# wishbone_master

**wishbone_master: sequential cells grouped by signal name**

(1.5 px per um) Other sequential cells in the stronger grey, the rest of the logic in the fainter grey.
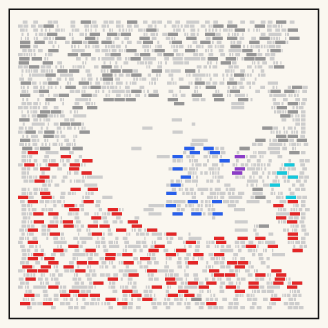
**wishbone_master: routing congestion**

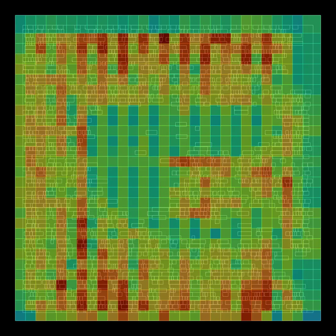
**wishbone_master: layout detail**

Region (90, 49) to (115, 74) um. Cells in grey, sequential cells in the stronger grey; small squares are vias.
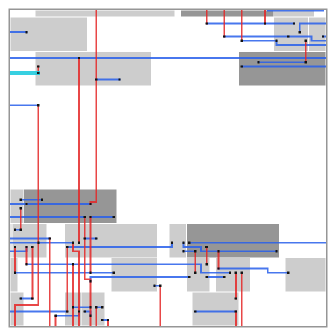
==> src/rtl/sd_wb_pkg.sv <==
`default_nettype none
// ============================================================================
// Package     : sd_wb_pkg
// Description : Shared widths, SD host register-map addresses, master FSM
//               state encoding and address-legality helpers.
// Revision    : 1.0 - initial release
// ============================================================================
package sd_wb_pkg;

  localparam int ADR_W  = 5;
  localparam int DATA_W = 128;
  localparam int CNT_W  = 16;

  // Slave register map landmarks
  localparam logic [ADR_W-1:0] REG_MAX  = 5'd15;
  localparam logic [ADR_W-1:0] CMD_EXEC = 5'd16;
  localparam logic [ADR_W-1:0] FIFO_WR  = 5'd17;
  localparam logic [ADR_W-1:0] FIFO_RD  = 5'd18;
  localparam logic [ADR_W-1:0] DAT_EXEC = 5'd19;

  typedef enum logic [2:0] {
    IDLE      = 3'd0,
    ISSUE     = 3'd1,
    WAIT_ACK  = 3'd2,
    EXEC_WAIT = 3'd3,
    RESP      = 3'd4
  } wb_state_e;

  // Writes to these addresses start a command/data transfer and are followed
  // by a second, completion acknowledge.
  function automatic logic is_exec_adr(input logic [ADR_W-1:0] adr);
    return (adr == CMD_EXEC) || (adr == DAT_EXEC);
  endfunction

  // Reads may target plain registers or the read FIFO; writes may target
  // plain registers, the command trigger, the write FIFO or the data trigger.
  function automatic logic adr_is_legal(input logic we, input logic [ADR_W-1:0] adr);
    if (we) begin
      return (adr <= FIFO_WR) || (adr == DAT_EXEC);
    end
    return (adr <= REG_MAX) || (adr == FIFO_RD);
  endfunction

endpackage
`default_nettype wire

==> src/rtl/wishbone_master_timeout_counter.sv <==
`default_nettype none
// ============================================================================
// Module      : wb_timeout_counter
// Description : Saturating wait counter with synchronous clear and a
//               "limit reached" flag against a run-time limit.
// Revision    : 1.0 - initial release
// ============================================================================
module wb_timeout_counter
  import sd_wb_pkg::*;
(
  input  logic             clock,
  input  logic             reset,
  input  logic             clear_i,
  input  logic             enable_i,
  input  logic [CNT_W-1:0] limit_i,
  output logic             reached_o
);

  logic [CNT_W-1:0] count_q;

  // Count enabled cycles, holding at all-ones instead of wrapping
  always_ff @(posedge clock) begin
    if (reset || clear_i) begin
      count_q <= '0;
    end else if (enable_i && (count_q != {CNT_W{1'b1}})) begin
      count_q <= count_q + 1'b1;
    end
  end

  assign reached_o = (count_q >= limit_i);

endmodule
`default_nettype wire

==> src/rtl/wishbone_master.sv <==
`default_nettype none
// ============================================================================
// Module      : wishbone_master
// Description : Single-transfer Wishbone initiator for the SD host register
//               map. One-cycle strobe per transfer, waits for the completion
//               ack on execute writes, reports data/error/timeout per request.
//               Optional macro WB_MASTER_ADR_CHECK_EN rejects illegal
//               addresses locally without a bus cycle.
// Revision    : 1.0 - initial release
// ============================================================================
module wishbone_master
  import sd_wb_pkg::*;
#(
  parameter int unsigned      ACK_TIMEOUT  = 8,
  parameter int unsigned      EXEC_TIMEOUT = 65535,
  parameter logic [ADR_W-1:0] PARK_ADR     = 5'h1F
) (
  input  logic              clock,
  input  logic              reset,
  // CPU-side request/response
  input  logic              req_valid,
  output logic              req_ready,
  input  logic              req_we,
  input  logic [ADR_W-1:0]  req_adr,
  input  logic [DATA_W-1:0] req_data,
  output logic              resp_valid,
  output logic [DATA_W-1:0] resp_data,
  output logic              resp_error,
  output logic              resp_timeout,
  // Wishbone
  output logic              strobe,
  output logic              we_o,
  output logic [ADR_W-1:0]  adr_o,
  output logic [DATA_W-1:0] wb_data_o,
  input  logic [DATA_W-1:0] wb_data_i,
  input  logic              ack_i,
  input  logic              error_i
);

  localparam logic [CNT_W-1:0] ACK_LIMIT  = CNT_W'(ACK_TIMEOUT);
  localparam logic [CNT_W-1:0] EXEC_LIMIT = CNT_W'(EXEC_TIMEOUT);

  wb_state_e         state_q, state_d;

  logic              strobe_q, strobe_d;
  logic              we_q, we_d;
  logic [ADR_W-1:0]  adr_q, adr_d;
  logic [DATA_W-1:0] wdata_q, wdata_d;
  logic              ready_q, ready_d;
  logic              rvalid_q, rvalid_d;
  logic [DATA_W-1:0] rdata_q, rdata_d;
  logic              rerror_q, rerror_d;
  logic              rtimeout_q, rtimeout_d;

  logic              w_adr_legal;
  logic              w_cnt_clear;
  logic              w_cnt_enable;
  logic [CNT_W-1:0]  w_cnt_limit;
  logic              w_reached;

`ifdef WB_MASTER_ADR_CHECK_EN
  assign w_adr_legal = adr_is_legal(req_we, req_adr);
`else
  assign w_adr_legal = 1'b1;
`endif

  // Counter restarts on every state change and only runs while waiting
  assign w_cnt_clear  = (state_d != state_q);
  assign w_cnt_enable = (state_q == WAIT_ACK) || (state_q == EXEC_WAIT);
  assign w_cnt_limit  = (state_q == EXEC_WAIT) ? EXEC_LIMIT : ACK_LIMIT;

  wb_timeout_counter u_timeout (
    .clock     (clock),
    .reset     (reset),
    .clear_i   (w_cnt_clear),
    .enable_i  (w_cnt_enable),
    .limit_i   (w_cnt_limit),
    .reached_o (w_reached)
  );

  // State register
  always_ff @(posedge clock) begin
    if (reset) begin
      state_q <= IDLE;
    end else begin
      state_q <= state_d;
    end
  end

  // Next state, response capture and next-cycle bus/handshake values
  always_comb begin
    state_d    = state_q;
    rdata_d    = rdata_q;
    rerror_d   = rerror_q;
    rtimeout_d = rtimeout_q;

    unique case (state_q)
      IDLE: begin
        if (req_valid && ready_q) begin
          rdata_d    = '0;
          rerror_d   = 1'b0;
          rtimeout_d = 1'b0;
          if (w_adr_legal) begin
            state_d = ISSUE;
          end else begin
            state_d  = RESP;
            rerror_d = 1'b1;
          end
        end
      end
      ISSUE: begin
        state_d = WAIT_ACK;
      end
      WAIT_ACK: begin
        if (ack_i) begin
          rdata_d  = we_q ? '0 : wb_data_i;
          rerror_d = error_i;
          state_d  = (we_q && is_exec_adr(adr_q)) ? EXEC_WAIT : RESP;
        end else if (w_reached) begin
          rtimeout_d = 1'b1;
          rerror_d   = 1'b1;
          state_d    = RESP;
        end
      end
      EXEC_WAIT: begin
        if (ack_i) begin
          state_d = RESP;
        end else if (w_reached) begin
          rtimeout_d = 1'b1;
          rerror_d   = 1'b1;
          state_d    = RESP;
        end
      end
      RESP: begin
        state_d = IDLE;
      end
      default: begin
        state_d = IDLE;
      end
    endcase

    // Bus is parked except while a transfer is being issued or acknowledged;
    // parking during EXEC_WAIT keeps the slave from re-executing.
    strobe_d = 1'b0;
    we_d     = 1'b0;
    adr_d    = PARK_ADR;
    wdata_d  = '0;
    case (state_d)
      ISSUE: begin
        strobe_d = 1'b1;
        we_d     = req_we;
        adr_d    = req_adr;
        wdata_d  = req_data;
      end
      WAIT_ACK: begin
        we_d    = we_q;
        adr_d   = adr_q;
        wdata_d = wdata_q;
      end
      default: begin
      end
    endcase

    ready_d  = (state_d == IDLE);
    rvalid_d = (state_d == RESP);
  end

  // Registered outputs
  always_ff @(posedge clock) begin
    if (reset) begin
      strobe_q   <= 1'b0;
      we_q       <= 1'b0;
      adr_q      <= PARK_ADR;
      wdata_q    <= '0;
      ready_q    <= 1'b0;
      rvalid_q   <= 1'b0;
      rdata_q    <= '0;
      rerror_q   <= 1'b0;
      rtimeout_q <= 1'b0;
    end else begin
      strobe_q   <= strobe_d;
      we_q       <= we_d;
      adr_q      <= adr_d;
      wdata_q    <= wdata_d;
      ready_q    <= ready_d;
      rvalid_q   <= rvalid_d;
      rdata_q    <= rdata_d;
      rerror_q   <= rerror_d;
      rtimeout_q <= rtimeout_d;
    end
  end

  assign strobe       = strobe_q;
  assign we_o         = we_q;
  assign adr_o        = adr_q;
  assign wb_data_o    = wdata_q;
  assign req_ready    = ready_q;
  assign resp_valid   = rvalid_q;
  assign resp_data    = rdata_q;
  assign resp_error   = rerror_q;
  assign resp_timeout = rtimeout_q;

endmodule
`default_nettype wire

==> config.mk <==
export PLATFORM = sky130hd
export DESIGN_NAME = wishbone_master
export DESIGN_NICKNAME = d
export VERILOG_FILES = /design/src/rtl/sd_wb_pkg.sv /design/src/rtl/wishbone_master_timeout_counter.sv /design/src/rtl/wishbone_master.sv
export SDC_FILE = /design/constraint.sdc
export NUM_CORES = 1
export LEC_CHECK = 0
export CORE_MARGIN = 5
export CORE_UTILIZATION = 30
export DETAILED_ROUTE_END_ITERATION = 10
export SYNTH_ARGS = -nofsm -noshare
export SYNTH_HDL_FRONTEND = slang
export SYNTH_SLANG_ARGS = --single-unit
==> constraint.sdc <==
create_clock -name clock -period 3.4 [get_ports clock]
set_input_delay 0.68 -clock clock [delete_from_list [all_inputs] [get_ports clock]]
set_output_delay 0.68 -clock clock [all_outputs]
set_load 0.02 [all_outputs]
==> GITHUB_STEP_SUMMARY <==
### Metrics collected by this job

| Metric | Value |
|---|---|
| Status | finished, final reports clean |
| Seq cells post-synth | 286 |
| Synth cell count leaders | dfxtp_1 (286), nand2_1 (269), a21oi_1 (138) |
| Sequential share of power | 40.9% |
| Max Transition Viols Final | 0 |
| Crit Reg-Reg Startpoint | state_q[2] |
| WL final | 44700 um |
| Longest Clk Path Bufs | 3 |
| Drt pass-1 iters | 5 |
| Port buffer count | around 530 |
| FF-to-FF End | wb_data_o[64] |
| Top Metal Used | met5 |
| Row count | 71 |
| Syn Area/Cell | 8.49 um^2 |
| Tool warnings | 32 |
| Worst r2r path cells | 9 |
| Fin. Hold Viols | 0 |
| GRT overflow | 0 |
| Hold Path Depth | 2 |
| Sw Pwr | 1990 uW |
| CP Launch Point | state_q[2] |
| Post-route DRC violation count | 0 |
| Adder Area Share | 1.75% |
Notes on 'sequential cells grouped by signal name' of wishbone_master above:
[red] wb_data_o | sequential cells: 128
[purple] state_q | sequential cells: 3
[cyan] adr_o | sequential cells: 5 | where: right middle
[blue] u_timeout.count_q | sequential cells: 16 | where: middle
sequential logic power: 3480 uW
final core utilization: 49.6%

Notes on 'routing congestion' of wishbone_master above:
met2 usage in global routing: 33.0%
GRT Overall Usage: 19.9%

Notes on 'layout detail' of wishbone_master above:
[cyan] metal 3
[blue] metal 1
[red] metal 2
sequential cells in the window: 3
cells with their middle in the window: 17
most frequent: o21ai_0 (3), clkdlybuf4s50_1 (3), dfxtp_1 (3)
netlist names of flops here include: wb_data_o (2), u_timeout.count_q (1)

## final cells by class
type                    count  area [um^2]
clock inverters            13          190
repair buffers            577         5880
clock buffers              50         1070
multi-input cells         929         5120
diodes                      5         12.5
inverters                  10         38.8
fillers                  3593        19000
flip-flops and latches    286         5730
well taps                 511          639
## worst max-delay path: stages (launching register included)
cell and delay, ns:
dfxtp_1 0.31, and2b_1 0.27, nand2_1 0.26, ha_1 0.40, a21o_1 0.19, a221o_1 0.35
a221oi_4 0.42, o21ai_4 0.21, buf_4 0.25, o21ai_0 0.20

# imem_loader

`src/rtl/imem_loader.sv`:
```
// imem_loader: boot-time byte-stream writer for the instruction memory.
// Keeps the core in reset until a whole program has been written.
module imem_loader #(
    parameter int unsigned ADDR_WIDTH = 32,
    parameter int unsigned DEPTH_WORDS = 256,
    parameter logic [ADDR_WIDTH-1:0] BASE_ADDR = '0
) (
    input  logic                  clk,
    input  logic                  rst,
    input  logic                  start,
    input  logic                  byte_valid,
    input  logic [7:0]            byte_data,
    output logic                  byte_ready,
    output logic                  mem_we,
    output logic [ADDR_WIDTH-1:0] mem_addr,
    output logic [31:0]           mem_wdata,
    input  logic                  mem_ready,
    output logic                  core_rst_n,
    output logic                  busy,
    output logic                  done,
    output logic                  error
);

    typedef enum logic [2:0] {
        S_IDLE,
        S_LEN,
        S_DATA,
        S_WRITE,
        S_DONE,
        S_ERROR
    } state_e;

    localparam logic [ADDR_WIDTH-1:0] ADDR_STEP = ADDR_WIDTH'(4);
    localparam logic [31:0] DEPTH = 32'(DEPTH_WORDS);

    state_e                state_q, state_d;
    logic [1:0]            idx_q, idx_d;
    logic [31:0]           len_q, len_d;
    logic [31:0]           word_q, word_d;
    logic [31:0]           shift_q, shift_d;
    logic [ADDR_WIDTH-1:0] addr_q, addr_d;
    logic [31:0]           wdata_q, wdata_d;

    logic        xfer;
    logic [31:0] shift_in;

    assign byte_ready = (state_q == S_LEN) || (state_q == S_DATA);
    assign mem_we     = (state_q == S_WRITE);
    assign busy       = byte_ready || mem_we;
    assign done       = (state_q == S_DONE);
    assign error      = (state_q == S_ERROR);
    assign core_rst_n = done;
    assign mem_addr   = addr_q;
    assign mem_wdata  = wdata_q;

    // Little-endian assembly: each new byte enters at the top and
    // the first byte of a group ends up in bits [7:0].
    assign xfer     = byte_valid && byte_ready;
    assign shift_in = {byte_data, shift_q[31:8]};

    always_comb begin
        state_d = state_q;
        idx_d   = idx_q;
        len_d   = len_q;
        word_d  = word_q;
        shift_d = shift_q;
        addr_d  = addr_q;
        wdata_d = wdata_q;
        unique case (state_q)
            S_IDLE, S_DONE, S_ERROR: begin
                if (start) begin
                    state_d = S_LEN;
                    idx_d   = '0;
                    len_d   = '0;
                    word_d  = '0;
                    shift_d = '0;
                    addr_d  = BASE_ADDR;
                end
            end
            S_LEN: begin
                if (xfer) begin
                    shift_d = shift_in;
                    idx_d   = idx_q + 2'd1;
                    if (idx_q == 2'd3) begin
                        len_d = shift_in;
                        if (shift_in == '0 || shift_in > DEPTH) begin
                            state_d = S_ERROR;
                        end else begin
                            state_d = S_DATA;
                        end
                    end
                end
            end
            S_DATA: begin
                if (xfer) begin
                    shift_d = shift_in;
                    idx_d   = idx_q + 2'd1;
                    if (idx_q == 2'd3) begin
                        wdata_d = shift_in;
                        state_d = S_WRITE;
                    end
                end
            end
            S_WRITE: begin
                if (mem_ready) begin
                    word_d = word_q + 32'd1;
                    addr_d = addr_q + ADDR_STEP;
                    if (word_q + 32'd1 == len_q) begin
                        state_d = S_DONE;
                    end else begin
                        state_d = S_DATA;
                    end
                end
            end
            default: state_d = S_IDLE;
        endcase
    end

    always_ff @(posedge clk) begin
        if (!rst) begin
            state_q <= S_IDLE;
            idx_q   <= '0;
            len_q   <= '0;
            word_q  <= '0;
            shift_q <= '0;
            addr_q  <= '0;
            wdata_q <= '0;
        end else begin
            state_q <= state_d;
            idx_q   <= idx_d;
            len_q   <= len_d;
            word_q  <= word_d;
            shift_q <= shift_d;
            addr_q  <= addr_d;
            wdata_q <= wdata_d;
        end
    end

endmodule

```
`config.mk`:
```
export PLATFORM = sky130hd
export DESIGN_NAME = imem_loader
export DESIGN_NICKNAME = d
export VERILOG_FILES = /design/src/rtl/imem_loader.sv
export SDC_FILE = /design/constraint.sdc
export NUM_CORES = 1
export LEC_CHECK = 0
export CORE_ASPECT_RATIO = 1.75
export CORE_MARGIN = 2
export CORE_UTILIZATION = 44
export CTS_BUF_LIST = sky130_fd_sc_hd__clkbuf_8
export CTS_CLUSTER_DIAMETER = 50
export DETAILED_ROUTE_END_ITERATION = 8
export GPL_ROUTABILITY_DRIVEN = 0
export PLACE_DENSITY = 0.7
export SLEW_MARGIN = 5
export SYNTH_ARGS = -nofsm -noshare
export SYNTH_HDL_FRONTEND = slang
export SYNTH_SLANG_ARGS = --single-unit
```
`constraint.sdc`:
```
create_clock -name clk -period 6.8 [get_ports clk]
set_input_delay 1.7 -clock clk [delete_from_list [all_inputs] [get_ports clk]]
set_output_delay 1.7 -clock clk [all_outputs]
set_load 0.01 [all_outputs]
```
==> GITHUB_STEP_SUMMARY <==
### Metrics collected by this job

| Metric | Value |
|---|---|
| Status | finished, final reports clean |
| PostCTS Resize Cnt | 0 |
| Slew @ Worst Pin | 1.20 ns |
| Synth Seq Share | approximately two fifths |
| Crit-path max FO | 39 |
| Clock Tree Root | clkbuf_8 |
| Sequential Area | ~3100 um^2 |
| Hold Path Depth | 2 |
| WL final | 18700 um |
| TAP cells | 227 |
| Setup Viol. Count Final | 0 |
| Number of global-route vias before repair | 6548 |
| Seq cells post-synth | 155 |
| CTS Hold Bufs | 0 |
| Flop count | 155 |
| Combinational power | 163 uW |
| Kind of cell adding the most delay to the critical path | simple AND/OR/NAND/NOR gates |
| Tool warnings | 26 |
| Area fraction in compound gates | ~15% |
| FFs w/ async S/R, synth | 0% |
| Via Count | between 6000 and 7000 |
| Gate power share | 9.1% |
| WP depth | 11 |
| CP max stage delay | 0.64 ns |
| Top cell area share | 41.2% |
| Worst slack at placement | 1.91 ns |
placed cells by master, fill, tap and decap left out, drive strengths merged, types with 2 or more instances in the layout:
cell and instances:
nand3 82, o31ai 5, inv 13, and2 10, nor2b 7, and4 4
xnor2 31, o21a 2, a311oi 5, ha 3, buf 6, nor3 22
nand3b 3, dfxtp 155, a211oi 7, nor2 83, nand2b 7, clkinv 3
xor2 35, a22oi 6, a21oi 128, clkbuf 18, clkdlybuf4s50 80, o211a 2
nand4b 3, nand2 183, nor4 18, or2 3, conb 2, or4 3
clkinvlp 3, and3 13, or3 9, nand4 21, a31oi 7, o21ai 31
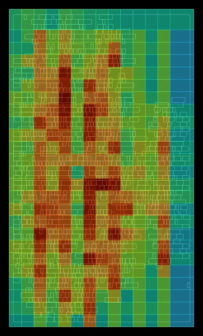
**Above:** imem_loader (routing congestion).
met2 usage in global routing: 35.9%
global route hottest layer: met2
met1 usage: 25.8%

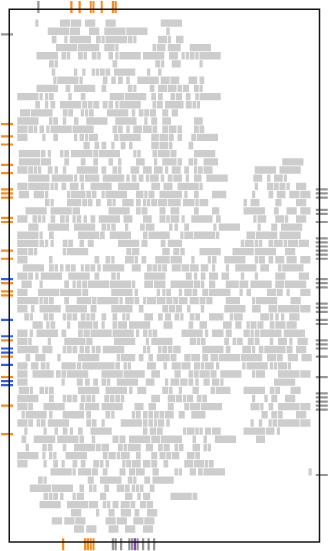
**Above:** imem_loader (pin placement).
(3 px per um) Pins as bars across the die edge, other pins in grey.
[orange] mem_wdata | pins: 32 | direction: output | edge: 20 left, 7 top, 5 bottom
[blue] byte_data | pins: 8 | direction: input | edge: left
[purple] mem_ready | pins: 1 | direction: input | edge: bottom
all pins by edge: 31 right, 29 left, 15 bottom, 8 top
width of the die: 103 um
port buffer count: 80
die height: 177 um


# sc_backgctrl_scheduler_flat

**sc_backgctrl_scheduler_flat: pin placement**

(4 px per um) Pins as bars across the die edge, other pins in grey.
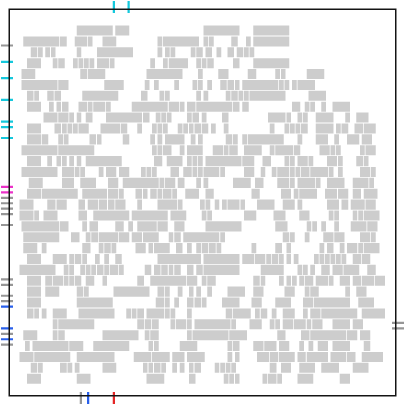
**sc_backgctrl_scheduler_flat: sequential cells grouped by signal name**

(3 px per um) Other sequential cells in the stronger grey, the rest of the logic in the fainter grey.
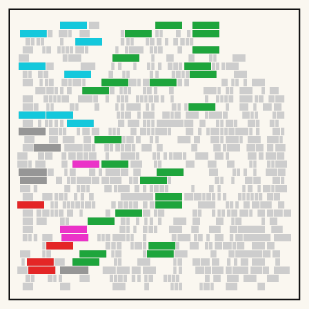
`src/rtl/sc_backgctrl_pkg.sv`:
```
// Shared types and constants for the background-type rotate register controller.
// State and shift-code encodings plus the period helper used by the scheduler.
package sc_backgctrl_pkg;

  typedef enum logic [2:0] {
    ST_IDLE   = 3'd0,
    ST_CLEAR  = 3'd1,
    ST_RUN    = 3'd2,
    ST_ROTATE = 3'd3,
    ST_LOAD   = 3'd4,
    ST_PAUSED = 3'd5
  } backgState_t;

  typedef enum logic [1:0] {
    SHIFT_NONE  = 2'b00,
    SHIFT_LEFT  = 2'b01,
    SHIFT_RIGHT = 2'b10
  } shiftCode_t;

  localparam int unsigned MIN_PERIOD = 2;

  // Very short periods would leave no RUN cycle between rotates, so clamp.
  function automatic logic [31:0] calcPeriod(input logic [31:0] base, input logic [1:0] speed);
    logic [31:0] shifted;
    shifted = base >> speed;
    return (shifted < 32'(MIN_PERIOD)) ? 32'(MIN_PERIOD) : shifted;
  endfunction

endpackage

```
`src/rtl/sc_backgctrl_if.sv`:
```
// Command/response bundle between the game FSM (master) and the scheduler (slave).
// Register-side outputs of the scheduler travel back on the same bundle.
interface sc_backgctrl_if #(
  parameter int DATAWIDTH = 4,
  parameter int STEPWIDTH = 8
);
  logic                 SC_BACKGCTRL_start_InLow;
  logic                 SC_BACKGCTRL_stop_InLow;
  logic                 SC_BACKGCTRL_pause_InLow;
  logic                 SC_BACKGCTRL_loadreq_InLow;
  logic [DATAWIDTH-1:0] SC_BACKGCTRL_pattern_InBUS;
  logic                 SC_BACKGCTRL_dir_In;
  logic [1:0]           SC_BACKGCTRL_speed_In;
  logic                 SC_BACKGCTRL_clear_OutLow;
  logic                 SC_BACKGCTRL_load_OutLow;
  logic [1:0]           SC_BACKGCTRL_shiftselection_Out;
  logic [DATAWIDTH-1:0] SC_BACKGCTRL_data_OutBUS;
  logic [STEPWIDTH-1:0] SC_BACKGCTRL_step_OutBUS;
  logic                 SC_BACKGCTRL_busy_Out;

  modport master (
    output SC_BACKGCTRL_start_InLow, SC_BACKGCTRL_stop_InLow, SC_BACKGCTRL_pause_InLow,
           SC_BACKGCTRL_loadreq_InLow, SC_BACKGCTRL_pattern_InBUS, SC_BACKGCTRL_dir_In,
           SC_BACKGCTRL_speed_In,
    input  SC_BACKGCTRL_clear_OutLow, SC_BACKGCTRL_load_OutLow, SC_BACKGCTRL_shiftselection_Out,
           SC_BACKGCTRL_data_OutBUS, SC_BACKGCTRL_step_OutBUS, SC_BACKGCTRL_busy_Out
  );

  modport slave (
    input  SC_BACKGCTRL_start_InLow, SC_BACKGCTRL_stop_InLow, SC_BACKGCTRL_pause_InLow,
           SC_BACKGCTRL_loadreq_InLow, SC_BACKGCTRL_pattern_InBUS, SC_BACKGCTRL_dir_In,
           SC_BACKGCTRL_speed_In,
    output SC_BACKGCTRL_clear_OutLow, SC_BACKGCTRL_load_OutLow, SC_BACKGCTRL_shiftselection_Out,
           SC_BACKGCTRL_data_OutBUS, SC_BACKGCTRL_step_OutBUS, SC_BACKGCTRL_busy_Out
  );
endinterface

```
`src/rtl/sc_backgctrl_prescaler.sv`:
```
// Rotate prescaler: counts enabled cycles and flags when the count reaches period-1.
// The flag uses >= so a period shortened mid-count still terminates on the next cycle.
module sc_backgctrl_prescaler #(
  parameter int CNT_WIDTH = 24
) (
  input  logic                 SC_BACKGCTRL_CLOCK_50,
  input  logic                 SC_BACKGCTRL_RESET_InHigh,
  input  logic                 clear,
  input  logic                 enable,
  input  logic [CNT_WIDTH-1:0] period,
  output logic                 terminalCount
);

  logic [CNT_WIDTH-1:0] count;

  assign terminalCount = (count >= (period - CNT_WIDTH'(1)));

  // NOTE: sequential state uses non-blocking (<=) so every flop samples pre-edge values.
  always_ff @(posedge SC_BACKGCTRL_CLOCK_50 or posedge SC_BACKGCTRL_RESET_InHigh) begin
    if (SC_BACKGCTRL_RESET_InHigh) begin
      count <= '0;
    end else if (clear) begin
      count <= '0;
    end else if (enable) begin
      count <= count + CNT_WIDTH'(1);
    end
  end

endmodule

```
`src/rtl/sc_backgctrl_scheduler.sv`:
```
// Sequencer for the background-type rotate register: start-clear, pattern load, pause, rotate.
// All register-side outputs are registered together with the state, so each is valid for the whole state cycle.
module sc_backgctrl_scheduler
  import sc_backgctrl_pkg::*;
#(
  parameter int                           BACKGCTRL_DATAWIDTH   = 4,
  parameter int                           BACKGCTRL_CNT_WIDTH   = 24,
  parameter logic [BACKGCTRL_CNT_WIDTH-1:0] BACKGCTRL_PERIOD_BASE = 24'd5000000,
  parameter int                           BACKGCTRL_STEP_WIDTH  = 8
) (
  input logic           SC_BACKGCTRL_CLOCK_50,
  input logic           SC_BACKGCTRL_RESET_InHigh,
  sc_backgctrl_if.slave bus
);

  backgState_t                     state;
  shiftCode_t                      shiftSel;
  logic                            clearN;
  logic                            loadN;
  logic                            busy;
  logic [BACKGCTRL_DATAWIDTH-1:0]  dataReg;
  logic [BACKGCTRL_STEP_WIDTH-1:0] stepCnt;

  logic [BACKGCTRL_CNT_WIDTH-1:0]  period;
  logic                            prescClear;
  logic                            prescEnable;
  logic                            terminalCount;
  logic                            runIdle;

  assign period = BACKGCTRL_CNT_WIDTH'(calcPeriod(32'(BACKGCTRL_PERIOD_BASE), bus.SC_BACKGCTRL_speed_In));

  // RUN with no higher-priority request pending: the only case where the prescaler advances.
  assign runIdle     = bus.SC_BACKGCTRL_stop_InLow & bus.SC_BACKGCTRL_loadreq_InLow &
                       bus.SC_BACKGCTRL_pause_InLow;
  assign prescClear  = (state == ST_IDLE) || (state == ST_CLEAR) ||
                       (state == ST_ROTATE) || (state == ST_LOAD);
  assign prescEnable = (state == ST_RUN) && runIdle && !terminalCount;

  sc_backgctrl_prescaler #(
    .CNT_WIDTH(BACKGCTRL_CNT_WIDTH)
  ) u_prescaler (
    .SC_BACKGCTRL_CLOCK_50    (SC_BACKGCTRL_CLOCK_50),
    .SC_BACKGCTRL_RESET_InHigh(SC_BACKGCTRL_RESET_InHigh),
    .clear                    (prescClear),
    .enable                   (prescEnable),
    .period                   (period),
    .terminalCount            (terminalCount)
  );

  always_ff @(posedge SC_BACKGCTRL_CLOCK_50 or posedge SC_BACKGCTRL_RESET_InHigh) begin
    if (SC_BACKGCTRL_RESET_InHigh) begin
      state    <= ST_IDLE;
      clearN   <= 1'b1;
      loadN    <= 1'b1;
      shiftSel <= SHIFT_NONE;
      dataReg  <= '0;
      stepCnt  <= '0;
      busy     <= 1'b0;
    end else begin
      // Command strobes last one cycle; only the branch entering a strobe state re-asserts one.
      clearN   <= 1'b1;
      loadN    <= 1'b1;
      shiftSel <= SHIFT_NONE;
      unique case (state)
        ST_IDLE: begin
          if (!bus.SC_BACKGCTRL_start_InLow) begin
            state   <= ST_CLEAR;
            clearN  <= 1'b0;
            stepCnt <= '0;
            busy    <= 1'b1;
          end
        end
        ST_CLEAR, ST_ROTATE, ST_LOAD: begin
          state <= ST_RUN;
        end
        ST_RUN: begin
          if (!bus.SC_BACKGCTRL_stop_InLow) begin
            state <= ST_IDLE;
            busy  <= 1'b0;
          end else if (!bus.SC_BACKGCTRL_loadreq_InLow) begin
            state   <= ST_LOAD;
            loadN   <= 1'b0;
            dataReg <= bus.SC_BACKGCTRL_pattern_InBUS;
          end else if (!bus.SC_BACKGCTRL_pause_InLow) begin
            state <= ST_PAUSED;
          end else if (terminalCount) begin
            state    <= ST_ROTATE;
            shiftSel <= bus.SC_BACKGCTRL_dir_In ? SHIFT_RIGHT : SHIFT_LEFT;
            stepCnt  <= stepCnt + BACKGCTRL_STEP_WIDTH'(1);
          end
        end
        ST_PAUSED: begin
          if (!bus.SC_BACKGCTRL_stop_InLow) begin
            state <= ST_IDLE;
            busy  <= 1'b0;
          end else if (bus.SC_BACKGCTRL_pause_InLow) begin
            state <= ST_RUN;
          end
        end
        default: begin
          state <= ST_IDLE;
          busy  <= 1'b0;
        end
      endcase
    end
  end

  assign bus.SC_BACKGCTRL_clear_OutLow       = clearN;
  assign bus.SC_BACKGCTRL_load_OutLow        = loadN;
  assign bus.SC_BACKGCTRL_shiftselection_Out = shiftSel;
  assign bus.SC_BACKGCTRL_data_OutBUS        = dataReg;
  assign bus.SC_BACKGCTRL_step_OutBUS        = stepCnt;
  assign bus.SC_BACKGCTRL_busy_Out           = busy;

endmodule
```
`src/flat_wrapper.sv`:
```
// flat-port wrapper written by rule: the top's interface ports become plain ports
module sc_backgctrl_scheduler_flat import sc_backgctrl_pkg::*;
#(
  parameter int                           BACKGCTRL_DATAWIDTH   = 4,
  parameter int                           BACKGCTRL_CNT_WIDTH   = 24,
  parameter logic [BACKGCTRL_CNT_WIDTH-1:0] BACKGCTRL_PERIOD_BASE = 24'd5000000,
  parameter int                           BACKGCTRL_STEP_WIDTH  = 8
)
  (SC_BACKGCTRL_CLOCK_50, SC_BACKGCTRL_RESET_InHigh, bus_SC_BACKGCTRL_start_InLow, bus_SC_BACKGCTRL_stop_InLow, bus_SC_BACKGCTRL_pause_InLow, bus_SC_BACKGCTRL_loadreq_InLow, bus_SC_BACKGCTRL_pattern_InBUS, bus_SC_BACKGCTRL_dir_In, bus_SC_BACKGCTRL_speed_In, bus_SC_BACKGCTRL_clear_OutLow, bus_SC_BACKGCTRL_load_OutLow, bus_SC_BACKGCTRL_shiftselection_Out, bus_SC_BACKGCTRL_data_OutBUS, bus_SC_BACKGCTRL_step_OutBUS, bus_SC_BACKGCTRL_busy_Out);
  sc_backgctrl_if bus_i ();
  input logic SC_BACKGCTRL_CLOCK_50;
  input logic SC_BACKGCTRL_RESET_InHigh;
  input wire logic [$bits(bus_i.SC_BACKGCTRL_start_InLow)-1:0] bus_SC_BACKGCTRL_start_InLow;
  input wire logic [$bits(bus_i.SC_BACKGCTRL_stop_InLow)-1:0] bus_SC_BACKGCTRL_stop_InLow;
  input wire logic [$bits(bus_i.SC_BACKGCTRL_pause_InLow)-1:0] bus_SC_BACKGCTRL_pause_InLow;
  input wire logic [$bits(bus_i.SC_BACKGCTRL_loadreq_InLow)-1:0] bus_SC_BACKGCTRL_loadreq_InLow;
  input wire logic [$bits(bus_i.SC_BACKGCTRL_pattern_InBUS)-1:0] bus_SC_BACKGCTRL_pattern_InBUS;
  input wire logic [$bits(bus_i.SC_BACKGCTRL_dir_In)-1:0] bus_SC_BACKGCTRL_dir_In;
  input wire logic [$bits(bus_i.SC_BACKGCTRL_speed_In)-1:0] bus_SC_BACKGCTRL_speed_In;
  output wire logic [$bits(bus_i.SC_BACKGCTRL_clear_OutLow)-1:0] bus_SC_BACKGCTRL_clear_OutLow;
  output wire logic [$bits(bus_i.SC_BACKGCTRL_load_OutLow)-1:0] bus_SC_BACKGCTRL_load_OutLow;
  output wire logic [$bits(bus_i.SC_BACKGCTRL_shiftselection_Out)-1:0] bus_SC_BACKGCTRL_shiftselection_Out;
  output wire logic [$bits(bus_i.SC_BACKGCTRL_data_OutBUS)-1:0] bus_SC_BACKGCTRL_data_OutBUS;
  output wire logic [$bits(bus_i.SC_BACKGCTRL_step_OutBUS)-1:0] bus_SC_BACKGCTRL_step_OutBUS;
  output wire logic [$bits(bus_i.SC_BACKGCTRL_busy_Out)-1:0] bus_SC_BACKGCTRL_busy_Out;
  assign bus_i.SC_BACKGCTRL_start_InLow = bus_SC_BACKGCTRL_start_InLow;
  assign bus_i.SC_BACKGCTRL_stop_InLow = bus_SC_BACKGCTRL_stop_InLow;
  assign bus_i.SC_BACKGCTRL_pause_InLow = bus_SC_BACKGCTRL_pause_InLow;
  assign bus_i.SC_BACKGCTRL_loadreq_InLow = bus_SC_BACKGCTRL_loadreq_InLow;
  assign bus_i.SC_BACKGCTRL_pattern_InBUS = bus_SC_BACKGCTRL_pattern_InBUS;
  assign bus_i.SC_BACKGCTRL_dir_In = bus_SC_BACKGCTRL_dir_In;
  assign bus_i.SC_BACKGCTRL_speed_In = bus_SC_BACKGCTRL_speed_In;
  assign bus_SC_BACKGCTRL_clear_OutLow = bus_i.SC_BACKGCTRL_clear_OutLow;
  assign bus_SC_BACKGCTRL_load_OutLow = bus_i.SC_BACKGCTRL_load_OutLow;
  assign bus_SC_BACKGCTRL_shiftselection_Out = bus_i.SC_BACKGCTRL_shiftselection_Out;
  assign bus_SC_BACKGCTRL_data_OutBUS = bus_i.SC_BACKGCTRL_data_OutBUS;
  assign bus_SC_BACKGCTRL_step_OutBUS = bus_i.SC_BACKGCTRL_step_OutBUS;
  assign bus_SC_BACKGCTRL_busy_Out = bus_i.SC_BACKGCTRL_busy_Out;
  sc_backgctrl_scheduler #(.BACKGCTRL_DATAWIDTH(BACKGCTRL_DATAWIDTH), .BACKGCTRL_CNT_WIDTH(BACKGCTRL_CNT_WIDTH), .BACKGCTRL_PERIOD_BASE(BACKGCTRL_PERIOD_BASE), .BACKGCTRL_STEP_WIDTH(BACKGCTRL_STEP_WIDTH)) u_core (.SC_BACKGCTRL_CLOCK_50(SC_BACKGCTRL_CLOCK_50), .SC_BACKGCTRL_RESET_InHigh(SC_BACKGCTRL_RESET_InHigh), .bus(bus_i));
endmodule
```
`config.mk`:
```
export PLATFORM = sky130hd
export DESIGN_NAME = sc_backgctrl_scheduler_flat
export DESIGN_NICKNAME = d
export VERILOG_FILES = /design/src/rtl/sc_backgctrl_pkg.sv /design/src/rtl/sc_backgctrl_if.sv /design/src/rtl/sc_backgctrl_prescaler.sv /design/src/rtl/sc_backgctrl_scheduler.sv /design/src/flat_wrapper.sv
export SDC_FILE = /design/constraint.sdc
export NUM_CORES = 1
export LEC_CHECK = 0
export ABC_AREA = 1
export CAP_MARGIN = 40
export CELL_PAD_IN_SITES_DETAIL_PLACEMENT = 0
export CELL_PAD_IN_SITES_GLOBAL_PLACEMENT = 1
export CORE_MARGIN = 2
export CORE_UTILIZATION = 43
export DETAILED_ROUTE_END_ITERATION = 7
export GPL_ROUTABILITY_DRIVEN = 0
export PLACE_DENSITY_LB_ADDON = 0.2
export SLEW_MARGIN = 20
export SYNTH_ARGS = -nofsm -noshare
export SYNTH_HDL_FRONTEND = slang
export SYNTH_HIERARCHICAL = 1
export SYNTH_SLANG_ARGS = --single-unit
export TNS_END_PERCENT = 1
```
`constraint.sdc`:
```
create_clock -name SC_BACKGCTRL_CLOCK_50 -period 2.54 [get_ports SC_BACKGCTRL_CLOCK_50]
set_input_delay 0.508 -clock SC_BACKGCTRL_CLOCK_50 [delete_from_list [all_inputs] [get_ports SC_BACKGCTRL_CLOCK_50]]
set_output_delay 0.508 -clock SC_BACKGCTRL_CLOCK_50 [all_outputs]
set_load 0.03 [all_outputs]
```
==> GITHUB_STEP_SUMMARY <==
### Metrics collected by this job

| Metric | Value |
|---|---|
| Critical path class | input port to flop |
| Synthesized cell area | 3660 um^2 |
| Adder Area Share | 11.6% |
| Crit path buffers/inverters | 9 |
| Area fraction in compound gates | 8.31% |
| Data buffer area share | 15.0% |
| Cell area leaders | dfrtp_1 (29%), nand2_1 (14%), ha_1 (12%) |
| Dpl hpwl | approximately 6900 um |
| Placeable Area | 8220 um^2 |
| PostCTS Resize Cnt | 40 |
| TritonCTS clock tree | built |
| Post-CTS Repair Setup Buffers | 8 |
| HP Class | flop to flop |
| Antenna viol nets, final | 0 |
| Clock Latency Late Sink | 0.30 ns |
| Dpl cell area | 4440 um^2 |
| Filler instances | 798 |
| Failing checks | negative setup slack |
| Layout area overhead | 32.1% |
| DR iter-0 viols | 147 |
| Reg with most FFs | u_core/u_prescaler/count |
| Tool warnings | 36 |
| Total CTS buffers | 5 |
| Setup Viol. Count Final | 36 |
| Slowest cell on crit path | ha_4 |
| FF-to-FF End | u_core/u_prescaler/count[19] |
| WL/cell | roughly 12 um |
| Top cell area share | 28.7% |
| RSZ-0062 raised after global routing | yes |
| Crit end category | flop |
| Logic Gate Count | roughly 420 |
| Pint | ~1500 uW |
| Worst r2r path cells | 17 |
| Syn Area/Cell | 6.83 um^2 |
| Setup ws final | -1.01 ns |
| # H-tree levels | 2 |
| Row count | 33 |
| Fin crit period | 3.55 ns |
| Chip area line of the yosys report | 3660 um^2 |
| Max Transition Viols Final | 0 |
| Crit Reg-Reg Startpoint | u_core/u_prescaler/count[15] |
| WL final | between 9000 and 10000 um |
| XOR Share, Synth | 5.26% |
| FFs w/ async S/R, synth | 100% |
| Sequential Area | 1100 um^2 |
| Area of all placed cells without fillers | 4830 um^2 |
| Commonest Layout Cell | nand2_1 |
| DRT met1 WL | around 4200 um |
| Drt pass-1 iters | 4 |
| Hold Path Origin | u_core/bus.SC_BACKGCTRL_busy_Out |
| Dominant comb cell | simple AND/OR/NAND/NOR gates |
| Sequential logic power | 847 uW |
| Status | finished with violations |
| Ant diodes | 0 |
| Initial antenna violation count | 0 |
| Inverter count | approximately 75 |
| Req. time, crit path | 2.74 ns |
| Critical Path Start Type | input port |
| First-pass GRT wire length | 15300 um |
| Init Core Util | 44.5% |
| EDFF count, synth | 0 |
| Cell Type Count | 36 |
| Sequential share of power | 33.4% |
| Logic cell area | 2450 um^2 |
| Dominant cell type by area after synthesis | dfrtp_1 |
About 'pin placement' of sc_backgctrl_scheduler_flat:
[cyan] bus_SC_BACKGCTRL_step_OutBUS | pins: 8 | direction: output | edge: 6 left, 2 top
[blue] bus_SC_BACKGCTRL_data_OutBUS | pins: 4 | direction: output | edge: 3 left, 1 bottom
[magenta] bus_SC_BACKGCTRL_shiftselection_Out | pins: 2 | direction: output | edge: left
[red] bus_SC_BACKGCTRL_load_OutLow | pins: 1 | direction: output | edge: bottom
all pins by edge: 23 left, 3 bottom, 2 right, 2 top
port buffer count: 29
die height: 96.3 um
width of the die: 96.3 um

About 'sequential cells grouped by signal name' of sc_backgctrl_scheduler_flat:
[magenta] u_core/state | sequential cells: 3
[cyan] u_core/bus.SC_BACKGCTRL_step_OutBUS | sequential cells: 8 | where: top left
[green] u_core/u_prescaler/count | sequential cells: 24
[red] u_core/bus.SC_BACKGCTRL_data_OutBUS | sequential cells: 4 | where: bottom left
final core utilization: 58.8%
fraction of area in registers: 22.8%

metrics by stage:
| step | total power (uW) | setup slack [ns] |
|---|---|---|
| 6_report | 2530 | -1.01 |
| 5_1_grt | 2720 | -1.27 |
| 4_1_cts | 2520 | -1.03 |
| 3_5_place_dp | 1900 | -1.93 |
| 3_3_place_gp | 1890 | -1.87 |
| 2_1_floorplan | 1590 | -0.890 |
per-layer routing:
metal / GRT usage (%) / vias to the layer above
met5: 0 / -
met4: 6.67 / 0
met3: 2.27 / 11
met2: 37.8 / 61
met1: 26.6 / 1610
li1: - / 1867

# dmem_arbiter

[src/rtl/dmem_arb_pkg.sv]
// dmem_arb_pkg: shared types and constants for the DataMemory arbiter.
//   state_t        - access sequencer states
//   PORT_CPU/DMA   - requester indices (port 0 = CPU MEM stage, port 1 = DMA/loader)
//   DEF_*          - default widths and memory latency
package dmem_arb_pkg;

    typedef enum logic [1:0] {
        IDLE   = 2'd0,
        ACCESS = 2'd1,
        DONE   = 2'd2
    } state_t;

    localparam logic PORT_CPU = 1'b0;
    localparam logic PORT_DMA = 1'b1;

    localparam int DEF_ADDR_W      = 32;
    localparam int DEF_DATA_W      = 32;
    localparam int DEF_MEM_LATENCY = 2;

endpackage

[src/rtl/rr_arb2.sv]
// rr_arb2: two-input round-robin picker (purely combinational).
//   req0, req1  in  - requests
//   last_grant  in  - port that won the previous arbitration
//   valid       out - at least one request present
//   winner      out - index of the chosen port
module rr_arb2 (
    input  logic req0,
    input  logic req1,
    input  logic last_grant,
    output logic valid,
    output logic winner
);
    assign valid  = req0 | req1;
    // On a tie the port that did not win last time goes first.
    assign winner = (req0 && req1) ? ~last_grant : req1;
endmodule

[src/rtl/dmem_arbiter.sv]
// dmem_arbiter: round-robin arbiter and access sequencer for the single-port DataMemory.
//   clk, rst_n                      - clock, asynchronous active-low reset
//   req/we/addr/wdata{0,1}          - requester side; port 0 = CPU, port 1 = DMA
//   ack{0,1}, rdata{0,1}            - one-cycle completion pulse and held read result
//   mem_addr/mem_wdata/mem_read/mem_write/mem_rdata - DataMemory interface
//   busy, grant                     - sequencer active, current/last granted port
//   Optional DMEM_ARB_PERF_EN: adds saturating gnt_cnt0, gnt_cnt1, wait_cnt outputs.
module dmem_arbiter
    import dmem_arb_pkg::*;
#(
    parameter int ADDR_W      = DEF_ADDR_W,
    parameter int DATA_W      = DEF_DATA_W,
    parameter int MEM_LATENCY = DEF_MEM_LATENCY
) (
    input  logic              clk,
    input  logic              rst_n,
    input  logic              req0,
    input  logic              req1,
    input  logic              we0,
    input  logic              we1,
    input  logic [ADDR_W-1:0] addr0,
    input  logic [ADDR_W-1:0] addr1,
    input  logic [DATA_W-1:0] wdata0,
    input  logic [DATA_W-1:0] wdata1,
    output logic              ack0,
    output logic              ack1,
    output logic [DATA_W-1:0] rdata0,
    output logic [DATA_W-1:0] rdata1,
    output logic [ADDR_W-1:0] mem_addr,
    output logic [DATA_W-1:0] mem_wdata,
    output logic              mem_read,
    output logic              mem_write,
    input  logic [DATA_W-1:0] mem_rdata,
    output logic              busy,
    output logic              grant
`ifdef DMEM_ARB_PERF_EN
    ,
    output logic [31:0]       gnt_cnt0,
    output logic [31:0]       gnt_cnt1,
    output logic [31:0]       wait_cnt
`endif
);
    localparam int CNT_W = $clog2(MEM_LATENCY + 1);

    state_t             state, state_nxt;
    logic               last_grant;
    logic               we_lat;
    logic [CNT_W-1:0]   cnt;
    logic               arb_valid;
    logic               arb_winner;
    logic               last_cycle;

    rr_arb2 u_rr (
        .req0       (req0),
        .req1       (req1),
        .last_grant (last_grant),
        .valid      (arb_valid),
        .winner     (arb_winner)
    );

    assign last_cycle = (state == ACCESS) && (cnt == '0);

    always_ff @(posedge clk or negedge rst_n) begin
        if (!rst_n) state <= IDLE;
        else        state <= state_nxt;
    end

    always_comb begin
        state_nxt = (state == IDLE)   ? (arb_valid  ? ACCESS : IDLE) :
                    (state == ACCESS) ? (last_cycle ? DONE   : ACCESS) : IDLE;
        ack0      = (state == DONE) && (grant == PORT_CPU);
        ack1      = (state == DONE) && (grant == PORT_DMA);
        busy      = (state == ACCESS) || (state == DONE);
    end

    // Memory-side lines are registered at grant and held until the last ACCESS cycle.
    always_ff @(posedge clk or negedge rst_n) begin
        if (!rst_n) begin
            grant      <= 1'b0;
            last_grant <= 1'b1;
            we_lat     <= 1'b0;
            cnt        <= '0;
            mem_addr   <= '0;
            mem_wdata  <= '0;
            mem_read   <= 1'b0;
            mem_write  <= 1'b0;
            rdata0     <= '0;
            rdata1     <= '0;
        end else begin
            if (state == IDLE && arb_valid) begin
                grant     <= arb_winner;
                we_lat    <= arb_winner ? we1 : we0;
                mem_addr  <= arb_winner ? addr1 : addr0;
                mem_wdata <= arb_winner ? wdata1 : wdata0;
                mem_read  <= ~(arb_winner ? we1 : we0);
                mem_write <= arb_winner ? we1 : we0;
                cnt       <= CNT_W'(MEM_LATENCY - 1);
            end
            if (state == ACCESS) begin
                if (cnt == '0) begin
                    mem_read  <= 1'b0;
                    mem_write <= 1'b0;
                    if (!we_lat && grant == PORT_CPU) rdata0 <= mem_rdata;
                    if (!we_lat && grant == PORT_DMA) rdata1 <= mem_rdata;
                end else begin
                    cnt <= cnt - 1'b1;
                end
            end
            if (state == DONE) last_grant <= grant;
        end
    end

`ifdef DMEM_ARB_PERF_EN
    // A port is waiting when it requests but is not the one being served.
    logic waiting;
    assign waiting = (req0 && !(busy && grant == PORT_CPU)) ||
                     (req1 && !(busy && grant == PORT_DMA));

    always_ff @(posedge clk or negedge rst_n) begin
        if (!rst_n) begin
            gnt_cnt0 <= '0;
            gnt_cnt1 <= '0;
            wait_cnt <= '0;
        end else begin
            if (ack0 && !(&gnt_cnt0)) gnt_cnt0 <= gnt_cnt0 + 1'b1;
            if (ack1 && !(&gnt_cnt1)) gnt_cnt1 <= gnt_cnt1 + 1'b1;
            if (waiting && !(&wait_cnt)) wait_cnt <= wait_cnt + 1'b1;
        end
    end
`endif

endmodule

[config.mk]
export PLATFORM = sky130hd
export DESIGN_NAME = dmem_arbiter
export DESIGN_NICKNAME = d
export VERILOG_FILES = /design/src/rtl/dmem_arb_pkg.sv /design/src/rtl/rr_arb2.sv /design/src/rtl/dmem_arbiter.sv
export SDC_FILE = /design/constraint.sdc
export NUM_CORES = 1
export LEC_CHECK = 0
export ABC_AREA = 1
export CORE_MARGIN = 2
export CORE_UTILIZATION = 43
export CTS_CLUSTER_SIZE = 14
export DETAILED_ROUTE_END_ITERATION = 8
export PLACE_DENSITY = 0.86
export SYNTH_ARGS = -nofsm -noshare
export SYNTH_HDL_FRONTEND = slang
export SYNTH_HIERARCHICAL = 1
export SYNTH_SLANG_ARGS = --single-unit
[constraint.sdc]
create_clock -name clk -period 3.4 [get_ports clk]
set_clock_uncertainty 0.2 [all_clocks]
set_input_delay 0.51 -clock clk [delete_from_list [all_inputs] [get_ports clk]]
set_output_delay 0.51 -clock clk [all_outputs]
set_load 0.1 [all_outputs]
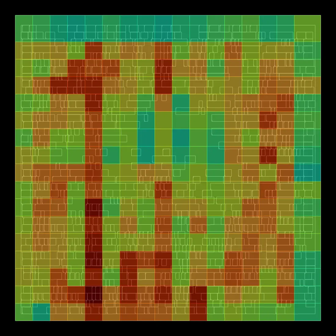
**Above:** dmem_arbiter (routing congestion).
GRT Overall Usage: 27.3%
met1 usage: 31.9%

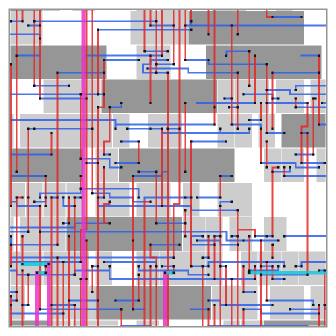
**Above:** dmem_arbiter (layout detail).
Region (48, 24) to (73, 49) um. Cells in grey, sequential cells in the stronger grey; small squares are vias.
[magenta] metal 4
[cyan] metal 3
[red] metal 2
[blue] metal 1
cells with their middle in the window: 54
sequential cells in the window: 8
netlist names of flops here include: mem_wdata (5)
most frequent: nand2_1 (10), dfrtp_1 (8)

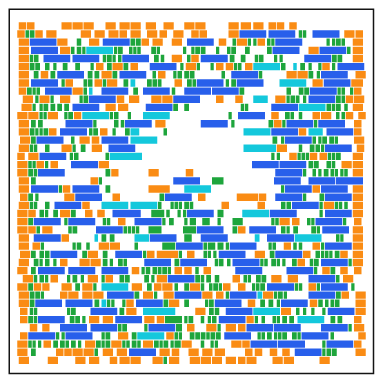
**Above:** dmem_arbiter (placed cells, one colour a class).
(3 px per um)
[cyan] clock drivers and dummy loads | cells: 31 | share of their area: 6.6%
[blue] sequential cells | cells: 137 | share of their area: 38%
[orange] remaining buffers and delay cells | cells: 313 | share of their area: 31%
[green] combinational and other logic | cells: 498 | share of their area: 24%
row count: 42
area of all placed cells without fillers: 9290 um^2
Placeable Area: 13300 um^2

==> GITHUB_STEP_SUMMARY <==
### Metrics collected by this job

| Metric | Value |
|---|---|
| Max Transition Viols Final | 0 |
| Antenna viol nets, final | 0 |
| Die height | 121 um |
| Critical Path Start Type | flop |
| TritonCTS clock tree | built |
| Setup ws final | 0.770 ns |
| CTS sink count | 137 |
| Nets@finish | between 1000 and 1500 |
| Cell count after synthesis | 682 |
| Top-count cell post-synth | nand2_1 |
| Most numerous logic cells after layout | nand2_1 (205), clkdlybuf4s50_1 (180), dfrtp_1 (136), a21oi_1 (129), buf_4 (128) |
| Slowest cell on crit path | clkdlybuf4s50_1 |
| FFs w/ async S/R, synth | 100% |
| Arrival @ worst endpoint | between 1.5 and 2 ns |
| Cycle use final | 77.4% |
| Post-CTS Repair Setup Buffers | 0 |
| Init Core Util | 44.2% |
| Worst slack at placement | about 0.87 ns |
| Worst r2r path cells | 6 |
| PostCTS Resize Cnt | 0 |
| Floorplan Nets | 852 |
| Syn Area/Cell | 8.61 um^2 |
| Clock Tree Root | clkbuf_16 |
| GRT overflow | 0 |
| Most common reg cell | dfrtp_1 |
| Ant diodes | 0 |
| Crit Reg-Reg Startpoint | grant |
| Crit-path max FO | 2 |
| MaxCap Viol Count | 0 |
| Hold Path Origin | rdata1[16] |
| Met3 Resource Use GR | 8.08% |
| Synth mux share | 0% |
| Placed cells | 1123 |
| Dpl hpwl | around 14000 um |
| Fin crit period | 2.63 ns |
| Die area | roughly 15000 um^2 |
| Layout area overhead | 58.2% |
| Dominant cell type by area after synthesis | dfrtp_1 |
| Setup Viol. Count Final | 0 |
| Hold WS | about 0.28 ns |
| First-pass GRT wire length | 30900 um |
| Logic cell area | 2160 um^2 |
| Critical path class | flop to primary output |
| Yosys warns | 6 |
| Met3 WL | 1730 um |
| Clk slew on worst S/H paths | 0.06 ns |
| Dpl cell area | 8690 um^2 |
| Fmax | 380 MHz |
| Seq cells post-synth | 137 |
| Slew @ Worst Pin | 0.973 ns |
| Finished Layout Cells | 1155 |
| Via Count | 6080 |
| Chip area line of the yosys report | 5870 um^2 |
| Status | finished, final reports clean |
| HP Class | flop to flop |
| CTS Hold Bufs | 1 |
| Synth Seq Share | 58.4% |
| Dominant comb cell | simple AND/OR/NAND/NOR gates |
| IO Pins | 300 |
| Top Metal Used | met4 |
| WL/cell | 17.1 um |
| DRT met1 WL | 7280 um |
| Crit path buffers/inverters | 1 |
| Yosys Instances | between 600 and 700 |
| Width of the die | 121 um |
| Routability cong. | between 0.8 and 0.9 |
[state kept, by name, summed over array words and instances, names as in the netlist]
register and cells:
rdata0 32, mem_addr 32, mem_wdata 32, last_grant 1, cnt 2, rdata1 32, mem_write 1, mem_read 1
we_lat 1, state 2, grant 1
[layout make-up]
type | instances | share of cell area, %
clock buffers | 23 | 5.14
clock inverters | 8 | 1.28
inverters | 12 | 0.485
multi-input cells | 486 | 23.2
flip-flops and latches | 137 | 36.9
well taps | 176 | 2.37
repair buffers | 313 | 30.6

# data_memory_arbiter_flat

[src/rtl/data_memory_arbiter_pkg.sv]
// Shared definitions for the data-memory arbiter: default bus widths and FSM states.
package data_memory_arbiter_pkg;

    localparam int DEF_ADDR_W = 48;
    localparam int DEF_DATA_W = 64;

    typedef enum logic [1:0] {
        S_IDLE  = 2'd0,
        S_ISSUE = 2'd1,
        S_WAIT  = 2'd2
    } state_t;

endpackage

[src/rtl/data_memory_arbiter_if.sv]
// Requester-side handshake bundle and memory-side bus bundle for the data-memory arbiter.
interface data_memory_arbiter_if #(
    parameter int ADDR_W = data_memory_arbiter_pkg::DEF_ADDR_W,
    parameter int DATA_W = data_memory_arbiter_pkg::DEF_DATA_W
) ();
    logic              req;
    logic              we;
    logic [ADDR_W-1:0] addr;
    logic [DATA_W-1:0] wdata;
    logic              ack;
    logic              rvalid;
    logic [DATA_W-1:0] rdata;

    modport master (output req, we, addr, wdata, input ack, rvalid, rdata);
    modport slave  (input req, we, addr, wdata, output ack, rvalid, rdata);
endinterface

interface data_memory_bus_if #(
    parameter int ADDR_W = data_memory_arbiter_pkg::DEF_ADDR_W,
    parameter int DATA_W = data_memory_arbiter_pkg::DEF_DATA_W
) ();
    logic              mem_write;
    logic              mem_read;
    logic [ADDR_W-1:0] mem_address;
    logic [DATA_W-1:0] mem_write_data;
    logic [DATA_W-1:0] mem_read_data;

    modport master (output mem_write, mem_read, mem_address, mem_write_data, input mem_read_data);
    modport slave  (input mem_write, mem_read, mem_address, mem_write_data, output mem_read_data);
endinterface

[src/rtl/data_memory_arbiter_rr_arbiter2.sv]
// Two-way grant logic: single requester wins, ties go to the port other than last_grant
// unless fixed priority is selected, in which case port 0 always wins.
module rr_arbiter2 (
    input  logic [1:0] req,
    input  logic       last_grant,
    input  logic       fixed,
    output logic [1:0] gnt
);

    always_comb begin
        gnt = req;
        if (req[0] && req[1]) begin
            gnt = (fixed || last_grant) ? 2'b01 : 2'b10;
        end
    end

endmodule

[src/rtl/data_memory_arbiter.sv]
// Shares the single-port data memory between two requesters, sequencing each access
// through IDLE -> ISSUE (-> WAIT) and returning read data with a one-cycle valid pulse.
module data_memory_arbiter #(
    parameter int ADDR_W         = data_memory_arbiter_pkg::DEF_ADDR_W,
    parameter int DATA_W         = data_memory_arbiter_pkg::DEF_DATA_W,
    parameter int READ_LATENCY   = 1,
    parameter int FIXED_PRIORITY = 0
) (
    input  logic                 clk,
    input  logic                 rst,
    data_memory_arbiter_if.slave p0,
    data_memory_arbiter_if.slave p1,
    data_memory_bus_if.master    mem
);
    import data_memory_arbiter_pkg::*;

    localparam int               CNT_W  = $clog2(READ_LATENCY) + 1;
    localparam logic [CNT_W-1:0] LAT_M1 = CNT_W'(READ_LATENCY - 1);

    state_t            state;
    logic              last_grant;
    logic              owner;
    logic              we_q;
    logic [CNT_W-1:0]  cnt;
    logic [1:0]        ack_q;
    logic [1:0]        rvalid_q;
    logic [DATA_W-1:0] rdata0_q;
    logic [DATA_W-1:0] rdata1_q;
    logic              mem_write_q;
    logic              mem_read_q;
    logic [ADDR_W-1:0] addr_q;
    logic [DATA_W-1:0] wdata_q;

    logic [1:0]        req;
    logic [1:0]        gnt;
    logic              sel_we;
    logic [ADDR_W-1:0] sel_addr;
    logic [DATA_W-1:0] sel_wdata;

    assign req = {p1.req, p0.req};

    rr_arbiter2 u_arb (
        .req        (req),
        .last_grant (last_grant),
        .fixed      (FIXED_PRIORITY != 0),
        .gnt        (gnt)
    );

    always_comb begin
        sel_we    = p0.we;
        sel_addr  = p0.addr;
        sel_wdata = p0.wdata;
        if (gnt[1]) begin
            sel_we    = p1.we;
            sel_addr  = p1.addr;
            sel_wdata = p1.wdata;
        end
    end

    // The memory-facing address/data registers double as the latched request,
    // so they are loaded on the IDLE->ISSUE edge and cleared on return to IDLE.
    always_ff @(posedge clk) begin
        if (rst) begin
            state       <= S_IDLE;
            last_grant  <= 1'b1;
            owner       <= 1'b0;
            we_q        <= 1'b0;
            cnt         <= '0;
            ack_q       <= '0;
            rvalid_q    <= '0;
            rdata0_q    <= '0;
            rdata1_q    <= '0;
            mem_write_q <= 1'b0;
            mem_read_q  <= 1'b0;
            addr_q      <= '0;
            wdata_q     <= '0;
        end else begin
            ack_q       <= '0;
            rvalid_q    <= '0;
            mem_write_q <= 1'b0;
            case (state)
                S_IDLE: begin
                    if (|req) begin
                        owner       <= gnt[1];
                        last_grant  <= gnt[1];
                        we_q        <= sel_we;
                        ack_q       <= gnt;
                        mem_write_q <= sel_we;
                        mem_read_q  <= ~sel_we;
                        addr_q      <= sel_addr;
                        wdata_q     <= sel_wdata;
                        cnt         <= LAT_M1;
                        state       <= S_ISSUE;
                    end
                end
                S_ISSUE, S_WAIT: begin
                    if (!we_q && cnt != '0) begin
                        cnt   <= cnt - CNT_W'(1);
                        state <= S_WAIT;
                    end else begin
                        if (!we_q) begin
                            if (owner) rdata1_q <= mem.mem_read_data;
                            else       rdata0_q <= mem.mem_read_data;
                            rvalid_q <= owner ? 2'b10 : 2'b01;
                        end
                        mem_read_q <= 1'b0;
                        addr_q     <= '0;
                        wdata_q    <= '0;
                        state      <= S_IDLE;
                    end
                end
                default: state <= S_IDLE;
            endcase
        end
    end

    assign p0.ack    = ack_q[0];
    assign p1.ack    = ack_q[1];
    assign p0.rvalid = rvalid_q[0];
    assign p1.rvalid = rvalid_q[1];
    assign p0.rdata  = rdata0_q;
    assign p1.rdata  = rdata1_q;

    assign mem.mem_write      = mem_write_q;
    assign mem.mem_read       = mem_read_q;
    assign mem.mem_address    = addr_q;
    assign mem.mem_write_data = wdata_q;

endmodule

[src/flat_wrapper.sv]
// flat-port wrapper written by rule: the top's interface ports become plain ports
module data_memory_arbiter_flat import data_memory_arbiter_pkg::*;
#(
    parameter int ADDR_W         = data_memory_arbiter_pkg::DEF_ADDR_W,
    parameter int DATA_W         = data_memory_arbiter_pkg::DEF_DATA_W,
    parameter int READ_LATENCY   = 1,
    parameter int FIXED_PRIORITY = 0
)
  (clk, rst, p0_req, p0_we, p0_addr, p0_wdata, p0_ack, p0_rvalid, p0_rdata, p1_req, p1_we, p1_addr, p1_wdata, p1_ack, p1_rvalid, p1_rdata, mem_mem_write, mem_mem_read, mem_mem_address, mem_mem_write_data, mem_mem_read_data);
  data_memory_arbiter_if #(.ADDR_W(ADDR_W), .DATA_W(DATA_W)) p0_i ();
  data_memory_arbiter_if #(.ADDR_W(ADDR_W), .DATA_W(DATA_W)) p1_i ();
  data_memory_bus_if #(.ADDR_W(ADDR_W), .DATA_W(DATA_W)) mem_i ();
  input  logic clk;
  input  logic rst;
  input wire logic [$bits(p0_i.req)-1:0] p0_req;
  input wire logic [$bits(p0_i.we)-1:0] p0_we;
  input wire logic [$bits(p0_i.addr)-1:0] p0_addr;
  input wire logic [$bits(p0_i.wdata)-1:0] p0_wdata;
  output wire logic [$bits(p0_i.ack)-1:0] p0_ack;
  output wire logic [$bits(p0_i.rvalid)-1:0] p0_rvalid;
  output wire logic [$bits(p0_i.rdata)-1:0] p0_rdata;
  input wire logic [$bits(p1_i.req)-1:0] p1_req;
  input wire logic [$bits(p1_i.we)-1:0] p1_we;
  input wire logic [$bits(p1_i.addr)-1:0] p1_addr;
  input wire logic [$bits(p1_i.wdata)-1:0] p1_wdata;
  output wire logic [$bits(p1_i.ack)-1:0] p1_ack;
  output wire logic [$bits(p1_i.rvalid)-1:0] p1_rvalid;
  output wire logic [$bits(p1_i.rdata)-1:0] p1_rdata;
  output wire logic [$bits(mem_i.mem_write)-1:0] mem_mem_write;
  output wire logic [$bits(mem_i.mem_read)-1:0] mem_mem_read;
  output wire logic [$bits(mem_i.mem_address)-1:0] mem_mem_address;
  output wire logic [$bits(mem_i.mem_write_data)-1:0] mem_mem_write_data;
  input wire logic [$bits(mem_i.mem_read_data)-1:0] mem_mem_read_data;
  assign p0_i.req = p0_req;
  assign p0_i.we = p0_we;
  assign p0_i.addr = p0_addr;
  assign p0_i.wdata = p0_wdata;
  assign p0_ack = p0_i.ack;
  assign p0_rvalid = p0_i.rvalid;
  assign p0_rdata = p0_i.rdata;
  assign p1_i.req = p1_req;
  assign p1_i.we = p1_we;
  assign p1_i.addr = p1_addr;
  assign p1_i.wdata = p1_wdata;
  assign p1_ack = p1_i.ack;
  assign p1_rvalid = p1_i.rvalid;
  assign p1_rdata = p1_i.rdata;
  assign mem_mem_write = mem_i.mem_write;
  assign mem_mem_read = mem_i.mem_read;
  assign mem_mem_address = mem_i.mem_address;
  assign mem_mem_write_data = mem_i.mem_write_data;
  assign mem_i.mem_read_data = mem_mem_read_data;
  data_memory_arbiter #(.ADDR_W(ADDR_W), .DATA_W(DATA_W), .READ_LATENCY(READ_LATENCY), .FIXED_PRIORITY(FIXED_PRIORITY)) u_core (.clk(clk), .rst(rst), .p0(p0_i), .p1(p1_i), .mem(mem_i));
endmodule
[config.mk]
export PLATFORM = sky130hd
export DESIGN_NAME = data_memory_arbiter_flat
export DESIGN_NICKNAME = d
export VERILOG_FILES = /design/src/rtl/data_memory_arbiter_pkg.sv /design/src/rtl/data_memory_arbiter_if.sv /design/src/rtl/data_memory_arbiter_rr_arbiter2.sv /design/src/rtl/data_memory_arbiter.sv /design/src/flat_wrapper.sv
export SDC_FILE = /design/constraint.sdc
export NUM_CORES = 1
export LEC_CHECK = 0
export ABC_AREA = 1
export CORE_AREA = 2 2 208 210
export DETAILED_ROUTE_END_ITERATION = 10
export DIE_AREA = 0 0 210 212
export GPL_TIMING_DRIVEN = 0
export SYNTH_ARGS = -nofsm -noshare
export SYNTH_HDL_FRONTEND = slang
export SYNTH_SLANG_ARGS = --single-unit
[constraint.sdc]
create_clock -name clk -period 3.98 [get_ports clk]
set_input_delay 0.796 -clock clk [delete_from_list [all_inputs] [get_ports clk]]
set_output_delay 0.796 -clock clk [all_outputs]
set_load 0.02 [all_outputs]
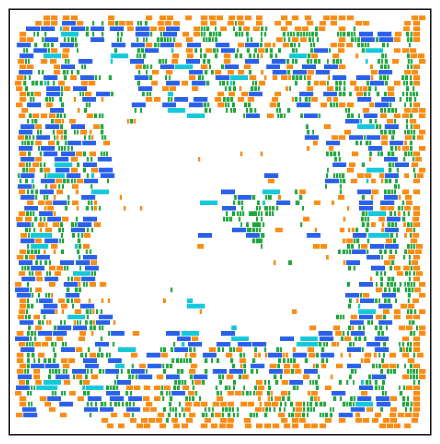
**Above:** data_memory_arbiter_flat (placed cells, one colour a class).
(2 px per um)
[orange] remaining buffers and delay cells | cells: 663 | share of their area: 36%
[green] combinational and other logic | cells: 1116 | share of their area: 29%
[cyan] clock drivers and dummy loads | cells: 53 | share of their area: 5.7%
[blue] sequential cells | cells: 252 | share of their area: 30%
Placeable Area: 42500 um^2
area of all placed cells without fillers: 17500 um^2
final core utilization: 41.1%
row count: 76

==> GITHUB_STEP_SUMMARY <==
### Metrics collected by this job

| Metric | Value |
|---|---|
| HP Class | flop to flop |
| Syn Area/Cell | 7.00 um^2 |
| Sw frac | roughly 31% |
| First-pass GRT wire length | 68900 um |
| CTS sink count | 252 |
| Nets@finish | roughly 2400 |
| Commonest Layout Cell | clkdlybuf4s50_1 |
| Clk slew on worst S/H paths | roughly 0.060 ns |
| MaxCap Viol Count | 0 |
| Status | finished, final reports clean |
| Top cell area share | 48.2% |
| Kind of cell adding the most delay to the critical path | buffers and inverters |
| Antenna viol nets, final | 0 |
| Setup crit end | u_core.mem.mem_address[42] |
| Hold Path Origin | u_core.mem.mem_address[1] |
| Signal buffers | around 660 |
| Fin crit period | 2.46 ns |
| Power Clock | 2710 uW |
| Top cell category | non-clock buffers |
| Sequential share of power | 37.4% |
| Slowest cell on crit path | clkbuf_1 |
| Sequential Area | around 5000 um^2 |
| Met3 WL | ~4400 um |
| Yosys Instances | between 1000 and 1500 |
| Fin. Hold Viols | 0 |
| RSZ-0062 raised after global routing | no |
| Number of global-route vias before repair | 12007 |
| WL final | 47200 um |
| CP Launch Point | u_core.state[0] |
| Met2 usage in global routing | between 30% and 40% |
| Most frequent CP cell | clkbuf_1 |
| WL met2 | 22700 um |
| Hold Path Depth | 2 |
| Longest Clk Path Bufs | 3 |
| Most numerous logic cells after layout | clkdlybuf4s50_1 (537), nand2_1 (348), nor2_1 (268), dfxtp_1 (252), nand3_1 (231) |
| Seq cells post-synth | about 250 |
| Adder Area Share | 0.239% |
| Global route hottest layer | met2 |
| Port buffer count | roughly 540 |
| Peak VDD IR | 0.306 mV |
| R2r setup slk | 1.52 ns |
| Met3 Resource Use GR | 7.02% |
-- flip-flops by register name (all words and copies together), names as in the netlist, 2 cells and up --
name and count:
u_core.ack_q 2, u_core.mem.mem_address 48, u_core.p1.rdata 64, u_core.mem.mem_write_data 64
u_core.state 2, u_core.rvalid_q 2, u_core.p0.rdata 64
-- per-stage QoR --
step           hold WS (ns)  cells  setup WS (ns)  area [um^2]
2_1_floorplan         0.453   1494           2.19        10500
3_3_place_gp          0.451   2577           1.12        16500
3_5_place_dp          0.454   2577           1.08        16500
4_1_cts               0.464   2630           1.48        17500
5_1_grt               0.483   2632           1.34        17500
6_report              0.462   2632           1.52        17500

# palette_stream

**palette_stream: routing congestion**

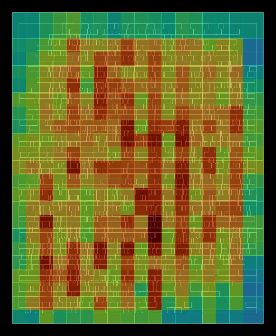
<file path="src/rtl/palette_stream.sv">
// palette_stream: multi-lane indexed-colour to RGB streamer.
// Walks a frame of palette indices in an external synchronous memory, expands
// each lane through the palette and emits one LANES*24-bit beat per step on a
// valid/ready stream through a 4-entry output FIFO.
// Optional macro PALETTE_STREAM_PAL_WRITE_EN: palette becomes a writable
// register file (reset to the default table); otherwise it is a constant table.
module palette_stream #(
    parameter int LANES       = 2,
    parameter int ADDR_W      = 15,
    parameter int IDX_W       = 4,
    parameter int LANE_STRIDE = 1024,
    parameter int FRAME_LEN   = 1024
) (
    input  logic                      clk,
    input  logic                      rst_n,
    input  logic                      start,
    input  logic [ADDR_W-1:0]         base_addr,
    output logic                      busy,
    output logic                      done,
    output logic                      mem_rd,
    output logic [LANES*ADDR_W-1:0]   mem_addr,
    input  logic [LANES*IDX_W-1:0]    mem_q,
    input  logic                      pal_we,
    input  logic [IDX_W-1:0]          pal_idx,
    input  logic [23:0]               pal_rgb,
    output logic [LANES*24-1:0]       out_data,
    output logic                      out_valid,
    input  logic                      out_ready,
    output logic                      out_last
);
    localparam int STEP_W = (FRAME_LEN > 1) ? $clog2(FRAME_LEN) : 1;
    localparam int BEAT_W = LANES * 24;
    localparam int PAL_N  = 1 << IDX_W;

    typedef enum logic [1:0] {IDLE, RUN, DRAIN} state_t;

    state_t              state;
    logic [ADDR_W-1:0]   base_r;
    logic [STEP_W-1:0]   step;       // next step to issue
    logic                rd_last;    // read on mem_rd this cycle is the final step
    logic                q_vld;      // mem_q carries data this cycle
    logic                q_last;

    logic [BEAT_W-1:0]   fifo_data [4];
    logic [3:0]          fifo_last;
    logic [1:0]          wr_ptr, rd_ptr;
    logic [2:0]          count;
    logic                push, pop;
    logic [3:0]          committed;
    logic [BEAT_W-1:0]   beat;

    function automatic logic [23:0] default_rgb(input logic [IDX_W-1:0] idx);
        case (32'(idx))
            1:       return 24'h000066;
            2:       return 24'hFF0000;
            3:       return 24'hFF3200;
            4:       return 24'hFFFF00;
            5:       return 24'h33FF00;
            6:       return 24'h009BFF;
            7:       return 24'h6D33FF;
            8:       return 24'hFFD393;
            9:       return 24'hFF99FF;
            10:      return 24'hFF329F;
            11:      return 24'h999999;
            12:      return 24'hFF9999;
            13:      return 24'hFFFFFF;
            default: return 24'h000000;
        endcase
    endfunction

    function automatic logic [LANES*ADDR_W-1:0] lane_addrs(input logic [ADDR_W-1:0] b,
                                                           input logic [STEP_W-1:0] s);
        logic [LANES*ADDR_W-1:0] a;
        a = '0;
        for (int k = 0; k < LANES; k++)
            a[k*ADDR_W +: ADDR_W] = b + ADDR_W'(s) + ADDR_W'(k * LANE_STRIDE);
        return a;
    endfunction

`ifdef PALETTE_STREAM_PAL_WRITE_EN
    logic [23:0] pal [PAL_N];

    // Palette register file: defaults on reset, writable in any state
    always_ff @(posedge clk or negedge rst_n) begin
        if (!rst_n) begin
            for (int i = 0; i < PAL_N; i++) pal[i] <= default_rgb(IDX_W'(i));
        end else if (pal_we) begin
            pal[pal_idx] <= pal_rgb;
        end
    end
`else
    logic unused_pal;
    assign unused_pal = ^{pal_we, pal_idx, pal_rgb, PAL_N[0]};
`endif

    // Expand each lane's index into its RGB slot, lane 0 in the MSBs
    always_comb begin
        beat = '0;
        for (int k = 0; k < LANES; k++) begin
`ifdef PALETTE_STREAM_PAL_WRITE_EN
            beat[(LANES-1-k)*24 +: 24] = pal[mem_q[k*IDX_W +: IDX_W]];
`else
            beat[(LANES-1-k)*24 +: 24] = default_rgb(mem_q[k*IDX_W +: IDX_W]);
`endif
        end
    end

    // Slots already spoken for: buffered beats, data returning now, read in flight
    assign committed = 4'(count) + 4'(q_vld) + 4'(mem_rd);
    assign push      = q_vld;
    assign pop       = out_valid & out_ready;
    assign out_valid = (count != 3'd0);
    assign out_data  = fifo_data[rd_ptr];
    assign out_last  = out_valid & fifo_last[rd_ptr];

    // Frame sequencer: issues reads under FIFO credit and tracks frame completion
    always_ff @(posedge clk or negedge rst_n) begin
        if (!rst_n) begin
            state    <= IDLE;
            base_r   <= '0;
            step     <= '0;
            busy     <= 1'b0;
            done     <= 1'b0;
            mem_rd   <= 1'b0;
            mem_addr <= '0;
            rd_last  <= 1'b0;
        end else begin
            done    <= 1'b0;
            mem_rd  <= 1'b0;
            rd_last <= 1'b0;
            case (state)
                IDLE: if (start) begin
                    base_r   <= base_addr;
                    busy     <= 1'b1;
                    mem_rd   <= 1'b1;
                    mem_addr <= lane_addrs(base_addr, '0);
                    rd_last  <= (FRAME_LEN == 1);
                    step     <= STEP_W'(1);
                    state    <= (FRAME_LEN == 1) ? DRAIN : RUN;
                end
                RUN: if (committed < 4'd4) begin
                    mem_rd   <= 1'b1;
                    mem_addr <= lane_addrs(base_r, step);
                    step     <= step + STEP_W'(1);
                    if (step == STEP_W'(FRAME_LEN - 1)) begin
                        rd_last <= 1'b1;
                        state   <= DRAIN;
                    end
                end
                DRAIN: if (pop && out_last) begin
                    busy  <= 1'b0;
                    done  <= 1'b1;
                    state <= IDLE;
                end
                default: state <= IDLE;
            endcase
        end
    end

    // Return pipeline and 4-entry output FIFO; reset drops anything in flight
    always_ff @(posedge clk or negedge rst_n) begin
        if (!rst_n) begin
            q_vld     <= 1'b0;
            q_last    <= 1'b0;
            wr_ptr    <= '0;
            rd_ptr    <= '0;
            count     <= '0;
            fifo_last <= '0;
            for (int i = 0; i < 4; i++) fifo_data[i] <= '0;
        end else begin
            q_vld  <= mem_rd;
            q_last <= rd_last;
            if (push) begin
                fifo_data[wr_ptr] <= beat;
                fifo_last[wr_ptr] <= q_last;
                wr_ptr            <= wr_ptr + 2'd1;
            end
            if (pop) rd_ptr <= rd_ptr + 2'd1;
            case ({push, pop})
                2'b10:   count <= count + 3'd1;
                2'b01:   count <= count - 3'd1;
                default: count <= count;
            endcase
        end
    end
endmodule

</file>
<file path="config.mk">
export PLATFORM = sky130hd
export DESIGN_NAME = palette_stream
export DESIGN_NICKNAME = d
export VERILOG_FILES = /design/src/rtl/palette_stream.sv
export SDC_FILE = /design/constraint.sdc
export NUM_CORES = 1
export LEC_CHECK = 0
export ABC_AREA = 1
export CAP_MARGIN = 20
export CORE_ASPECT_RATIO = 1.25
export CORE_MARGIN = 3
export CORE_UTILIZATION = 61
export CTS_BUF_LIST = sky130_fd_sc_hd__clkbuf_16
export DETAILED_ROUTE_END_ITERATION = 6
export PLACE_DENSITY = 0.86
export SKIP_LAST_GASP = 1
export SLEW_MARGIN = 20
export SYNTH_ARGS = -nofsm -noshare
export SYNTH_HDL_FRONTEND = slang
export SYNTH_SLANG_ARGS = --single-unit
</file>
<file path="constraint.sdc">
create_clock -name clk -period 3.83 [get_ports clk]
set_input_delay 0.5745 -clock clk [delete_from_list [all_inputs] [get_ports clk]]
set_output_delay 0.5745 -clock clk [all_outputs]
set_load 0.02 [all_outputs]
</file>
==> GITHUB_STEP_SUMMARY <==
### Metrics collected by this job

| Metric | Value |
|---|---|
| Top flop regs | fifo_data: 160 flops, mem_addr: 20 flops, base_r: 15 flops |
| Port buffer count | 109 |
| Post-route DRC violation count | 0 |
| Crit end category | primary output |
| RSZ-0062 raised after global routing | no |
| Synthesized cell area | between 10000 and 15000 um^2 |
| Vias/cell | roughly 5.8 |
| Slowest cell on crit path | dfrtp_2 |
| Fraction of area in registers | 42.8% |
| Dpl cell area | 12400 um^2 |
| Filler instances | 1331 |
| Synth Seq Share | 49.7% |
| Fin crit period | 3.65 ns |
| Arrival @ worst endpoint | a little over 3 ns |
| EDFF count, synth | 0 |
| Setup TNS | 0 ns |
| Status | finished, final reports clean |
| Logic Gate Count | 1045 |
| Init Core Util | 63.5% |
| Data buffer area share | 9.83% |
| Number of global-route vias before repair | 10052 |
| Setup Viol. Count Final | 0 |
| FFs w/ async S/R, synth | 100% |
| Crit Reg-Reg Startpoint | step[0] |
| Flop count | 224 |
| Fin. Hold Viols | 0 |
| Met3 WL | 1740 um |
| Antenna viol nets, final | 0 |
| Leak | 0.00635 uW |
| Yosys Instances | 1446 |
| Tool warnings | 74 |
| Power Dens Cells | 986 nW/um^2 |
| Crit path buffers/inverters | 2 |
| Max Transition Viols Final | 0 |
| Logic share of the area | 37.6% |
| Cell area leaders | dfrtp_1 (50%), nand2_1 (16%), nor2_1 (6.4%) |
| Dominant comb cell | simple AND/OR/NAND/NOR gates |
| Yosys warns | 0 |
| Placeable Area | 17800 um^2 |
| CTS sink count | 224 |
| Met1 usage | 38.5% |
| Synth Area in Simple Gates | between 20 and 25% |
| Cell count after synthesis | roughly 1400 |
| Hold WS | between 0.1 and 0.15 ns |
| XOR Share, Synth | 0.854% |
| Top Metal Used | met4 |
| Met3 Resource Use GR | between 3 and 4% |
| Clk pwr share | between 15 and 20% |
| CP Launch Point | rd_ptr[0] |
| Reg with most FFs | fifo_data |
About 'routing congestion' of palette_stream:
GRT Overall Usage: 29.9%
final core utilization: 73.8%

==> cells in the final DEF, fill, tap and decap left out, drive strengths merged <==
cell type      Yosys  layout
nand2            472     472
dfrtp            224     224
nor2             194     194
o21ai            143     143
clkdlybuf4s50      0     108
inv               81      83
a31oi             60      60
o22ai             42      42
ha                35      35
nand3             35      35
a21oi             30      30
clkbuf            63      23
buf               27      20
clkinv             6      16
xnor2              7       7
nor3               6       6
o211ai             4       4
xor2               4       4
a21boi             3       3
nand4              3       3
o21bai             2       2
fa                 2       2
bufinv             0       2
or2                1       1
o21a               1       1
a31o               1       1

# glonass_ca_modulator

==> src/rtl/glonass_pkg.sv <==
// Shared constants for the GLONASS L1 C/A chain: ST ranging code definition
// and default nav-data framing.
package glonass_pkg;

  localparam int         ST_LEN          = 511;
  localparam int         ST_POLY_TAPS [2] = '{5, 9};
  localparam int         ST_OUT_TAP      = 7;
  localparam logic [9:1] ST_INIT         = 9'h1FF;

  localparam int EPOCHS_PER_BIT_DEF = 20;
  localparam int MEANDER_HALF_DEF   = 10;

  // One ST shift: feedback s5^s9 enters s1, everything moves up one place.
  function automatic logic [9:1] st_step(input logic [9:1] s);
    return {s[8:1], s[ST_POLY_TAPS[0]] ^ s[ST_POLY_TAPS[1]]};
  endfunction

endpackage

==> src/rtl/chip_tick_detect.sv <==
// Brings an asynchronous rate clock into the clk domain and emits a registered
// one-cycle tick per rising edge.
module chip_tick_detect #(
  parameter int SYNC_STAGES = 2
) (
  input  logic clk,
  input  logic rst_n,
  input  logic chip_clk_i,
  output logic tick_o
);

  logic [SYNC_STAGES-1:0] sync_q;
  logic                   edge_q;
  logic                   tick_q;

  always_ff @(posedge clk) begin
    if (!rst_n) begin
      sync_q <= '0;
      edge_q <= 1'b0;
      tick_q <= 1'b0;
    end else begin
      sync_q[0] <= chip_clk_i;
      for (int i = 1; i < SYNC_STAGES; i++) sync_q[i] <= sync_q[i-1];
      edge_q <= sync_q[SYNC_STAGES-1];
      tick_q <= sync_q[SYNC_STAGES-1] & ~edge_q;
    end
  end

  assign tick_o = tick_q;

endmodule

==> src/rtl/glonass_ca_modulator.sv <==
// GLONASS L1 C/A baseband modulator: ST code generator with epoch/bit framing,
// 100 Hz meander and a one-deep nav-bit holding register.
module glonass_ca_modulator
  import glonass_pkg::*;
#(
  parameter int EPOCHS_PER_BIT = EPOCHS_PER_BIT_DEF,
  parameter int MEANDER_HALF   = MEANDER_HALF_DEF,
  parameter int SYNC_STAGES    = 2
) (
  input  logic       clk,
  input  logic       rst_n,
  input  logic       chip_clk,
  input  logic       nav_bit,
  input  logic       nav_valid,
  output logic       nav_ready,
  output logic       code_chip,
  output logic       chip_out,
  output logic       chip_tick,
  output logic       epoch,
  output logic       bit_start,
  output logic       meander,
  output logic [4:0] epoch_cnt,
  output logic       data_underrun
);

  localparam logic [8:0] LAST_IDX   = 9'(ST_LEN - 1);
  localparam logic [4:0] LAST_EPOCH = 5'(EPOCHS_PER_BIT - 1);
  localparam logic [4:0] MEANDER_TH = 5'(MEANDER_HALF);

  logic       tick;
  logic       boundary;
  logic [9:1] s_q, s_d;
  logic [8:0] chip_idx_q, chip_idx_d;
  logic [4:0] ecnt_q, ecnt_d;
  logic       hold_q, hold_d, hold_full_q, hold_full_d;
  logic       active_q, active_d;
  logic       code_q, code_d, out_q, out_d, tick_out_q, tick_out_d;
  logic       epoch_q, epoch_d, bstart_q, bstart_d, meander_q, meander_d;
  logic       under_q, under_d;
  logic [4:0] ecnt_out_q, ecnt_out_d;

  chip_tick_detect #(.SYNC_STAGES(SYNC_STAGES)) u_tick (
    .clk        (clk),
    .rst_n      (rst_n),
    .chip_clk_i (chip_clk),
    .tick_o     (tick)
  );

  assign boundary = tick && (chip_idx_q == '0) && (ecnt_q == '0);

  always_comb begin
    s_d         = s_q;
    chip_idx_d  = chip_idx_q;
    ecnt_d      = ecnt_q;
    hold_d      = hold_q;
    hold_full_d = hold_full_q;
    active_d    = active_q;
    code_d      = code_q;
    out_d       = out_q;
    meander_d   = meander_q;
    ecnt_out_d  = ecnt_out_q;
    tick_out_d  = 1'b0;
    epoch_d     = 1'b0;
    bstart_d    = 1'b0;
    under_d     = 1'b0;

    if (tick) begin
      s_d        = st_step(s_q);
      chip_idx_d = (chip_idx_q == LAST_IDX) ? 9'd0 : chip_idx_q + 9'd1;
      if (chip_idx_q == LAST_IDX)
        ecnt_d = (ecnt_q == LAST_EPOCH) ? 5'd0 : ecnt_q + 5'd1;

      // The boundary decision only sees the register state before this edge,
      // so a bit offered in the same cycle waits for the next boundary.
      if (boundary) begin
        bstart_d = 1'b1;
        if (hold_full_q) begin
          active_d    = hold_q;
          hold_full_d = 1'b0;
        end else begin
          active_d = 1'b0;
          under_d  = 1'b1;
        end
      end

      code_d     = s_q[ST_OUT_TAP];
      meander_d  = (ecnt_q >= MEANDER_TH);
      out_d      = s_q[ST_OUT_TAP] ^ active_d ^ meander_d;
      ecnt_out_d = ecnt_q;
      tick_out_d = 1'b1;
      epoch_d    = (chip_idx_q == '0);
    end

    // valid/ready: a bit transfers on any clk edge where nav_valid and
    // nav_ready are both high; nav_ready is low exactly while holding is full.
    if (nav_valid && !hold_full_q) begin
      hold_d      = nav_bit;
      hold_full_d = 1'b1;
    end
  end

  always_ff @(posedge clk) begin
    if (!rst_n) begin
      s_q         <= ST_INIT;
      chip_idx_q  <= '0;
      ecnt_q      <= '0;
      hold_q      <= 1'b0;
      hold_full_q <= 1'b0;
      active_q    <= 1'b0;
      code_q      <= 1'b0;
      out_q       <= 1'b0;
      tick_out_q  <= 1'b0;
      epoch_q     <= 1'b0;
      bstart_q    <= 1'b0;
      meander_q   <= 1'b0;
      under_q     <= 1'b0;
      ecnt_out_q  <= '0;
    end else begin
      s_q         <= s_d;
      chip_idx_q  <= chip_idx_d;
      ecnt_q      <= ecnt_d;
      hold_q      <= hold_d;
      hold_full_q <= hold_full_d;
      active_q    <= active_d;
      code_q      <= code_d;
      out_q       <= out_d;
      tick_out_q  <= tick_out_d;
      epoch_q     <= epoch_d;
      bstart_q    <= bstart_d;
      meander_q   <= meander_d;
      under_q     <= under_d;
      ecnt_out_q  <= ecnt_out_d;
    end
  end

  // A maximal-length ST register is back at all ones after every 511 shifts.
  st_period_check: assert property (@(posedge clk)
    (rst_n && tick && chip_idx_q == LAST_IDX) |-> (s_d == ST_INIT));

  assign nav_ready     = ~hold_full_q;
  assign code_chip     = code_q;
  assign chip_out      = out_q;
  assign chip_tick     = tick_out_q;
  assign epoch         = epoch_q;
  assign bit_start     = bstart_q;
  assign meander       = meander_q;
  assign epoch_cnt     = ecnt_out_q;
  assign data_underrun = under_q;

endmodule
==> config.mk <==
export PLATFORM = sky130hd
export DESIGN_NAME = glonass_ca_modulator
export DESIGN_NICKNAME = d
export VERILOG_FILES = /design/src/rtl/glonass_pkg.sv /design/src/rtl/chip_tick_detect.sv /design/src/rtl/glonass_ca_modulator.sv
export SDC_FILE = /design/constraint.sdc
export NUM_CORES = 1
export LEC_CHECK = 0
export CAP_MARGIN = 20
export CORE_ASPECT_RATIO = 1.1
export CORE_MARGIN = 2
export CORE_UTILIZATION = 55
export DETAILED_ROUTE_END_ITERATION = 10
export PLACE_DENSITY_LB_ADDON = 0.12
export SLEW_MARGIN = 30
export SYNTH_ARGS = -nofsm -noshare
export SYNTH_HDL_FRONTEND = slang
export SYNTH_SLANG_ARGS = --single-unit
==> constraint.sdc <==
create_clock -name clk -period 3 [get_ports clk]
set_clock_uncertainty 0.05 [all_clocks]
set_input_delay 0.6 -clock clk [delete_from_list [all_inputs] [get_ports clk]]
set_output_delay 0.6 -clock clk [all_outputs]
set_load 0.05 [all_outputs]
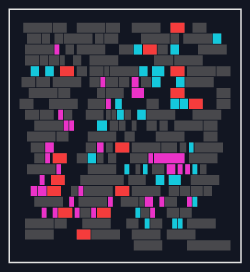
**Above:** glonass_ca_modulator (gate families picked out).
(4 px per um)
[cyan] nor cells | cells: 27
[red] mux cells | cells: 14
[magenta] nand cells | cells: 31
Finished Layout Cells: 231
Commonest Layout Cell: dfxtp_1
logic share of the area: 40.7%

==> GITHUB_STEP_SUMMARY <==
### Metrics collected by this job

| Metric | Value |
|---|---|
| Top cell area share | 48.4% |
| Cell Type Count | 37 |
| Via Count | 1219 |
| DR iter-0 viols | 39 |
| Power Dens Cells | 531 nW/um^2 |
| Ratio of cells with drive above 1 in the final layout | 7.11% |
| Dpl cell area | 1920 um^2 |
| R2r setup slk | 1.04 ns |
| Syn Area/Cell | 9.70 um^2 |
| Yosys Instances | between 150 and 200 |
| Top Metal Used | met4 |
| Logic Gate Count | 121 |
| Slew @ Worst Pin | ~0.66 ns |
| Sw Pwr | approximately 210 uW |
| Signal buffers | 19 |
| Combinational power | 50.6 uW |
| Status | finished, final reports clean |
| Nets@finish | 207 |
| Placed cells | 223 |
| Clk pwr share | 42.6% |
| RSZ-0062 raised after global routing | no |
| WL final | 2890 um |
| Largest net degree at the start of global routing | 24 |
| Data buffer area share | 9.10% |
| Crit Reg-Reg Startpoint | chip_idx_q[0] |
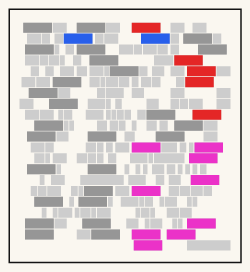
**Above:** glonass_ca_modulator (sequential cells grouped by signal name).
(4 px per um) Other sequential cells in the stronger grey, the rest of the logic in the fainter grey.
[blue] u_tick.sync_q | sequential cells: 2
[magenta] chip_idx_q | sequential cells: 9
[red] epoch_cnt | sequential cells: 5 | where: top right
not coloured: 26
final core utilization: 67.4%
Sequential Area: 841 um^2
sequential logic power: 570 uW
fraction of area in registers: 41.3%

## cell families (layout without fill, tap and decap cells)
group / after synthesis / after routing / synth area share, %
mux: 14 / 14 / 8.07
simple gates: 74 / 74 / 23.9
fa+ha+maj: 6 / 6 / 4.33
buf+inv: 16 / 34 / 3.75
compound gates: 17 / 17 / 6.49
xor+xnor: 10 / 10 / 5.05
flops: 42 / 42 / 48.5
## metal layers
layer  vias to the layer above  global-route usage [%]
li1                        633                       -
met1                       558                    21.1
met2                        22                    31.0
met3                         6                    6.63
met4                         0                    8.14
met5                         -                       0

# vga_timing_gen

<file path="src/rtl/vga_timing_gen.sv">
// VGA scan generator: pixel/line counters, registered blank/sync decode,
// delayed copies of the status bits for the sprite pipeline, and frame strobes.
module vga_timing_gen #(
  parameter int H_VISIBLE = 640,
  parameter int H_FP      = 16,
  parameter int H_SYNC    = 96,
  parameter int H_BP      = 48,
  parameter int V_VISIBLE = 480,
  parameter int V_FP      = 10,
  parameter int V_SYNC    = 2,
  parameter int V_BP      = 33,
  parameter int PIPE_DLY  = 1
) (
  input  logic        vga_clk,
  input  logic        reset_n,
  output logic [9:0]  DrawX,
  output logic [9:0]  DrawY,
  output logic        blank,
  output logic        hs,
  output logic        vs,
  output logic        blank_d,
  output logic        hs_d,
  output logic        vs_d,
  output logic        line_start,
  output logic        frame_start,
  output logic [15:0] frame_count
);

  localparam int H_TOTAL = H_VISIBLE + H_FP + H_SYNC + H_BP;
  localparam int V_TOTAL = V_VISIBLE + V_FP + V_SYNC + V_BP;

  localparam logic [9:0] H_MAX      = 10'(H_TOTAL - 1);
  localparam logic [9:0] V_MAX      = 10'(V_TOTAL - 1);
  localparam logic [9:0] H_VIS      = 10'(H_VISIBLE);
  localparam logic [9:0] V_VIS      = 10'(V_VISIBLE);
  localparam logic [9:0] HS_FIRST   = 10'(H_VISIBLE + H_FP);
  localparam logic [9:0] HS_LAST    = 10'(H_VISIBLE + H_FP + H_SYNC - 1);
  localparam logic [9:0] VS_FIRST   = 10'(V_VISIBLE + V_FP);
  localparam logic [9:0] VS_LAST    = 10'(V_VISIBLE + V_FP + V_SYNC - 1);

  logic [9:0] next_x;
  logic [9:0] next_y;

  always_comb begin
    next_x = DrawX + 10'd1;
    next_y = DrawY;
    if (DrawX == H_MAX) begin
      next_x = '0;
      if (DrawY == V_MAX) next_y = '0;
      else                next_y = DrawY + 10'd1;
    end
  end

  // Status bits are decoded from the upcoming count so they line up with
  // the DrawX/DrawY value presented in the same cycle.
  always_ff @(posedge vga_clk or negedge reset_n) begin
    if (!reset_n) begin
      DrawX       <= '0;
      DrawY       <= '0;
      blank       <= 1'b0;
      hs          <= 1'b1;
      vs          <= 1'b1;
      line_start  <= 1'b0;
      frame_start <= 1'b0;
      frame_count <= '0;
    end else begin
      DrawX       <= next_x;
      DrawY       <= next_y;
      blank       <= (next_x < H_VIS) && (next_y < V_VIS);
      hs          <= !((next_x >= HS_FIRST) && (next_x <= HS_LAST));
      vs          <= !((next_y >= VS_FIRST) && (next_y <= VS_LAST));
      line_start  <= (next_x == '0);
      frame_start <= (next_x == '0) && (next_y == '0);
      if ((next_x == '0) && (next_y == '0))
        frame_count <= frame_count + 16'd1;
    end
  end

  generate
    if (PIPE_DLY == 0) begin : g_no_delay
      assign blank_d = blank;
      assign hs_d    = hs;
      assign vs_d    = vs;
    end else begin : g_delay
      logic [PIPE_DLY-1:0] blank_sr;
      logic [PIPE_DLY-1:0] hs_sr;
      logic [PIPE_DLY-1:0] vs_sr;

      always_ff @(posedge vga_clk or negedge reset_n) begin
        if (!reset_n) begin
          blank_sr <= '0;
          hs_sr    <= '1;
          vs_sr    <= '1;
        end else begin
          blank_sr[0] <= blank;
          hs_sr[0]    <= hs;
          vs_sr[0]    <= vs;
          for (int i = 1; i < PIPE_DLY; i++) begin
            blank_sr[i] <= blank_sr[i-1];
            hs_sr[i]    <= hs_sr[i-1];
            vs_sr[i]    <= vs_sr[i-1];
          end
        end
      end

      assign blank_d = blank_sr[PIPE_DLY-1];
      assign hs_d    = hs_sr[PIPE_DLY-1];
      assign vs_d    = vs_sr[PIPE_DLY-1];
    end
  endgenerate

endmodule
</file>
<file path="config.mk">
export PLATFORM = sky130hd
export DESIGN_NAME = vga_timing_gen
export DESIGN_NICKNAME = d
export VERILOG_FILES = /design/src/rtl/vga_timing_gen.sv
export SDC_FILE = /design/constraint.sdc
export NUM_CORES = 1
export LEC_CHECK = 0
export ABC_CLOCK_PERIOD_IN_PS = 6100
export CORE_MARGIN = 2
export CORE_UTILIZATION = 56
export DETAILED_ROUTE_END_ITERATION = 16
export PLACE_DENSITY_LB_ADDON = 0.25
export SLEW_MARGIN = 5
export SYNTH_ARGS = -nofsm -noshare
export SYNTH_HDL_FRONTEND = slang
export SYNTH_SLANG_ARGS = --single-unit
export TNS_END_PERCENT = 10
</file>
<file path="constraint.sdc">
create_clock -name vga_clk -period 6.1 [get_ports vga_clk]
set_clock_uncertainty 0.15 [all_clocks]
set_input_delay 1.22 -clock vga_clk [delete_from_list [all_inputs] [get_ports vga_clk]]
set_output_delay 1.22 -clock vga_clk [all_outputs]
set_load 0.005 [all_outputs]
</file>
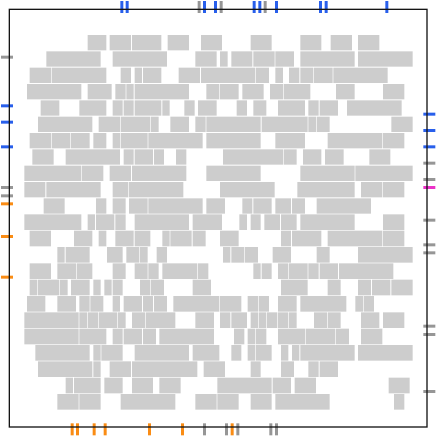
**Above:** vga_timing_gen (pin placement).
(6 px per um) Pins as bars across the die edge, other pins in grey.
[magenta] vs | pins: 1 | direction: output | edge: right
[orange] DrawX | pins: 10 | direction: output | edge: 7 bottom, 3 left
[blue] frame_count | pins: 16 | direction: output | edge: 10 top, 3 right, 3 left
die height: 69.4 um
port buffer count: 45
width of the die: 69.4 um

logic make-up (layout without fill, tap and decap cells):
| group | Yosys count | in the layout |
|---|---|---|
| and+or+nand+nor | 104 | 104 |
| DFF | 44 | 44 |
| xor gates and xnor gates | 29 | 29 |
| AOI/OAI and AO/OA | 25 | 25 |
| buffers and inverters | 16 | 59 |
| adders and majority gates | 5 | 5 |
| muxes | 3 | 3 |
layer usage:
metal	GRT usage [%]	up-vias	share of wire, %	routed length (um)
li1	-	902	-	-
met1	29.7	863	48	2310
met2	32.3	48	46	2230
met3	4.07	8	4.3	210
met4	10.2	0	1.9	91
met5	0	-	0	0
==> GITHUB_STEP_SUMMARY <==
### Metrics collected by this job

| Metric | Value |
|---|---|
| Status | finished, final reports clean |
| # H-tree levels | 2 |
| Power Clock | about 230 uW |
| Syn Area/Cell | approximately 11 um^2 |
| Commonest Layout Cell | clkdlybuf4s50_1 |
| WL final | 4840 um |
| Largest net degree at the start of global routing | between 40 and 50 |
| Sw Pwr | 105 uW |
| Area of all placed cells without fillers | 2960 um^2 |
| Post-CTS Repair Setup Buffers | 0 |
| Final core utilization | 72.9% |
| Hold WS | 0.217 ns |
| Worst slew margin | 38.4% |
| DR iter-0 viols | 77 |
| Max FFs per register | 16 |
| RSZ-0062 raised after global routing | no |
| Vias/cell | between 5 and 6 |
| Post-route DRC violation count | 0 |
| Nets@finish | 275 |
| Logic share of the area | 40.5% |
| Hold Path Origin | vs |
| XOR Share, Synth | 10.6% |
| CTS sink count | 44 |
| Clk pwr share | 44.0% |
| Fraction of area in registers | between 30% and 40% |
| Placeable Area | 4060 um^2 |
| Synth Area in Simple Gates | roughly 29% |
| GRT overflow | 0 |
| CP Launch Point | DrawX[0] |
| Chip area line of the yosys report | 2390 um^2 |
| First-pass GRT wire length | 8300 um |
| Logic cell area | 1200 um^2 |
| TAP cells | 50 |
| Synth Seq Share | between 40 and 50% |
| IO Pins | 46 |
| Cell area leaders | dfrtp_1 (42%), xor2_1 (7.0%), dfstp_2 (4.4%) |
| Crit path buffers/inverters | 0 |
| Crit end category | flop |
| Slowest cell on crit path | nor4_1 |
| Power Dens Cells | 179 nW/um^2 |
| Row count | 23 |
| Fmax | 292 MHz |
| Finished Layout Cells | roughly 320 |
| Crit-path max FO | 15 |
| Slew @ Worst Pin | 0.924 ns |
| Cell Type Count | 49 |
| Critical path cell sequence | ha_1 > nand4_1 > nor4_1 > xor2_1 > nor4_2 > nand4bb_4 > nor2_1 > mux2_1 |
| Adder Area Share | between 2 and 3% |
| Seq cells post-synth | 44 |
| WP depth | 8 |
| Drt pass-1 iters | 4 |
| Most numerous logic cells after layout | clkdlybuf4s50_1 (44), dfrtp_1 (40), xor2_1 (19), nand3_1 (17), nand2_1 (17) |
| Fin. Hold Viols | 0 |
| CP max stage delay | about 0.5 ns |
| Gate power share | under 10% |
| Clk slew on worst S/H paths | 0.08 ns |
| Sequential Area | 1110 um^2 |
| Init Core Util | between 50 and 60% |
| Initial antenna violation count | 0 |
| Worst r2r path cells | 8 |
| Critical Path Start Type | flop |
| Via Count | roughly 1800 |

# writeback_arbiter

[src/rtl/exec_pkg.sv]
// exec_pkg: shared execute-stage widths, source ids and result payload
package exec_pkg;
    localparam int DATA_W = 16;
    localparam int TAG_W  = 5;
    typedef enum logic [1:0] {SRC_A0, SRC_A1, SRC_M, SRC_LS} src_e;
    typedef struct packed {
        logic [TAG_W-1:0]  tag;
        logic [DATA_W-1:0] data;
    } result_t;
    localparam logic [TAG_W-1:0] NO_TAG = '0;
endpackage

[src/rtl/result_fifo.sv]
// result_fifo: small per-unit result buffer with flush; full/empty from occupancy only
module result_fifo #(
    parameter int  DEPTH = 2,
    parameter type T     = exec_pkg::result_t
) (
    input  logic clk,
    input  logic rst,
    input  logic flush,
    input  logic push,
    input  logic pop,
    input  T     push_data,
    output logic full,
    output logic empty,
    output T     head
);
    localparam int AW = $clog2(DEPTH);
    T               mem_q [DEPTH];
    logic [AW-1:0]  wr_q, rd_q;
    logic [AW:0]    cnt_q, cnt_d;
    assign full  = cnt_q == (AW+1)'(DEPTH);
    assign empty = cnt_q == '0;
    assign head  = mem_q[rd_q];
    assign cnt_d = cnt_q + (AW+1)'(push) - (AW+1)'(pop);
    always_ff @(posedge clk) begin
        if (rst || flush) begin
            wr_q  <= '0;
            rd_q  <= '0;
            cnt_q <= '0;
        end else begin
            cnt_q <= cnt_d;
            if (push) wr_q <= wr_q + AW'(1);
            if (pop)  rd_q <= rd_q + AW'(1);
        end
    end
    always_ff @(posedge clk) begin
        if (push && !flush && !rst) mem_q[wr_q] <= push_data;
    end
endmodule

[src/rtl/writeback_arbiter.sv]
// writeback_arbiter: buffers four execution-unit results and round-robins them onto
// the registered result broadcast bus
module writeback_arbiter
    import exec_pkg::*;
#(
    parameter int DEPTH = 2
) (
    input  logic              clk,
    input  logic              rst,
    input  logic              flush,
    input  logic              a0_valid,
    input  logic              a1_valid,
    input  logic              m_valid,
    input  logic              ls_valid,
    input  logic [DATA_W-1:0] a0_data,
    input  logic [DATA_W-1:0] a1_data,
    input  logic [DATA_W-1:0] m_data,
    input  logic [7:0]        ls_data,
    input  logic [TAG_W-1:0]  a0_tag,
    input  logic [TAG_W-1:0]  a1_tag,
    input  logic [TAG_W-1:0]  m_tag,
    input  logic [TAG_W-1:0]  ls_tag,
    output logic              a0_ready,
    output logic              a1_ready,
    output logic              m_ready,
    output logic              ls_ready,
    output logic              cdb_valid,
    output logic [TAG_W-1:0]  cdb_tag,
    output logic [DATA_W-1:0] cdb_data,
    output logic [1:0]        cdb_src
);
    logic [3:0] valid, full, empty, push, pop;
    result_t    in_r [4];
    result_t    head [4];
    logic       gnt_vld;
    logic [1:0] gnt_idx, rr_q;
    logic       vld_q;
    result_t    cdb_q;
    src_e       src_q;
    assign valid = {ls_valid, m_valid, a1_valid, a0_valid};
    assign in_r[0] = '{tag: a0_tag, data: a0_data};
    assign in_r[1] = '{tag: a1_tag, data: a1_data};
    assign in_r[2] = '{tag: m_tag,  data: m_data};
    assign in_r[3] = '{tag: ls_tag, data: DATA_W'(ls_data)};
    assign {ls_ready, m_ready, a1_ready, a0_ready} = ~full;
    genvar g;
    generate
        for (g = 0; g < 4; g++) begin : g_fifo
            // tag 0 completes the handshake but is never buffered
            assign push[g] = valid[g] && !full[g] && in_r[g].tag != NO_TAG;
            assign pop[g]  = gnt_vld && gnt_idx == 2'(g);
            result_fifo #(.DEPTH(DEPTH), .T(result_t)) u_fifo (
                .clk       (clk),
                .rst       (rst),
                .flush     (flush),
                .push      (push[g]),
                .pop       (pop[g]),
                .push_data (in_r[g]),
                .full      (full[g]),
                .empty     (empty[g]),
                .head      (head[g])
            );
        end
    endgenerate
    // descending scan so the candidate nearest rr_q is the one that sticks
    always_comb begin
        gnt_vld = 1'b0;
        gnt_idx = rr_q;
        for (int i = 3; i >= 0; i--) begin
            if (!empty[rr_q + 2'(i)]) begin
                gnt_vld = !flush;
                gnt_idx = rr_q + 2'(i);
            end
        end
    end
    always_ff @(posedge clk) begin
        if (rst) begin
            rr_q  <= '0;
            vld_q <= 1'b0;
            cdb_q <= '0;
            src_q <= SRC_A0;
        end else begin
            vld_q <= gnt_vld;
            if (gnt_vld) begin
                rr_q  <= gnt_idx + 2'd1;
                cdb_q <= head[gnt_idx];
                src_q <= src_e'(gnt_idx);
            end
        end
    end
    assign cdb_valid = vld_q;
    assign cdb_tag   = cdb_q.tag;
    assign cdb_data  = cdb_q.data;
    assign cdb_src   = src_q;
endmodule

[config.mk]
export PLATFORM = sky130hd
export DESIGN_NAME = writeback_arbiter
export DESIGN_NICKNAME = d
export VERILOG_FILES = /design/src/rtl/exec_pkg.sv /design/src/rtl/result_fifo.sv /design/src/rtl/writeback_arbiter.sv
export SDC_FILE = /design/constraint.sdc
export NUM_CORES = 1
export LEC_CHECK = 0
export CAP_MARGIN = 10
export CORE_MARGIN = 5
export CORE_UTILIZATION = 30
export CTS_CLUSTER_DIAMETER = 30
export DETAILED_ROUTE_END_ITERATION = 8
export GPL_TIMING_DRIVEN = 0
export SETUP_SLACK_MARGIN = 0.05
export SYNTH_ARGS = -nofsm -noshare
export SYNTH_HDL_FRONTEND = slang
export SYNTH_SLANG_ARGS = --single-unit
[constraint.sdc]
create_clock -name clk -period 3.2 [get_ports clk]
set_input_delay 0.32 -clock clk [delete_from_list [all_inputs] [get_ports clk]]
set_output_delay 0.32 -clock clk [all_outputs]
set_load 0.01 [all_outputs]
==> GITHUB_STEP_SUMMARY <==
### Metrics collected by this job

| Metric | Value |
|---|---|
| Status | finished, final reports clean |
| Yosys warns | 0 |
| TAP cells | between 300 and 400 |
| Longest Clk Path Bufs | 2 |
| Filler instances | 2471 |
| Area of all placed cells without fillers | about 10000 um^2 |
| Clk pwr share | 33.7% |
| RSZ-0062 raised after global routing | no |
| Post-CTS Repair Setup Buffers | 0 |
| Signal buffers | 146 |
| Hold Path Origin | a1_data[6] |
| TritonCTS clock tree | built |
| Ant diodes | 0 |
| Dominant cell type by area after synthesis | edfxtp_1 |
| HP Class | input port to flop |
| Worst slack at placement | 0.298 ns |
| FF-to-FF End | g_fifo[3].u_fifo.cnt_q[1] |
| Synth cell count leaders | edfxtp_1 (152), mux2i_1 (60), dfxtp_1 (46) |
| Seq cells post-synth | between 150 and 200 |
| Top cell category | flip-flops and latches |
| Pwr top | sequential cells |
| Largest net degree at the start of global routing | 18 |
| Max Transition Viols Final | 0 |
| Crit Reg-Reg Startpoint | g_fifo[0].u_fifo.cnt_q[1] |
| Combinational power | 1090 uW |
| Fin crit period | 2.86 ns |
| Synth mux share | 10.2% |
| Slew @ Worst Pin | 0.976 ns |
| CP max stage delay | around 0.46 ns |
| Setup TNS | 0 ns |
| Init Core Util | 30.2% |
| Floorplan Nets | 599 |
| Synth Area in Simple Gates | 7.09% |
| Total power draw | between 6000 and 7000 uW |
| Vias/cell | 4.63 |
| PostCTS Resize Cnt | 0 |
| Clock Skew | 0.00972 ns |
| Width of the die | 171 um |
| First-pass GRT wire length | 27900 um |
| IO Pins | 111 |
| WL met2 | around 8600 um |
| Setup Viol. Count Final | 0 |
| GRT Overall Usage | 12.9% |
| Final clock-cell share | 5.63% |
| Antenna viol nets, final | 0 |
| Worst Hold Endpoint | g_fifo[1].u_fifo.mem_q[1][6] |
| Critical path class | flop to flop |
| FFs w/ async S/R, synth | 0% |
| Sequential share of power | 48.5% |
| Pint | 4500 uW |
| Die area | 29300 um^2 |
| Logic Gate Count | 275 |
| Dominant comb cell | multiplexers |
| Met3 Resource Use GR | 3.86% |
| Power Dens Cells | 607 nW/um^2 |
| Leak | 0.00329 uW |
| Tool warnings | 26 |
| Crit-path max FO | 10 |
| Initial antenna violation count | 0 |
| CTS Hold Bufs | 0 |
| Dpl cell area | 9520 um^2 |
| EDFF count, synth | 152 |
| Nets@finish | around 740 |
| Arrival @ worst endpoint | 3.17 ns |
==> critical path, delay by kind of cell, from the launching register on <==
| family | cells | cell delay, ns |
|---|---|---|
| and+or+nand+nor | 3 | 0.53 |
| adders and majority gates | 2 | 0.38 |
| buffers and inverters | 3 | 0.53 |
| xor gates and xnor gates | 2 | 0.30 |
| DFF | 1 | 0.36 |
| AOI/OAI and AO/OA | 2 | 0.63 |
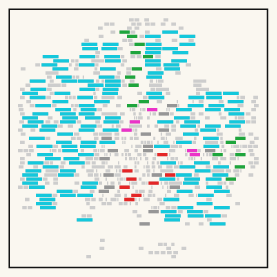
**Above:** writeback_arbiter (sequential cells grouped by signal name).
(1.5 px per um) Other sequential cells in the stronger grey, the rest of the logic in the fainter grey.
[magenta] cdb_tag | sequential cells: 5 | where: middle
[green] cdb_data | sequential cells: 16
[cyan] g_fifo.u_fifo.mem_q | sequential cells: 152
[red] g_fifo.u_fifo.cnt_q | sequential cells: 8
Sequential Area: 5490 um^2
fraction of area in registers: 54.4%

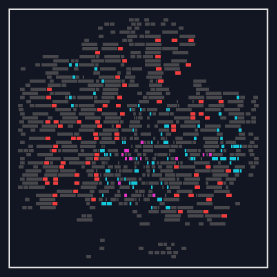
**Above:** writeback_arbiter (gate families picked out).
(1.5 px per um)
[magenta] nand cells | cells: 12 | where: middle
[cyan] nor cells | cells: 73
[red] mux cells | cells: 77
logic share of the area: 21.9%
Finished Layout Cells: 998
Commonest Layout Cell: edfxtp_1

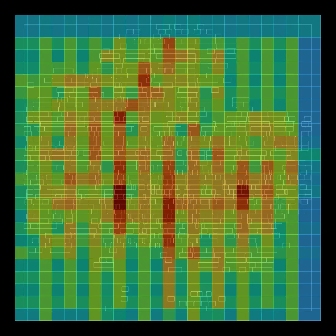
**Above:** writeback_arbiter (routing congestion).
WL/cell: 18.7 um
met2 usage in global routing: 20.6%


# piradspi_cmd_arbiter_flat

**piradspi_cmd_arbiter_flat: gate families picked out**

(2 px per um)
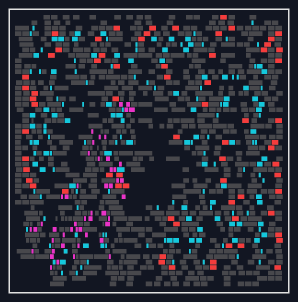
**piradspi_cmd_arbiter_flat: layout detail**

Region (57, 30) to (82, 55) um. Cells in grey, sequential cells in the stronger grey; small squares are vias.
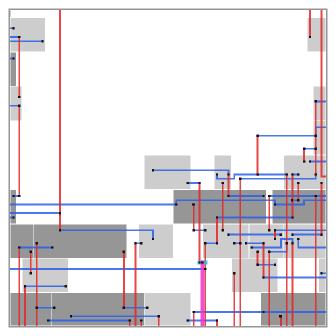
**piradspi_cmd_arbiter_flat: sequential cells grouped by signal name**

(2 px per um) Other sequential cells in the stronger grey, the rest of the logic in the fainter grey.
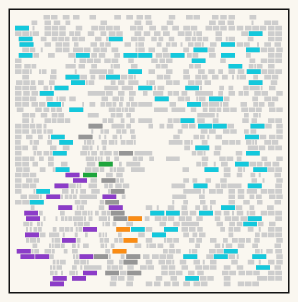
`config.mk`:
```
export PLATFORM = sky130hd
export DESIGN_NAME = piradspi_cmd_arbiter_flat
export DESIGN_NICKNAME = d
export VERILOG_FILES = /design/src/rtl/piradspi_cmd_arbiter_if.sv /design/src/rtl/piradspi_cmd_arbiter.sv /design/src/flat_wrapper.sv
export SDC_FILE = /design/constraint.sdc
export NUM_CORES = 1
export LEC_CHECK = 0
export CAP_MARGIN = 20
export CORE_AREA = 2 2 137 139
export DETAILED_ROUTE_END_ITERATION = 8
export DIE_AREA = 0 0 139 141
export PLACE_DENSITY_LB_ADDON = 0.05
export RECOVER_POWER = 100
export SYNTH_ARGS = -nofsm -noshare
export SYNTH_HDL_FRONTEND = slang
export SYNTH_SLANG_ARGS = --single-unit
```
`constraint.sdc`:
```
create_clock -name clk -period 2.6 [get_ports clk]
set_clock_uncertainty 0.05 [all_clocks]
set_input_delay 0.26 -clock clk [delete_from_list [all_inputs] [get_ports clk]]
set_output_delay 0.26 -clock clk [all_outputs]
set_load 0.02 [all_outputs]
```
`src/rtl/piradspi_cmd_arbiter_if.sv`:
```
// Bundle of requester-side and engine-side signals for the command arbiter.
// The slave modport is the arbiter's view. The master modport is the view of the
// requesters, the engine and any status observer together.
interface piradspi_cmd_arbiter_if #(
  parameter int NUM_REQ   = 4,
  parameter int CMD_WIDTH = 64
);
  logic [NUM_REQ-1:0]           req_valid;
  logic [NUM_REQ-1:0]           req_ready;
  logic [NUM_REQ*CMD_WIDTH-1:0] req_cmd;
  logic [NUM_REQ-1:0]           req_done;
  logic [NUM_REQ-1:0]           req_error;
  logic                         m_valid;
  logic                         m_ready;
  logic [CMD_WIDTH-1:0]         m_cmd;
  logic                         cmd_completed;
  logic                         engine_error;
  logic [NUM_REQ-1:0]           grant;
  logic                         busy;
  logic                         timeout;
  logic                         stray_completion;

  modport slave (
    input  req_valid, req_cmd, m_ready, cmd_completed, engine_error,
    output req_ready, req_done, req_error, m_valid, m_cmd, grant, busy, timeout,
           stray_completion
  );

  modport master (
    output req_valid, req_cmd, m_ready, cmd_completed, engine_error,
    input  req_ready, req_done, req_error, m_valid, m_cmd, grant, busy, timeout,
           stray_completion
  );
endinterface

```
`src/rtl/piradspi_cmd_arbiter.sv`:
```
// Round-robin arbiter that shares the single fifo-engine command port among NUM_REQ sources.
// It holds the engine until the command completes or the watchdog expires.
module piradspi_cmd_arbiter #(
  parameter int NUM_REQ        = 4,
  parameter int CMD_WIDTH      = 64,
  parameter int TIMEOUT_WIDTH  = 20,
  parameter int TIMEOUT_CYCLES = 1000000
) (
  input  logic                   clk,
  input  logic                   rst,
  piradspi_cmd_arbiter_if.slave  bus
);

  localparam int LG_W = (NUM_REQ > 1) ? $clog2(NUM_REQ) : 1;
  localparam bit WDOG_EN = (TIMEOUT_CYCLES != 0);
  localparam logic [TIMEOUT_WIDTH-1:0] WDOG_LAST =
    TIMEOUT_WIDTH'((TIMEOUT_CYCLES == 0) ? 0 : TIMEOUT_CYCLES - 1);

  typedef enum logic [1:0] {IDLE, ISSUE, WAIT_DONE} state_e;

  state_e                   state_q;
  logic                     m_valid_q;
  logic [CMD_WIDTH-1:0]     m_cmd_q;
  logic [NUM_REQ-1:0]       grant_q;
  logic [LG_W-1:0]          last_grant_q;
  logic [NUM_REQ-1:0]       done_q;
  logic [NUM_REQ-1:0]       error_q;
  logic                     timeout_q;
  logic                     stray_q;
  logic [TIMEOUT_WIDTH-1:0] wdog_q;

  logic                     found;
  logic [LG_W-1:0]          winner;
  logic [LG_W-1:0]          cand;
  logic [NUM_REQ-1:0]       winner_oh;

  // Scan upward from the requester after the last grant, so the most recent owner comes last.
  always_comb begin
    found  = 1'b0;
    winner = '0;
    cand   = '0;
    for (int off = 1; off <= NUM_REQ; off++) begin
      cand = LG_W'((int'(last_grant_q) + off) % NUM_REQ);
      if (!found && bus.req_valid[cand]) begin
        found  = 1'b1;
        winner = cand;
      end
    end
    winner_oh = NUM_REQ'(1) << winner;
  end

  assign bus.req_ready        = (state_q == IDLE && !rst && found) ? winner_oh : '0;
  assign bus.m_valid          = m_valid_q;
  assign bus.m_cmd            = m_cmd_q;
  assign bus.grant            = grant_q;
  assign bus.busy             = (state_q != IDLE);
  assign bus.req_done         = done_q;
  assign bus.req_error        = error_q;
  assign bus.timeout          = timeout_q;
  assign bus.stray_completion = stray_q;

  always_ff @(posedge clk) begin
    if (rst) begin
      state_q      <= IDLE;
      m_valid_q    <= 1'b0;
      m_cmd_q      <= '0;
      grant_q      <= '0;
      last_grant_q <= LG_W'(NUM_REQ - 1);
      done_q       <= '0;
      error_q      <= '0;
      timeout_q    <= 1'b0;
      stray_q      <= 1'b0;
      wdog_q       <= '0;
    end else begin
      done_q    <= '0;
      error_q   <= '0;
      timeout_q <= 1'b0;
      stray_q   <= bus.cmd_completed && (state_q != WAIT_DONE);
      case (state_q)
        IDLE: begin
          if (found) begin
            m_cmd_q      <= bus.req_cmd[winner*CMD_WIDTH +: CMD_WIDTH];
            grant_q      <= winner_oh;
            last_grant_q <= winner;
            m_valid_q    <= 1'b1;
            state_q      <= ISSUE;
          end
        end
        ISSUE: begin
          if (m_valid_q && bus.m_ready) begin
            m_valid_q <= 1'b0;
            wdog_q    <= '0;
            state_q   <= WAIT_DONE;
          end
        end
        WAIT_DONE: begin
          if (wdog_q != '1) wdog_q <= wdog_q + 1'b1;
          // A completion arriving in the expiry cycle takes priority over the watchdog.
          if (bus.cmd_completed) begin
            done_q  <= grant_q;
            error_q <= bus.engine_error ? grant_q : '0;
            grant_q <= '0;
            state_q <= IDLE;
          end else if (WDOG_EN && wdog_q == WDOG_LAST) begin
            done_q    <= grant_q;
            error_q   <= grant_q;
            timeout_q <= 1'b1;
            grant_q   <= '0;
            state_q   <= IDLE;
          end
        end
        default: state_q <= IDLE;
      endcase
    end
  end

endmodule

```
`src/flat_wrapper.sv`:
```
// flat-port wrapper written by rule: the top's interface ports become plain ports
module piradspi_cmd_arbiter_flat 
#(
  parameter int NUM_REQ        = 4,
  parameter int CMD_WIDTH      = 64,
  parameter int TIMEOUT_WIDTH  = 20,
  parameter int TIMEOUT_CYCLES = 1000000
)
  (clk, rst, bus_req_valid, bus_req_cmd, bus_m_ready, bus_cmd_completed, bus_engine_error, bus_req_ready, bus_req_done, bus_req_error, bus_m_valid, bus_m_cmd, bus_grant, bus_busy, bus_timeout, bus_stray_completion);
  piradspi_cmd_arbiter_if #(.NUM_REQ(NUM_REQ), .CMD_WIDTH(CMD_WIDTH)) bus_i ();
  input  logic clk;
  input  logic rst;
  input wire logic [$bits(bus_i.req_valid)-1:0] bus_req_valid;
  input wire logic [$bits(bus_i.req_cmd)-1:0] bus_req_cmd;
  input wire logic [$bits(bus_i.m_ready)-1:0] bus_m_ready;
  input wire logic [$bits(bus_i.cmd_completed)-1:0] bus_cmd_completed;
  input wire logic [$bits(bus_i.engine_error)-1:0] bus_engine_error;
  output wire logic [$bits(bus_i.req_ready)-1:0] bus_req_ready;
  output wire logic [$bits(bus_i.req_done)-1:0] bus_req_done;
  output wire logic [$bits(bus_i.req_error)-1:0] bus_req_error;
  output wire logic [$bits(bus_i.m_valid)-1:0] bus_m_valid;
  output wire logic [$bits(bus_i.m_cmd)-1:0] bus_m_cmd;
  output wire logic [$bits(bus_i.grant)-1:0] bus_grant;
  output wire logic [$bits(bus_i.busy)-1:0] bus_busy;
  output wire logic [$bits(bus_i.timeout)-1:0] bus_timeout;
  output wire logic [$bits(bus_i.stray_completion)-1:0] bus_stray_completion;
  assign bus_i.req_valid = bus_req_valid;
  assign bus_i.req_cmd = bus_req_cmd;
  assign bus_i.m_ready = bus_m_ready;
  assign bus_i.cmd_completed = bus_cmd_completed;
  assign bus_i.engine_error = bus_engine_error;
  assign bus_req_ready = bus_i.req_ready;
  assign bus_req_done = bus_i.req_done;
  assign bus_req_error = bus_i.req_error;
  assign bus_m_valid = bus_i.m_valid;
  assign bus_m_cmd = bus_i.m_cmd;
  assign bus_grant = bus_i.grant;
  assign bus_busy = bus_i.busy;
  assign bus_timeout = bus_i.timeout;
  assign bus_stray_completion = bus_i.stray_completion;
  piradspi_cmd_arbiter #(.NUM_REQ(NUM_REQ), .CMD_WIDTH(CMD_WIDTH), .TIMEOUT_WIDTH(TIMEOUT_WIDTH), .TIMEOUT_CYCLES(TIMEOUT_CYCLES)) u_core (.clk(clk), .rst(rst), .bus(bus_i));
endmodule
```
==> GITHUB_STEP_SUMMARY <==
### Metrics collected by this job

| Metric | Value |
|---|---|
| Ratio of cells with drive above 1 in the final layout | 8.38% |
| Arrival @ worst endpoint | 2.14 ns |
| Total CTS buffers | 9 |
| Signal buffers | 396 |
| Antenna viol nets, final | 0 |
| FFs w/ async S/R, synth | 0% |
| Initial antenna violation count | 2 |
| Peak VDD IR | 0.504 mV |
| DR iter-0 viols | 430 |
| Synthesized cell area | 6340 um^2 |
| Clk pwr share | between 10% and 20% |
| Nets@finish | between 1000 and 1500 |
| Filler instances | about 1600 |
| Cell count after synthesis | 670 |
| Longest Clk Path Bufs | 2 |
| Max FFs per register | 64 |
| Sw Pwr | 4370 uW |
| CTS Hold Bufs | 0 |
| Total power draw | around 10000 uW |
| GRT Overall Usage | 25.6% |
| Number of global-route vias before repair | 7099 |
| Worst slack at placement | -0.156 ns |
| Fin. Hold Viols | 0 |
| Flop count | 103 |
| Cycle use final | 94.1% |
| Hold WS | 0.173 ns |
| Crit-path max FO | 4 |
| Setup Viol. Count Final | 0 |
| Most common reg cell | dfxtp_1 |
| Post-route DRC violation count | 0 |
| Floorplan Nets | about 940 |
| PostCTS Resize Cnt | 3 |
| Met3 WL | 1740 um |
| WL final | 26300 um |
| Die area | 19600 um^2 |
| Placeable Area | 18300 um^2 |
| Gate power share | between 60% and 70% |
| Yosys Instances | 670 |
| Die height | 141 um |
| Logic cell area | between 3000 and 4000 um^2 |
| Synth Seq Share | 32.5% |
| FF-to-FF End | u_core.wdog_q[18] |
| Init Core Util | a little over a third |
| RSZ-0062 raised after global routing | no |
| Cell area leaders | dfxtp_1 (33%), a2111oi_2 (12%), mux2i_1 (11%) |
| MaxCap Viol Count | 0 |
| Inverter count | 6 |
| Largest net degree at the start of global routing | between 60 and 70 |
| Setup crit end | bus_req_ready[2] |
| Dpl hpwl | ~20000 um |
| Placed cells | 1232 |
| Max Transition Viols Final | 0 |
| WL/cell | 21.0 um |
| Top-count cell post-synth | dfxtp_1 |
| Layout area overhead | 63.5% |
| Power Dens Cells | just under 1000 nW/um^2 |
| Sw frac | 43.9% |
| Most numerous logic cells after layout | clkdlybuf4s50_1 (263), dfxtp_1 (103), nor2_1 (81), dlygate4sd3_1 (80), mux2i_1 (69) |
| Status | finished, final reports clean |
| CTS sink count | just over 100 |
| Pint | 5590 uW |
## Picture notes: 'gate families picked out' of piradspi_cmd_arbiter_flat
[cyan] nor cells | cells: 162 | where: spread over the die
[magenta] nand cells | cells: 49
[red] mux cells | cells: 69 | where: spread over the die
Commonest Layout Cell: clkdlybuf4s50_1
logic share of the area: 35.9%
Finished Layout Cells: 1250

## Picture notes: 'layout detail' of piradspi_cmd_arbiter_flat
[red] metal 2
[blue] metal 1
[magenta] metal 4
[cyan] metal 3
cells with their middle in the window: 17
sequential cells in the window: 5
netlist names of flops here include: u_core.bus.m_cmd (4), u_core.bus.req_error (1)
most frequent: dfxtp_1 (5), dlygate4sd3_1 (3)

## Picture notes: 'sequential cells grouped by signal name' of piradspi_cmd_arbiter_flat
[cyan] u_core.bus.m_cmd | sequential cells: 64 | where: spread over the die
[orange] u_core.bus.req_error | sequential cells: 4 | where: bottom middle
[green] u_core.state_q | sequential cells: 2
[purple] u_core.wdog_q | sequential cells: 20 | where: bottom left
not coloured: 13
final core utilization: 56.7%
sequential logic power: 2500 uW
Sequential Area: 2060 um^2
fraction of area in registers: 19.9%

[worst max-delay path, stage by stage]
cell and delay, ns:
clkdlybuf4s50_1 0.52, nand2b_1 0.18, a21boi_4 0.08, or3_2 0.53
nor3_1 0.21, dlygate4sd2_1 0.36
[cells by family after synthesis]
kind of cell	Yosys count	share of synthesized area (%)
buf+inv	74	5.67
xor+xnor	7	0.967
mux	69	10.9
simple gates	239	22.4
fa+ha+maj	5	0.987
flops	103	32.5
compound gates	173	26.6
[metal layers]
layer  global-route usage [%]  up-vias
met2                     45.8      273
met5                        0        -
li1                         -     3334
met4                     11.0        0
met3                     5.54       47
met1                     29.6     3322


==> gallery <==
Pin placement.
picture 1
(8 px per um) Pins as bars across the die edge, other pins in grey.
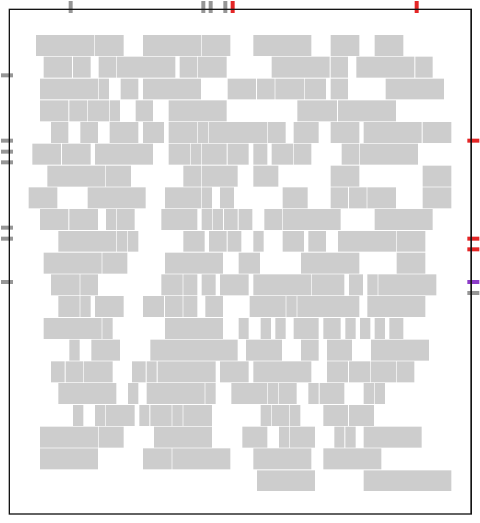
picture 2
(3 px per um) Pins as bars across the die edge, other pins in grey.
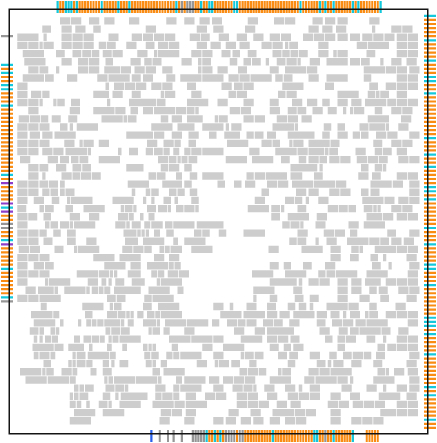
picture 3
(3 px per um) Pins as bars across the die edge, other pins in grey.
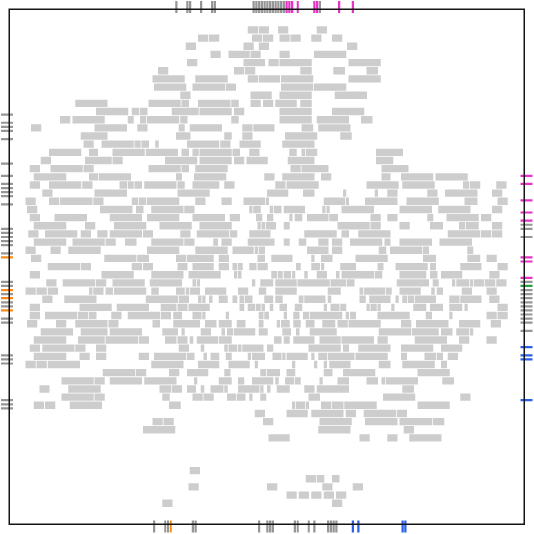
picture 4
(3 px per um) Pins as bars across the die edge, other pins in grey.
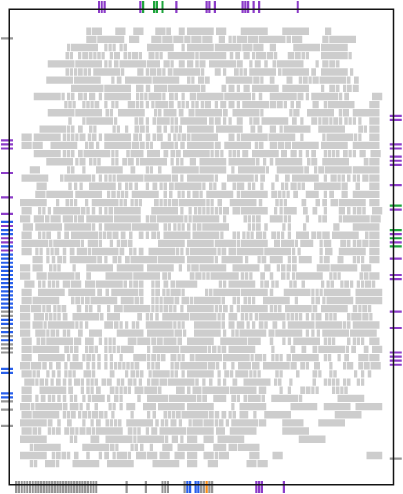
picture 5
(4 px per um) Pins as bars across the die edge, other pins in grey.
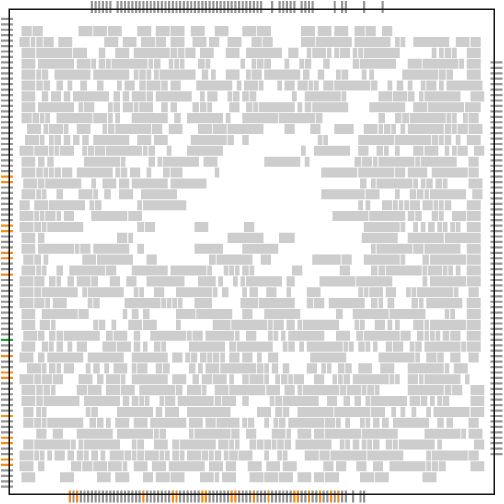
picture 6
(2 px per um) Pins as bars across the die edge, other pins in grey.
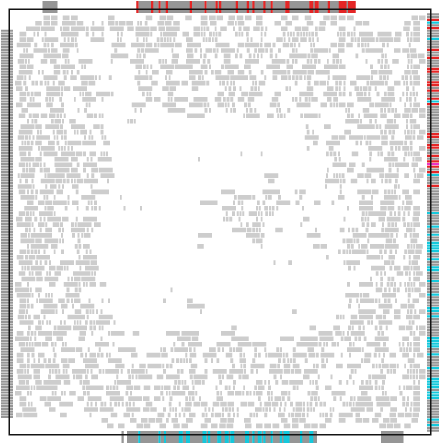
picture 5 -> dmem_arbiter
picture 3 -> writeback_arbiter
picture 1 -> glonass_ca_modulator
picture 6 -> data_memory_arbiter_flat
picture 4 -> palette_stream
picture 2 -> piradspi_cmd_arbiter_flat

Key to picture 4:
[purple] out_data | pins: 48 | direction: output | edge: 20 right, 14 top, 10 left, 4 bottom
[green] mem_q | pins: 8 | direction: input | edge: 4 top, 4 right
[orange] done | pins: 1 | direction: output | edge: bottom
[blue] mem_addr | pins: 30 | direction: output | edge: 26 left, 4 bottom


==> screenshots <==
Routing congestion.
image #1
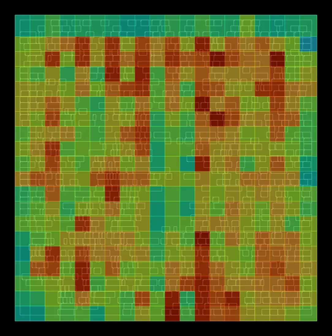
image #2
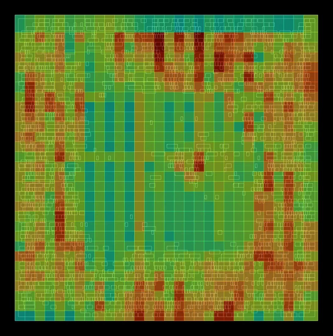
image #3
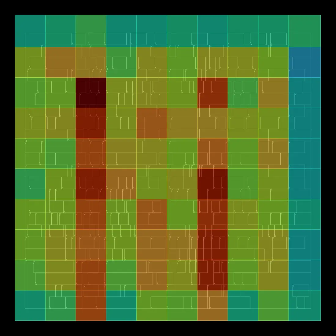
image #4
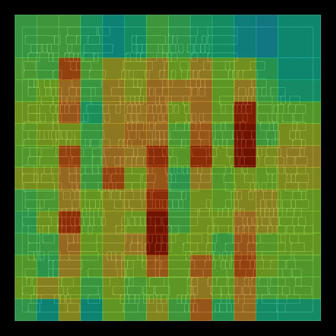
image #5
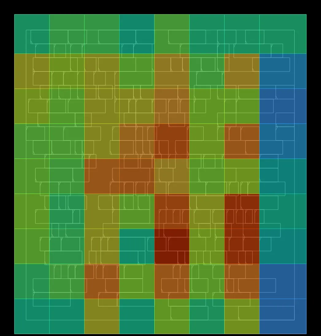
Image #3 is vga_timing_gen.
Image #1 is piradspi_cmd_arbiter_flat.
Image #5 is glonass_ca_modulator.
Image #2 is data_memory_arbiter_flat.
Image #4 is sc_backgctrl_scheduler_flat.

No activity file was given, so power comes from the tool's default toggle rates.
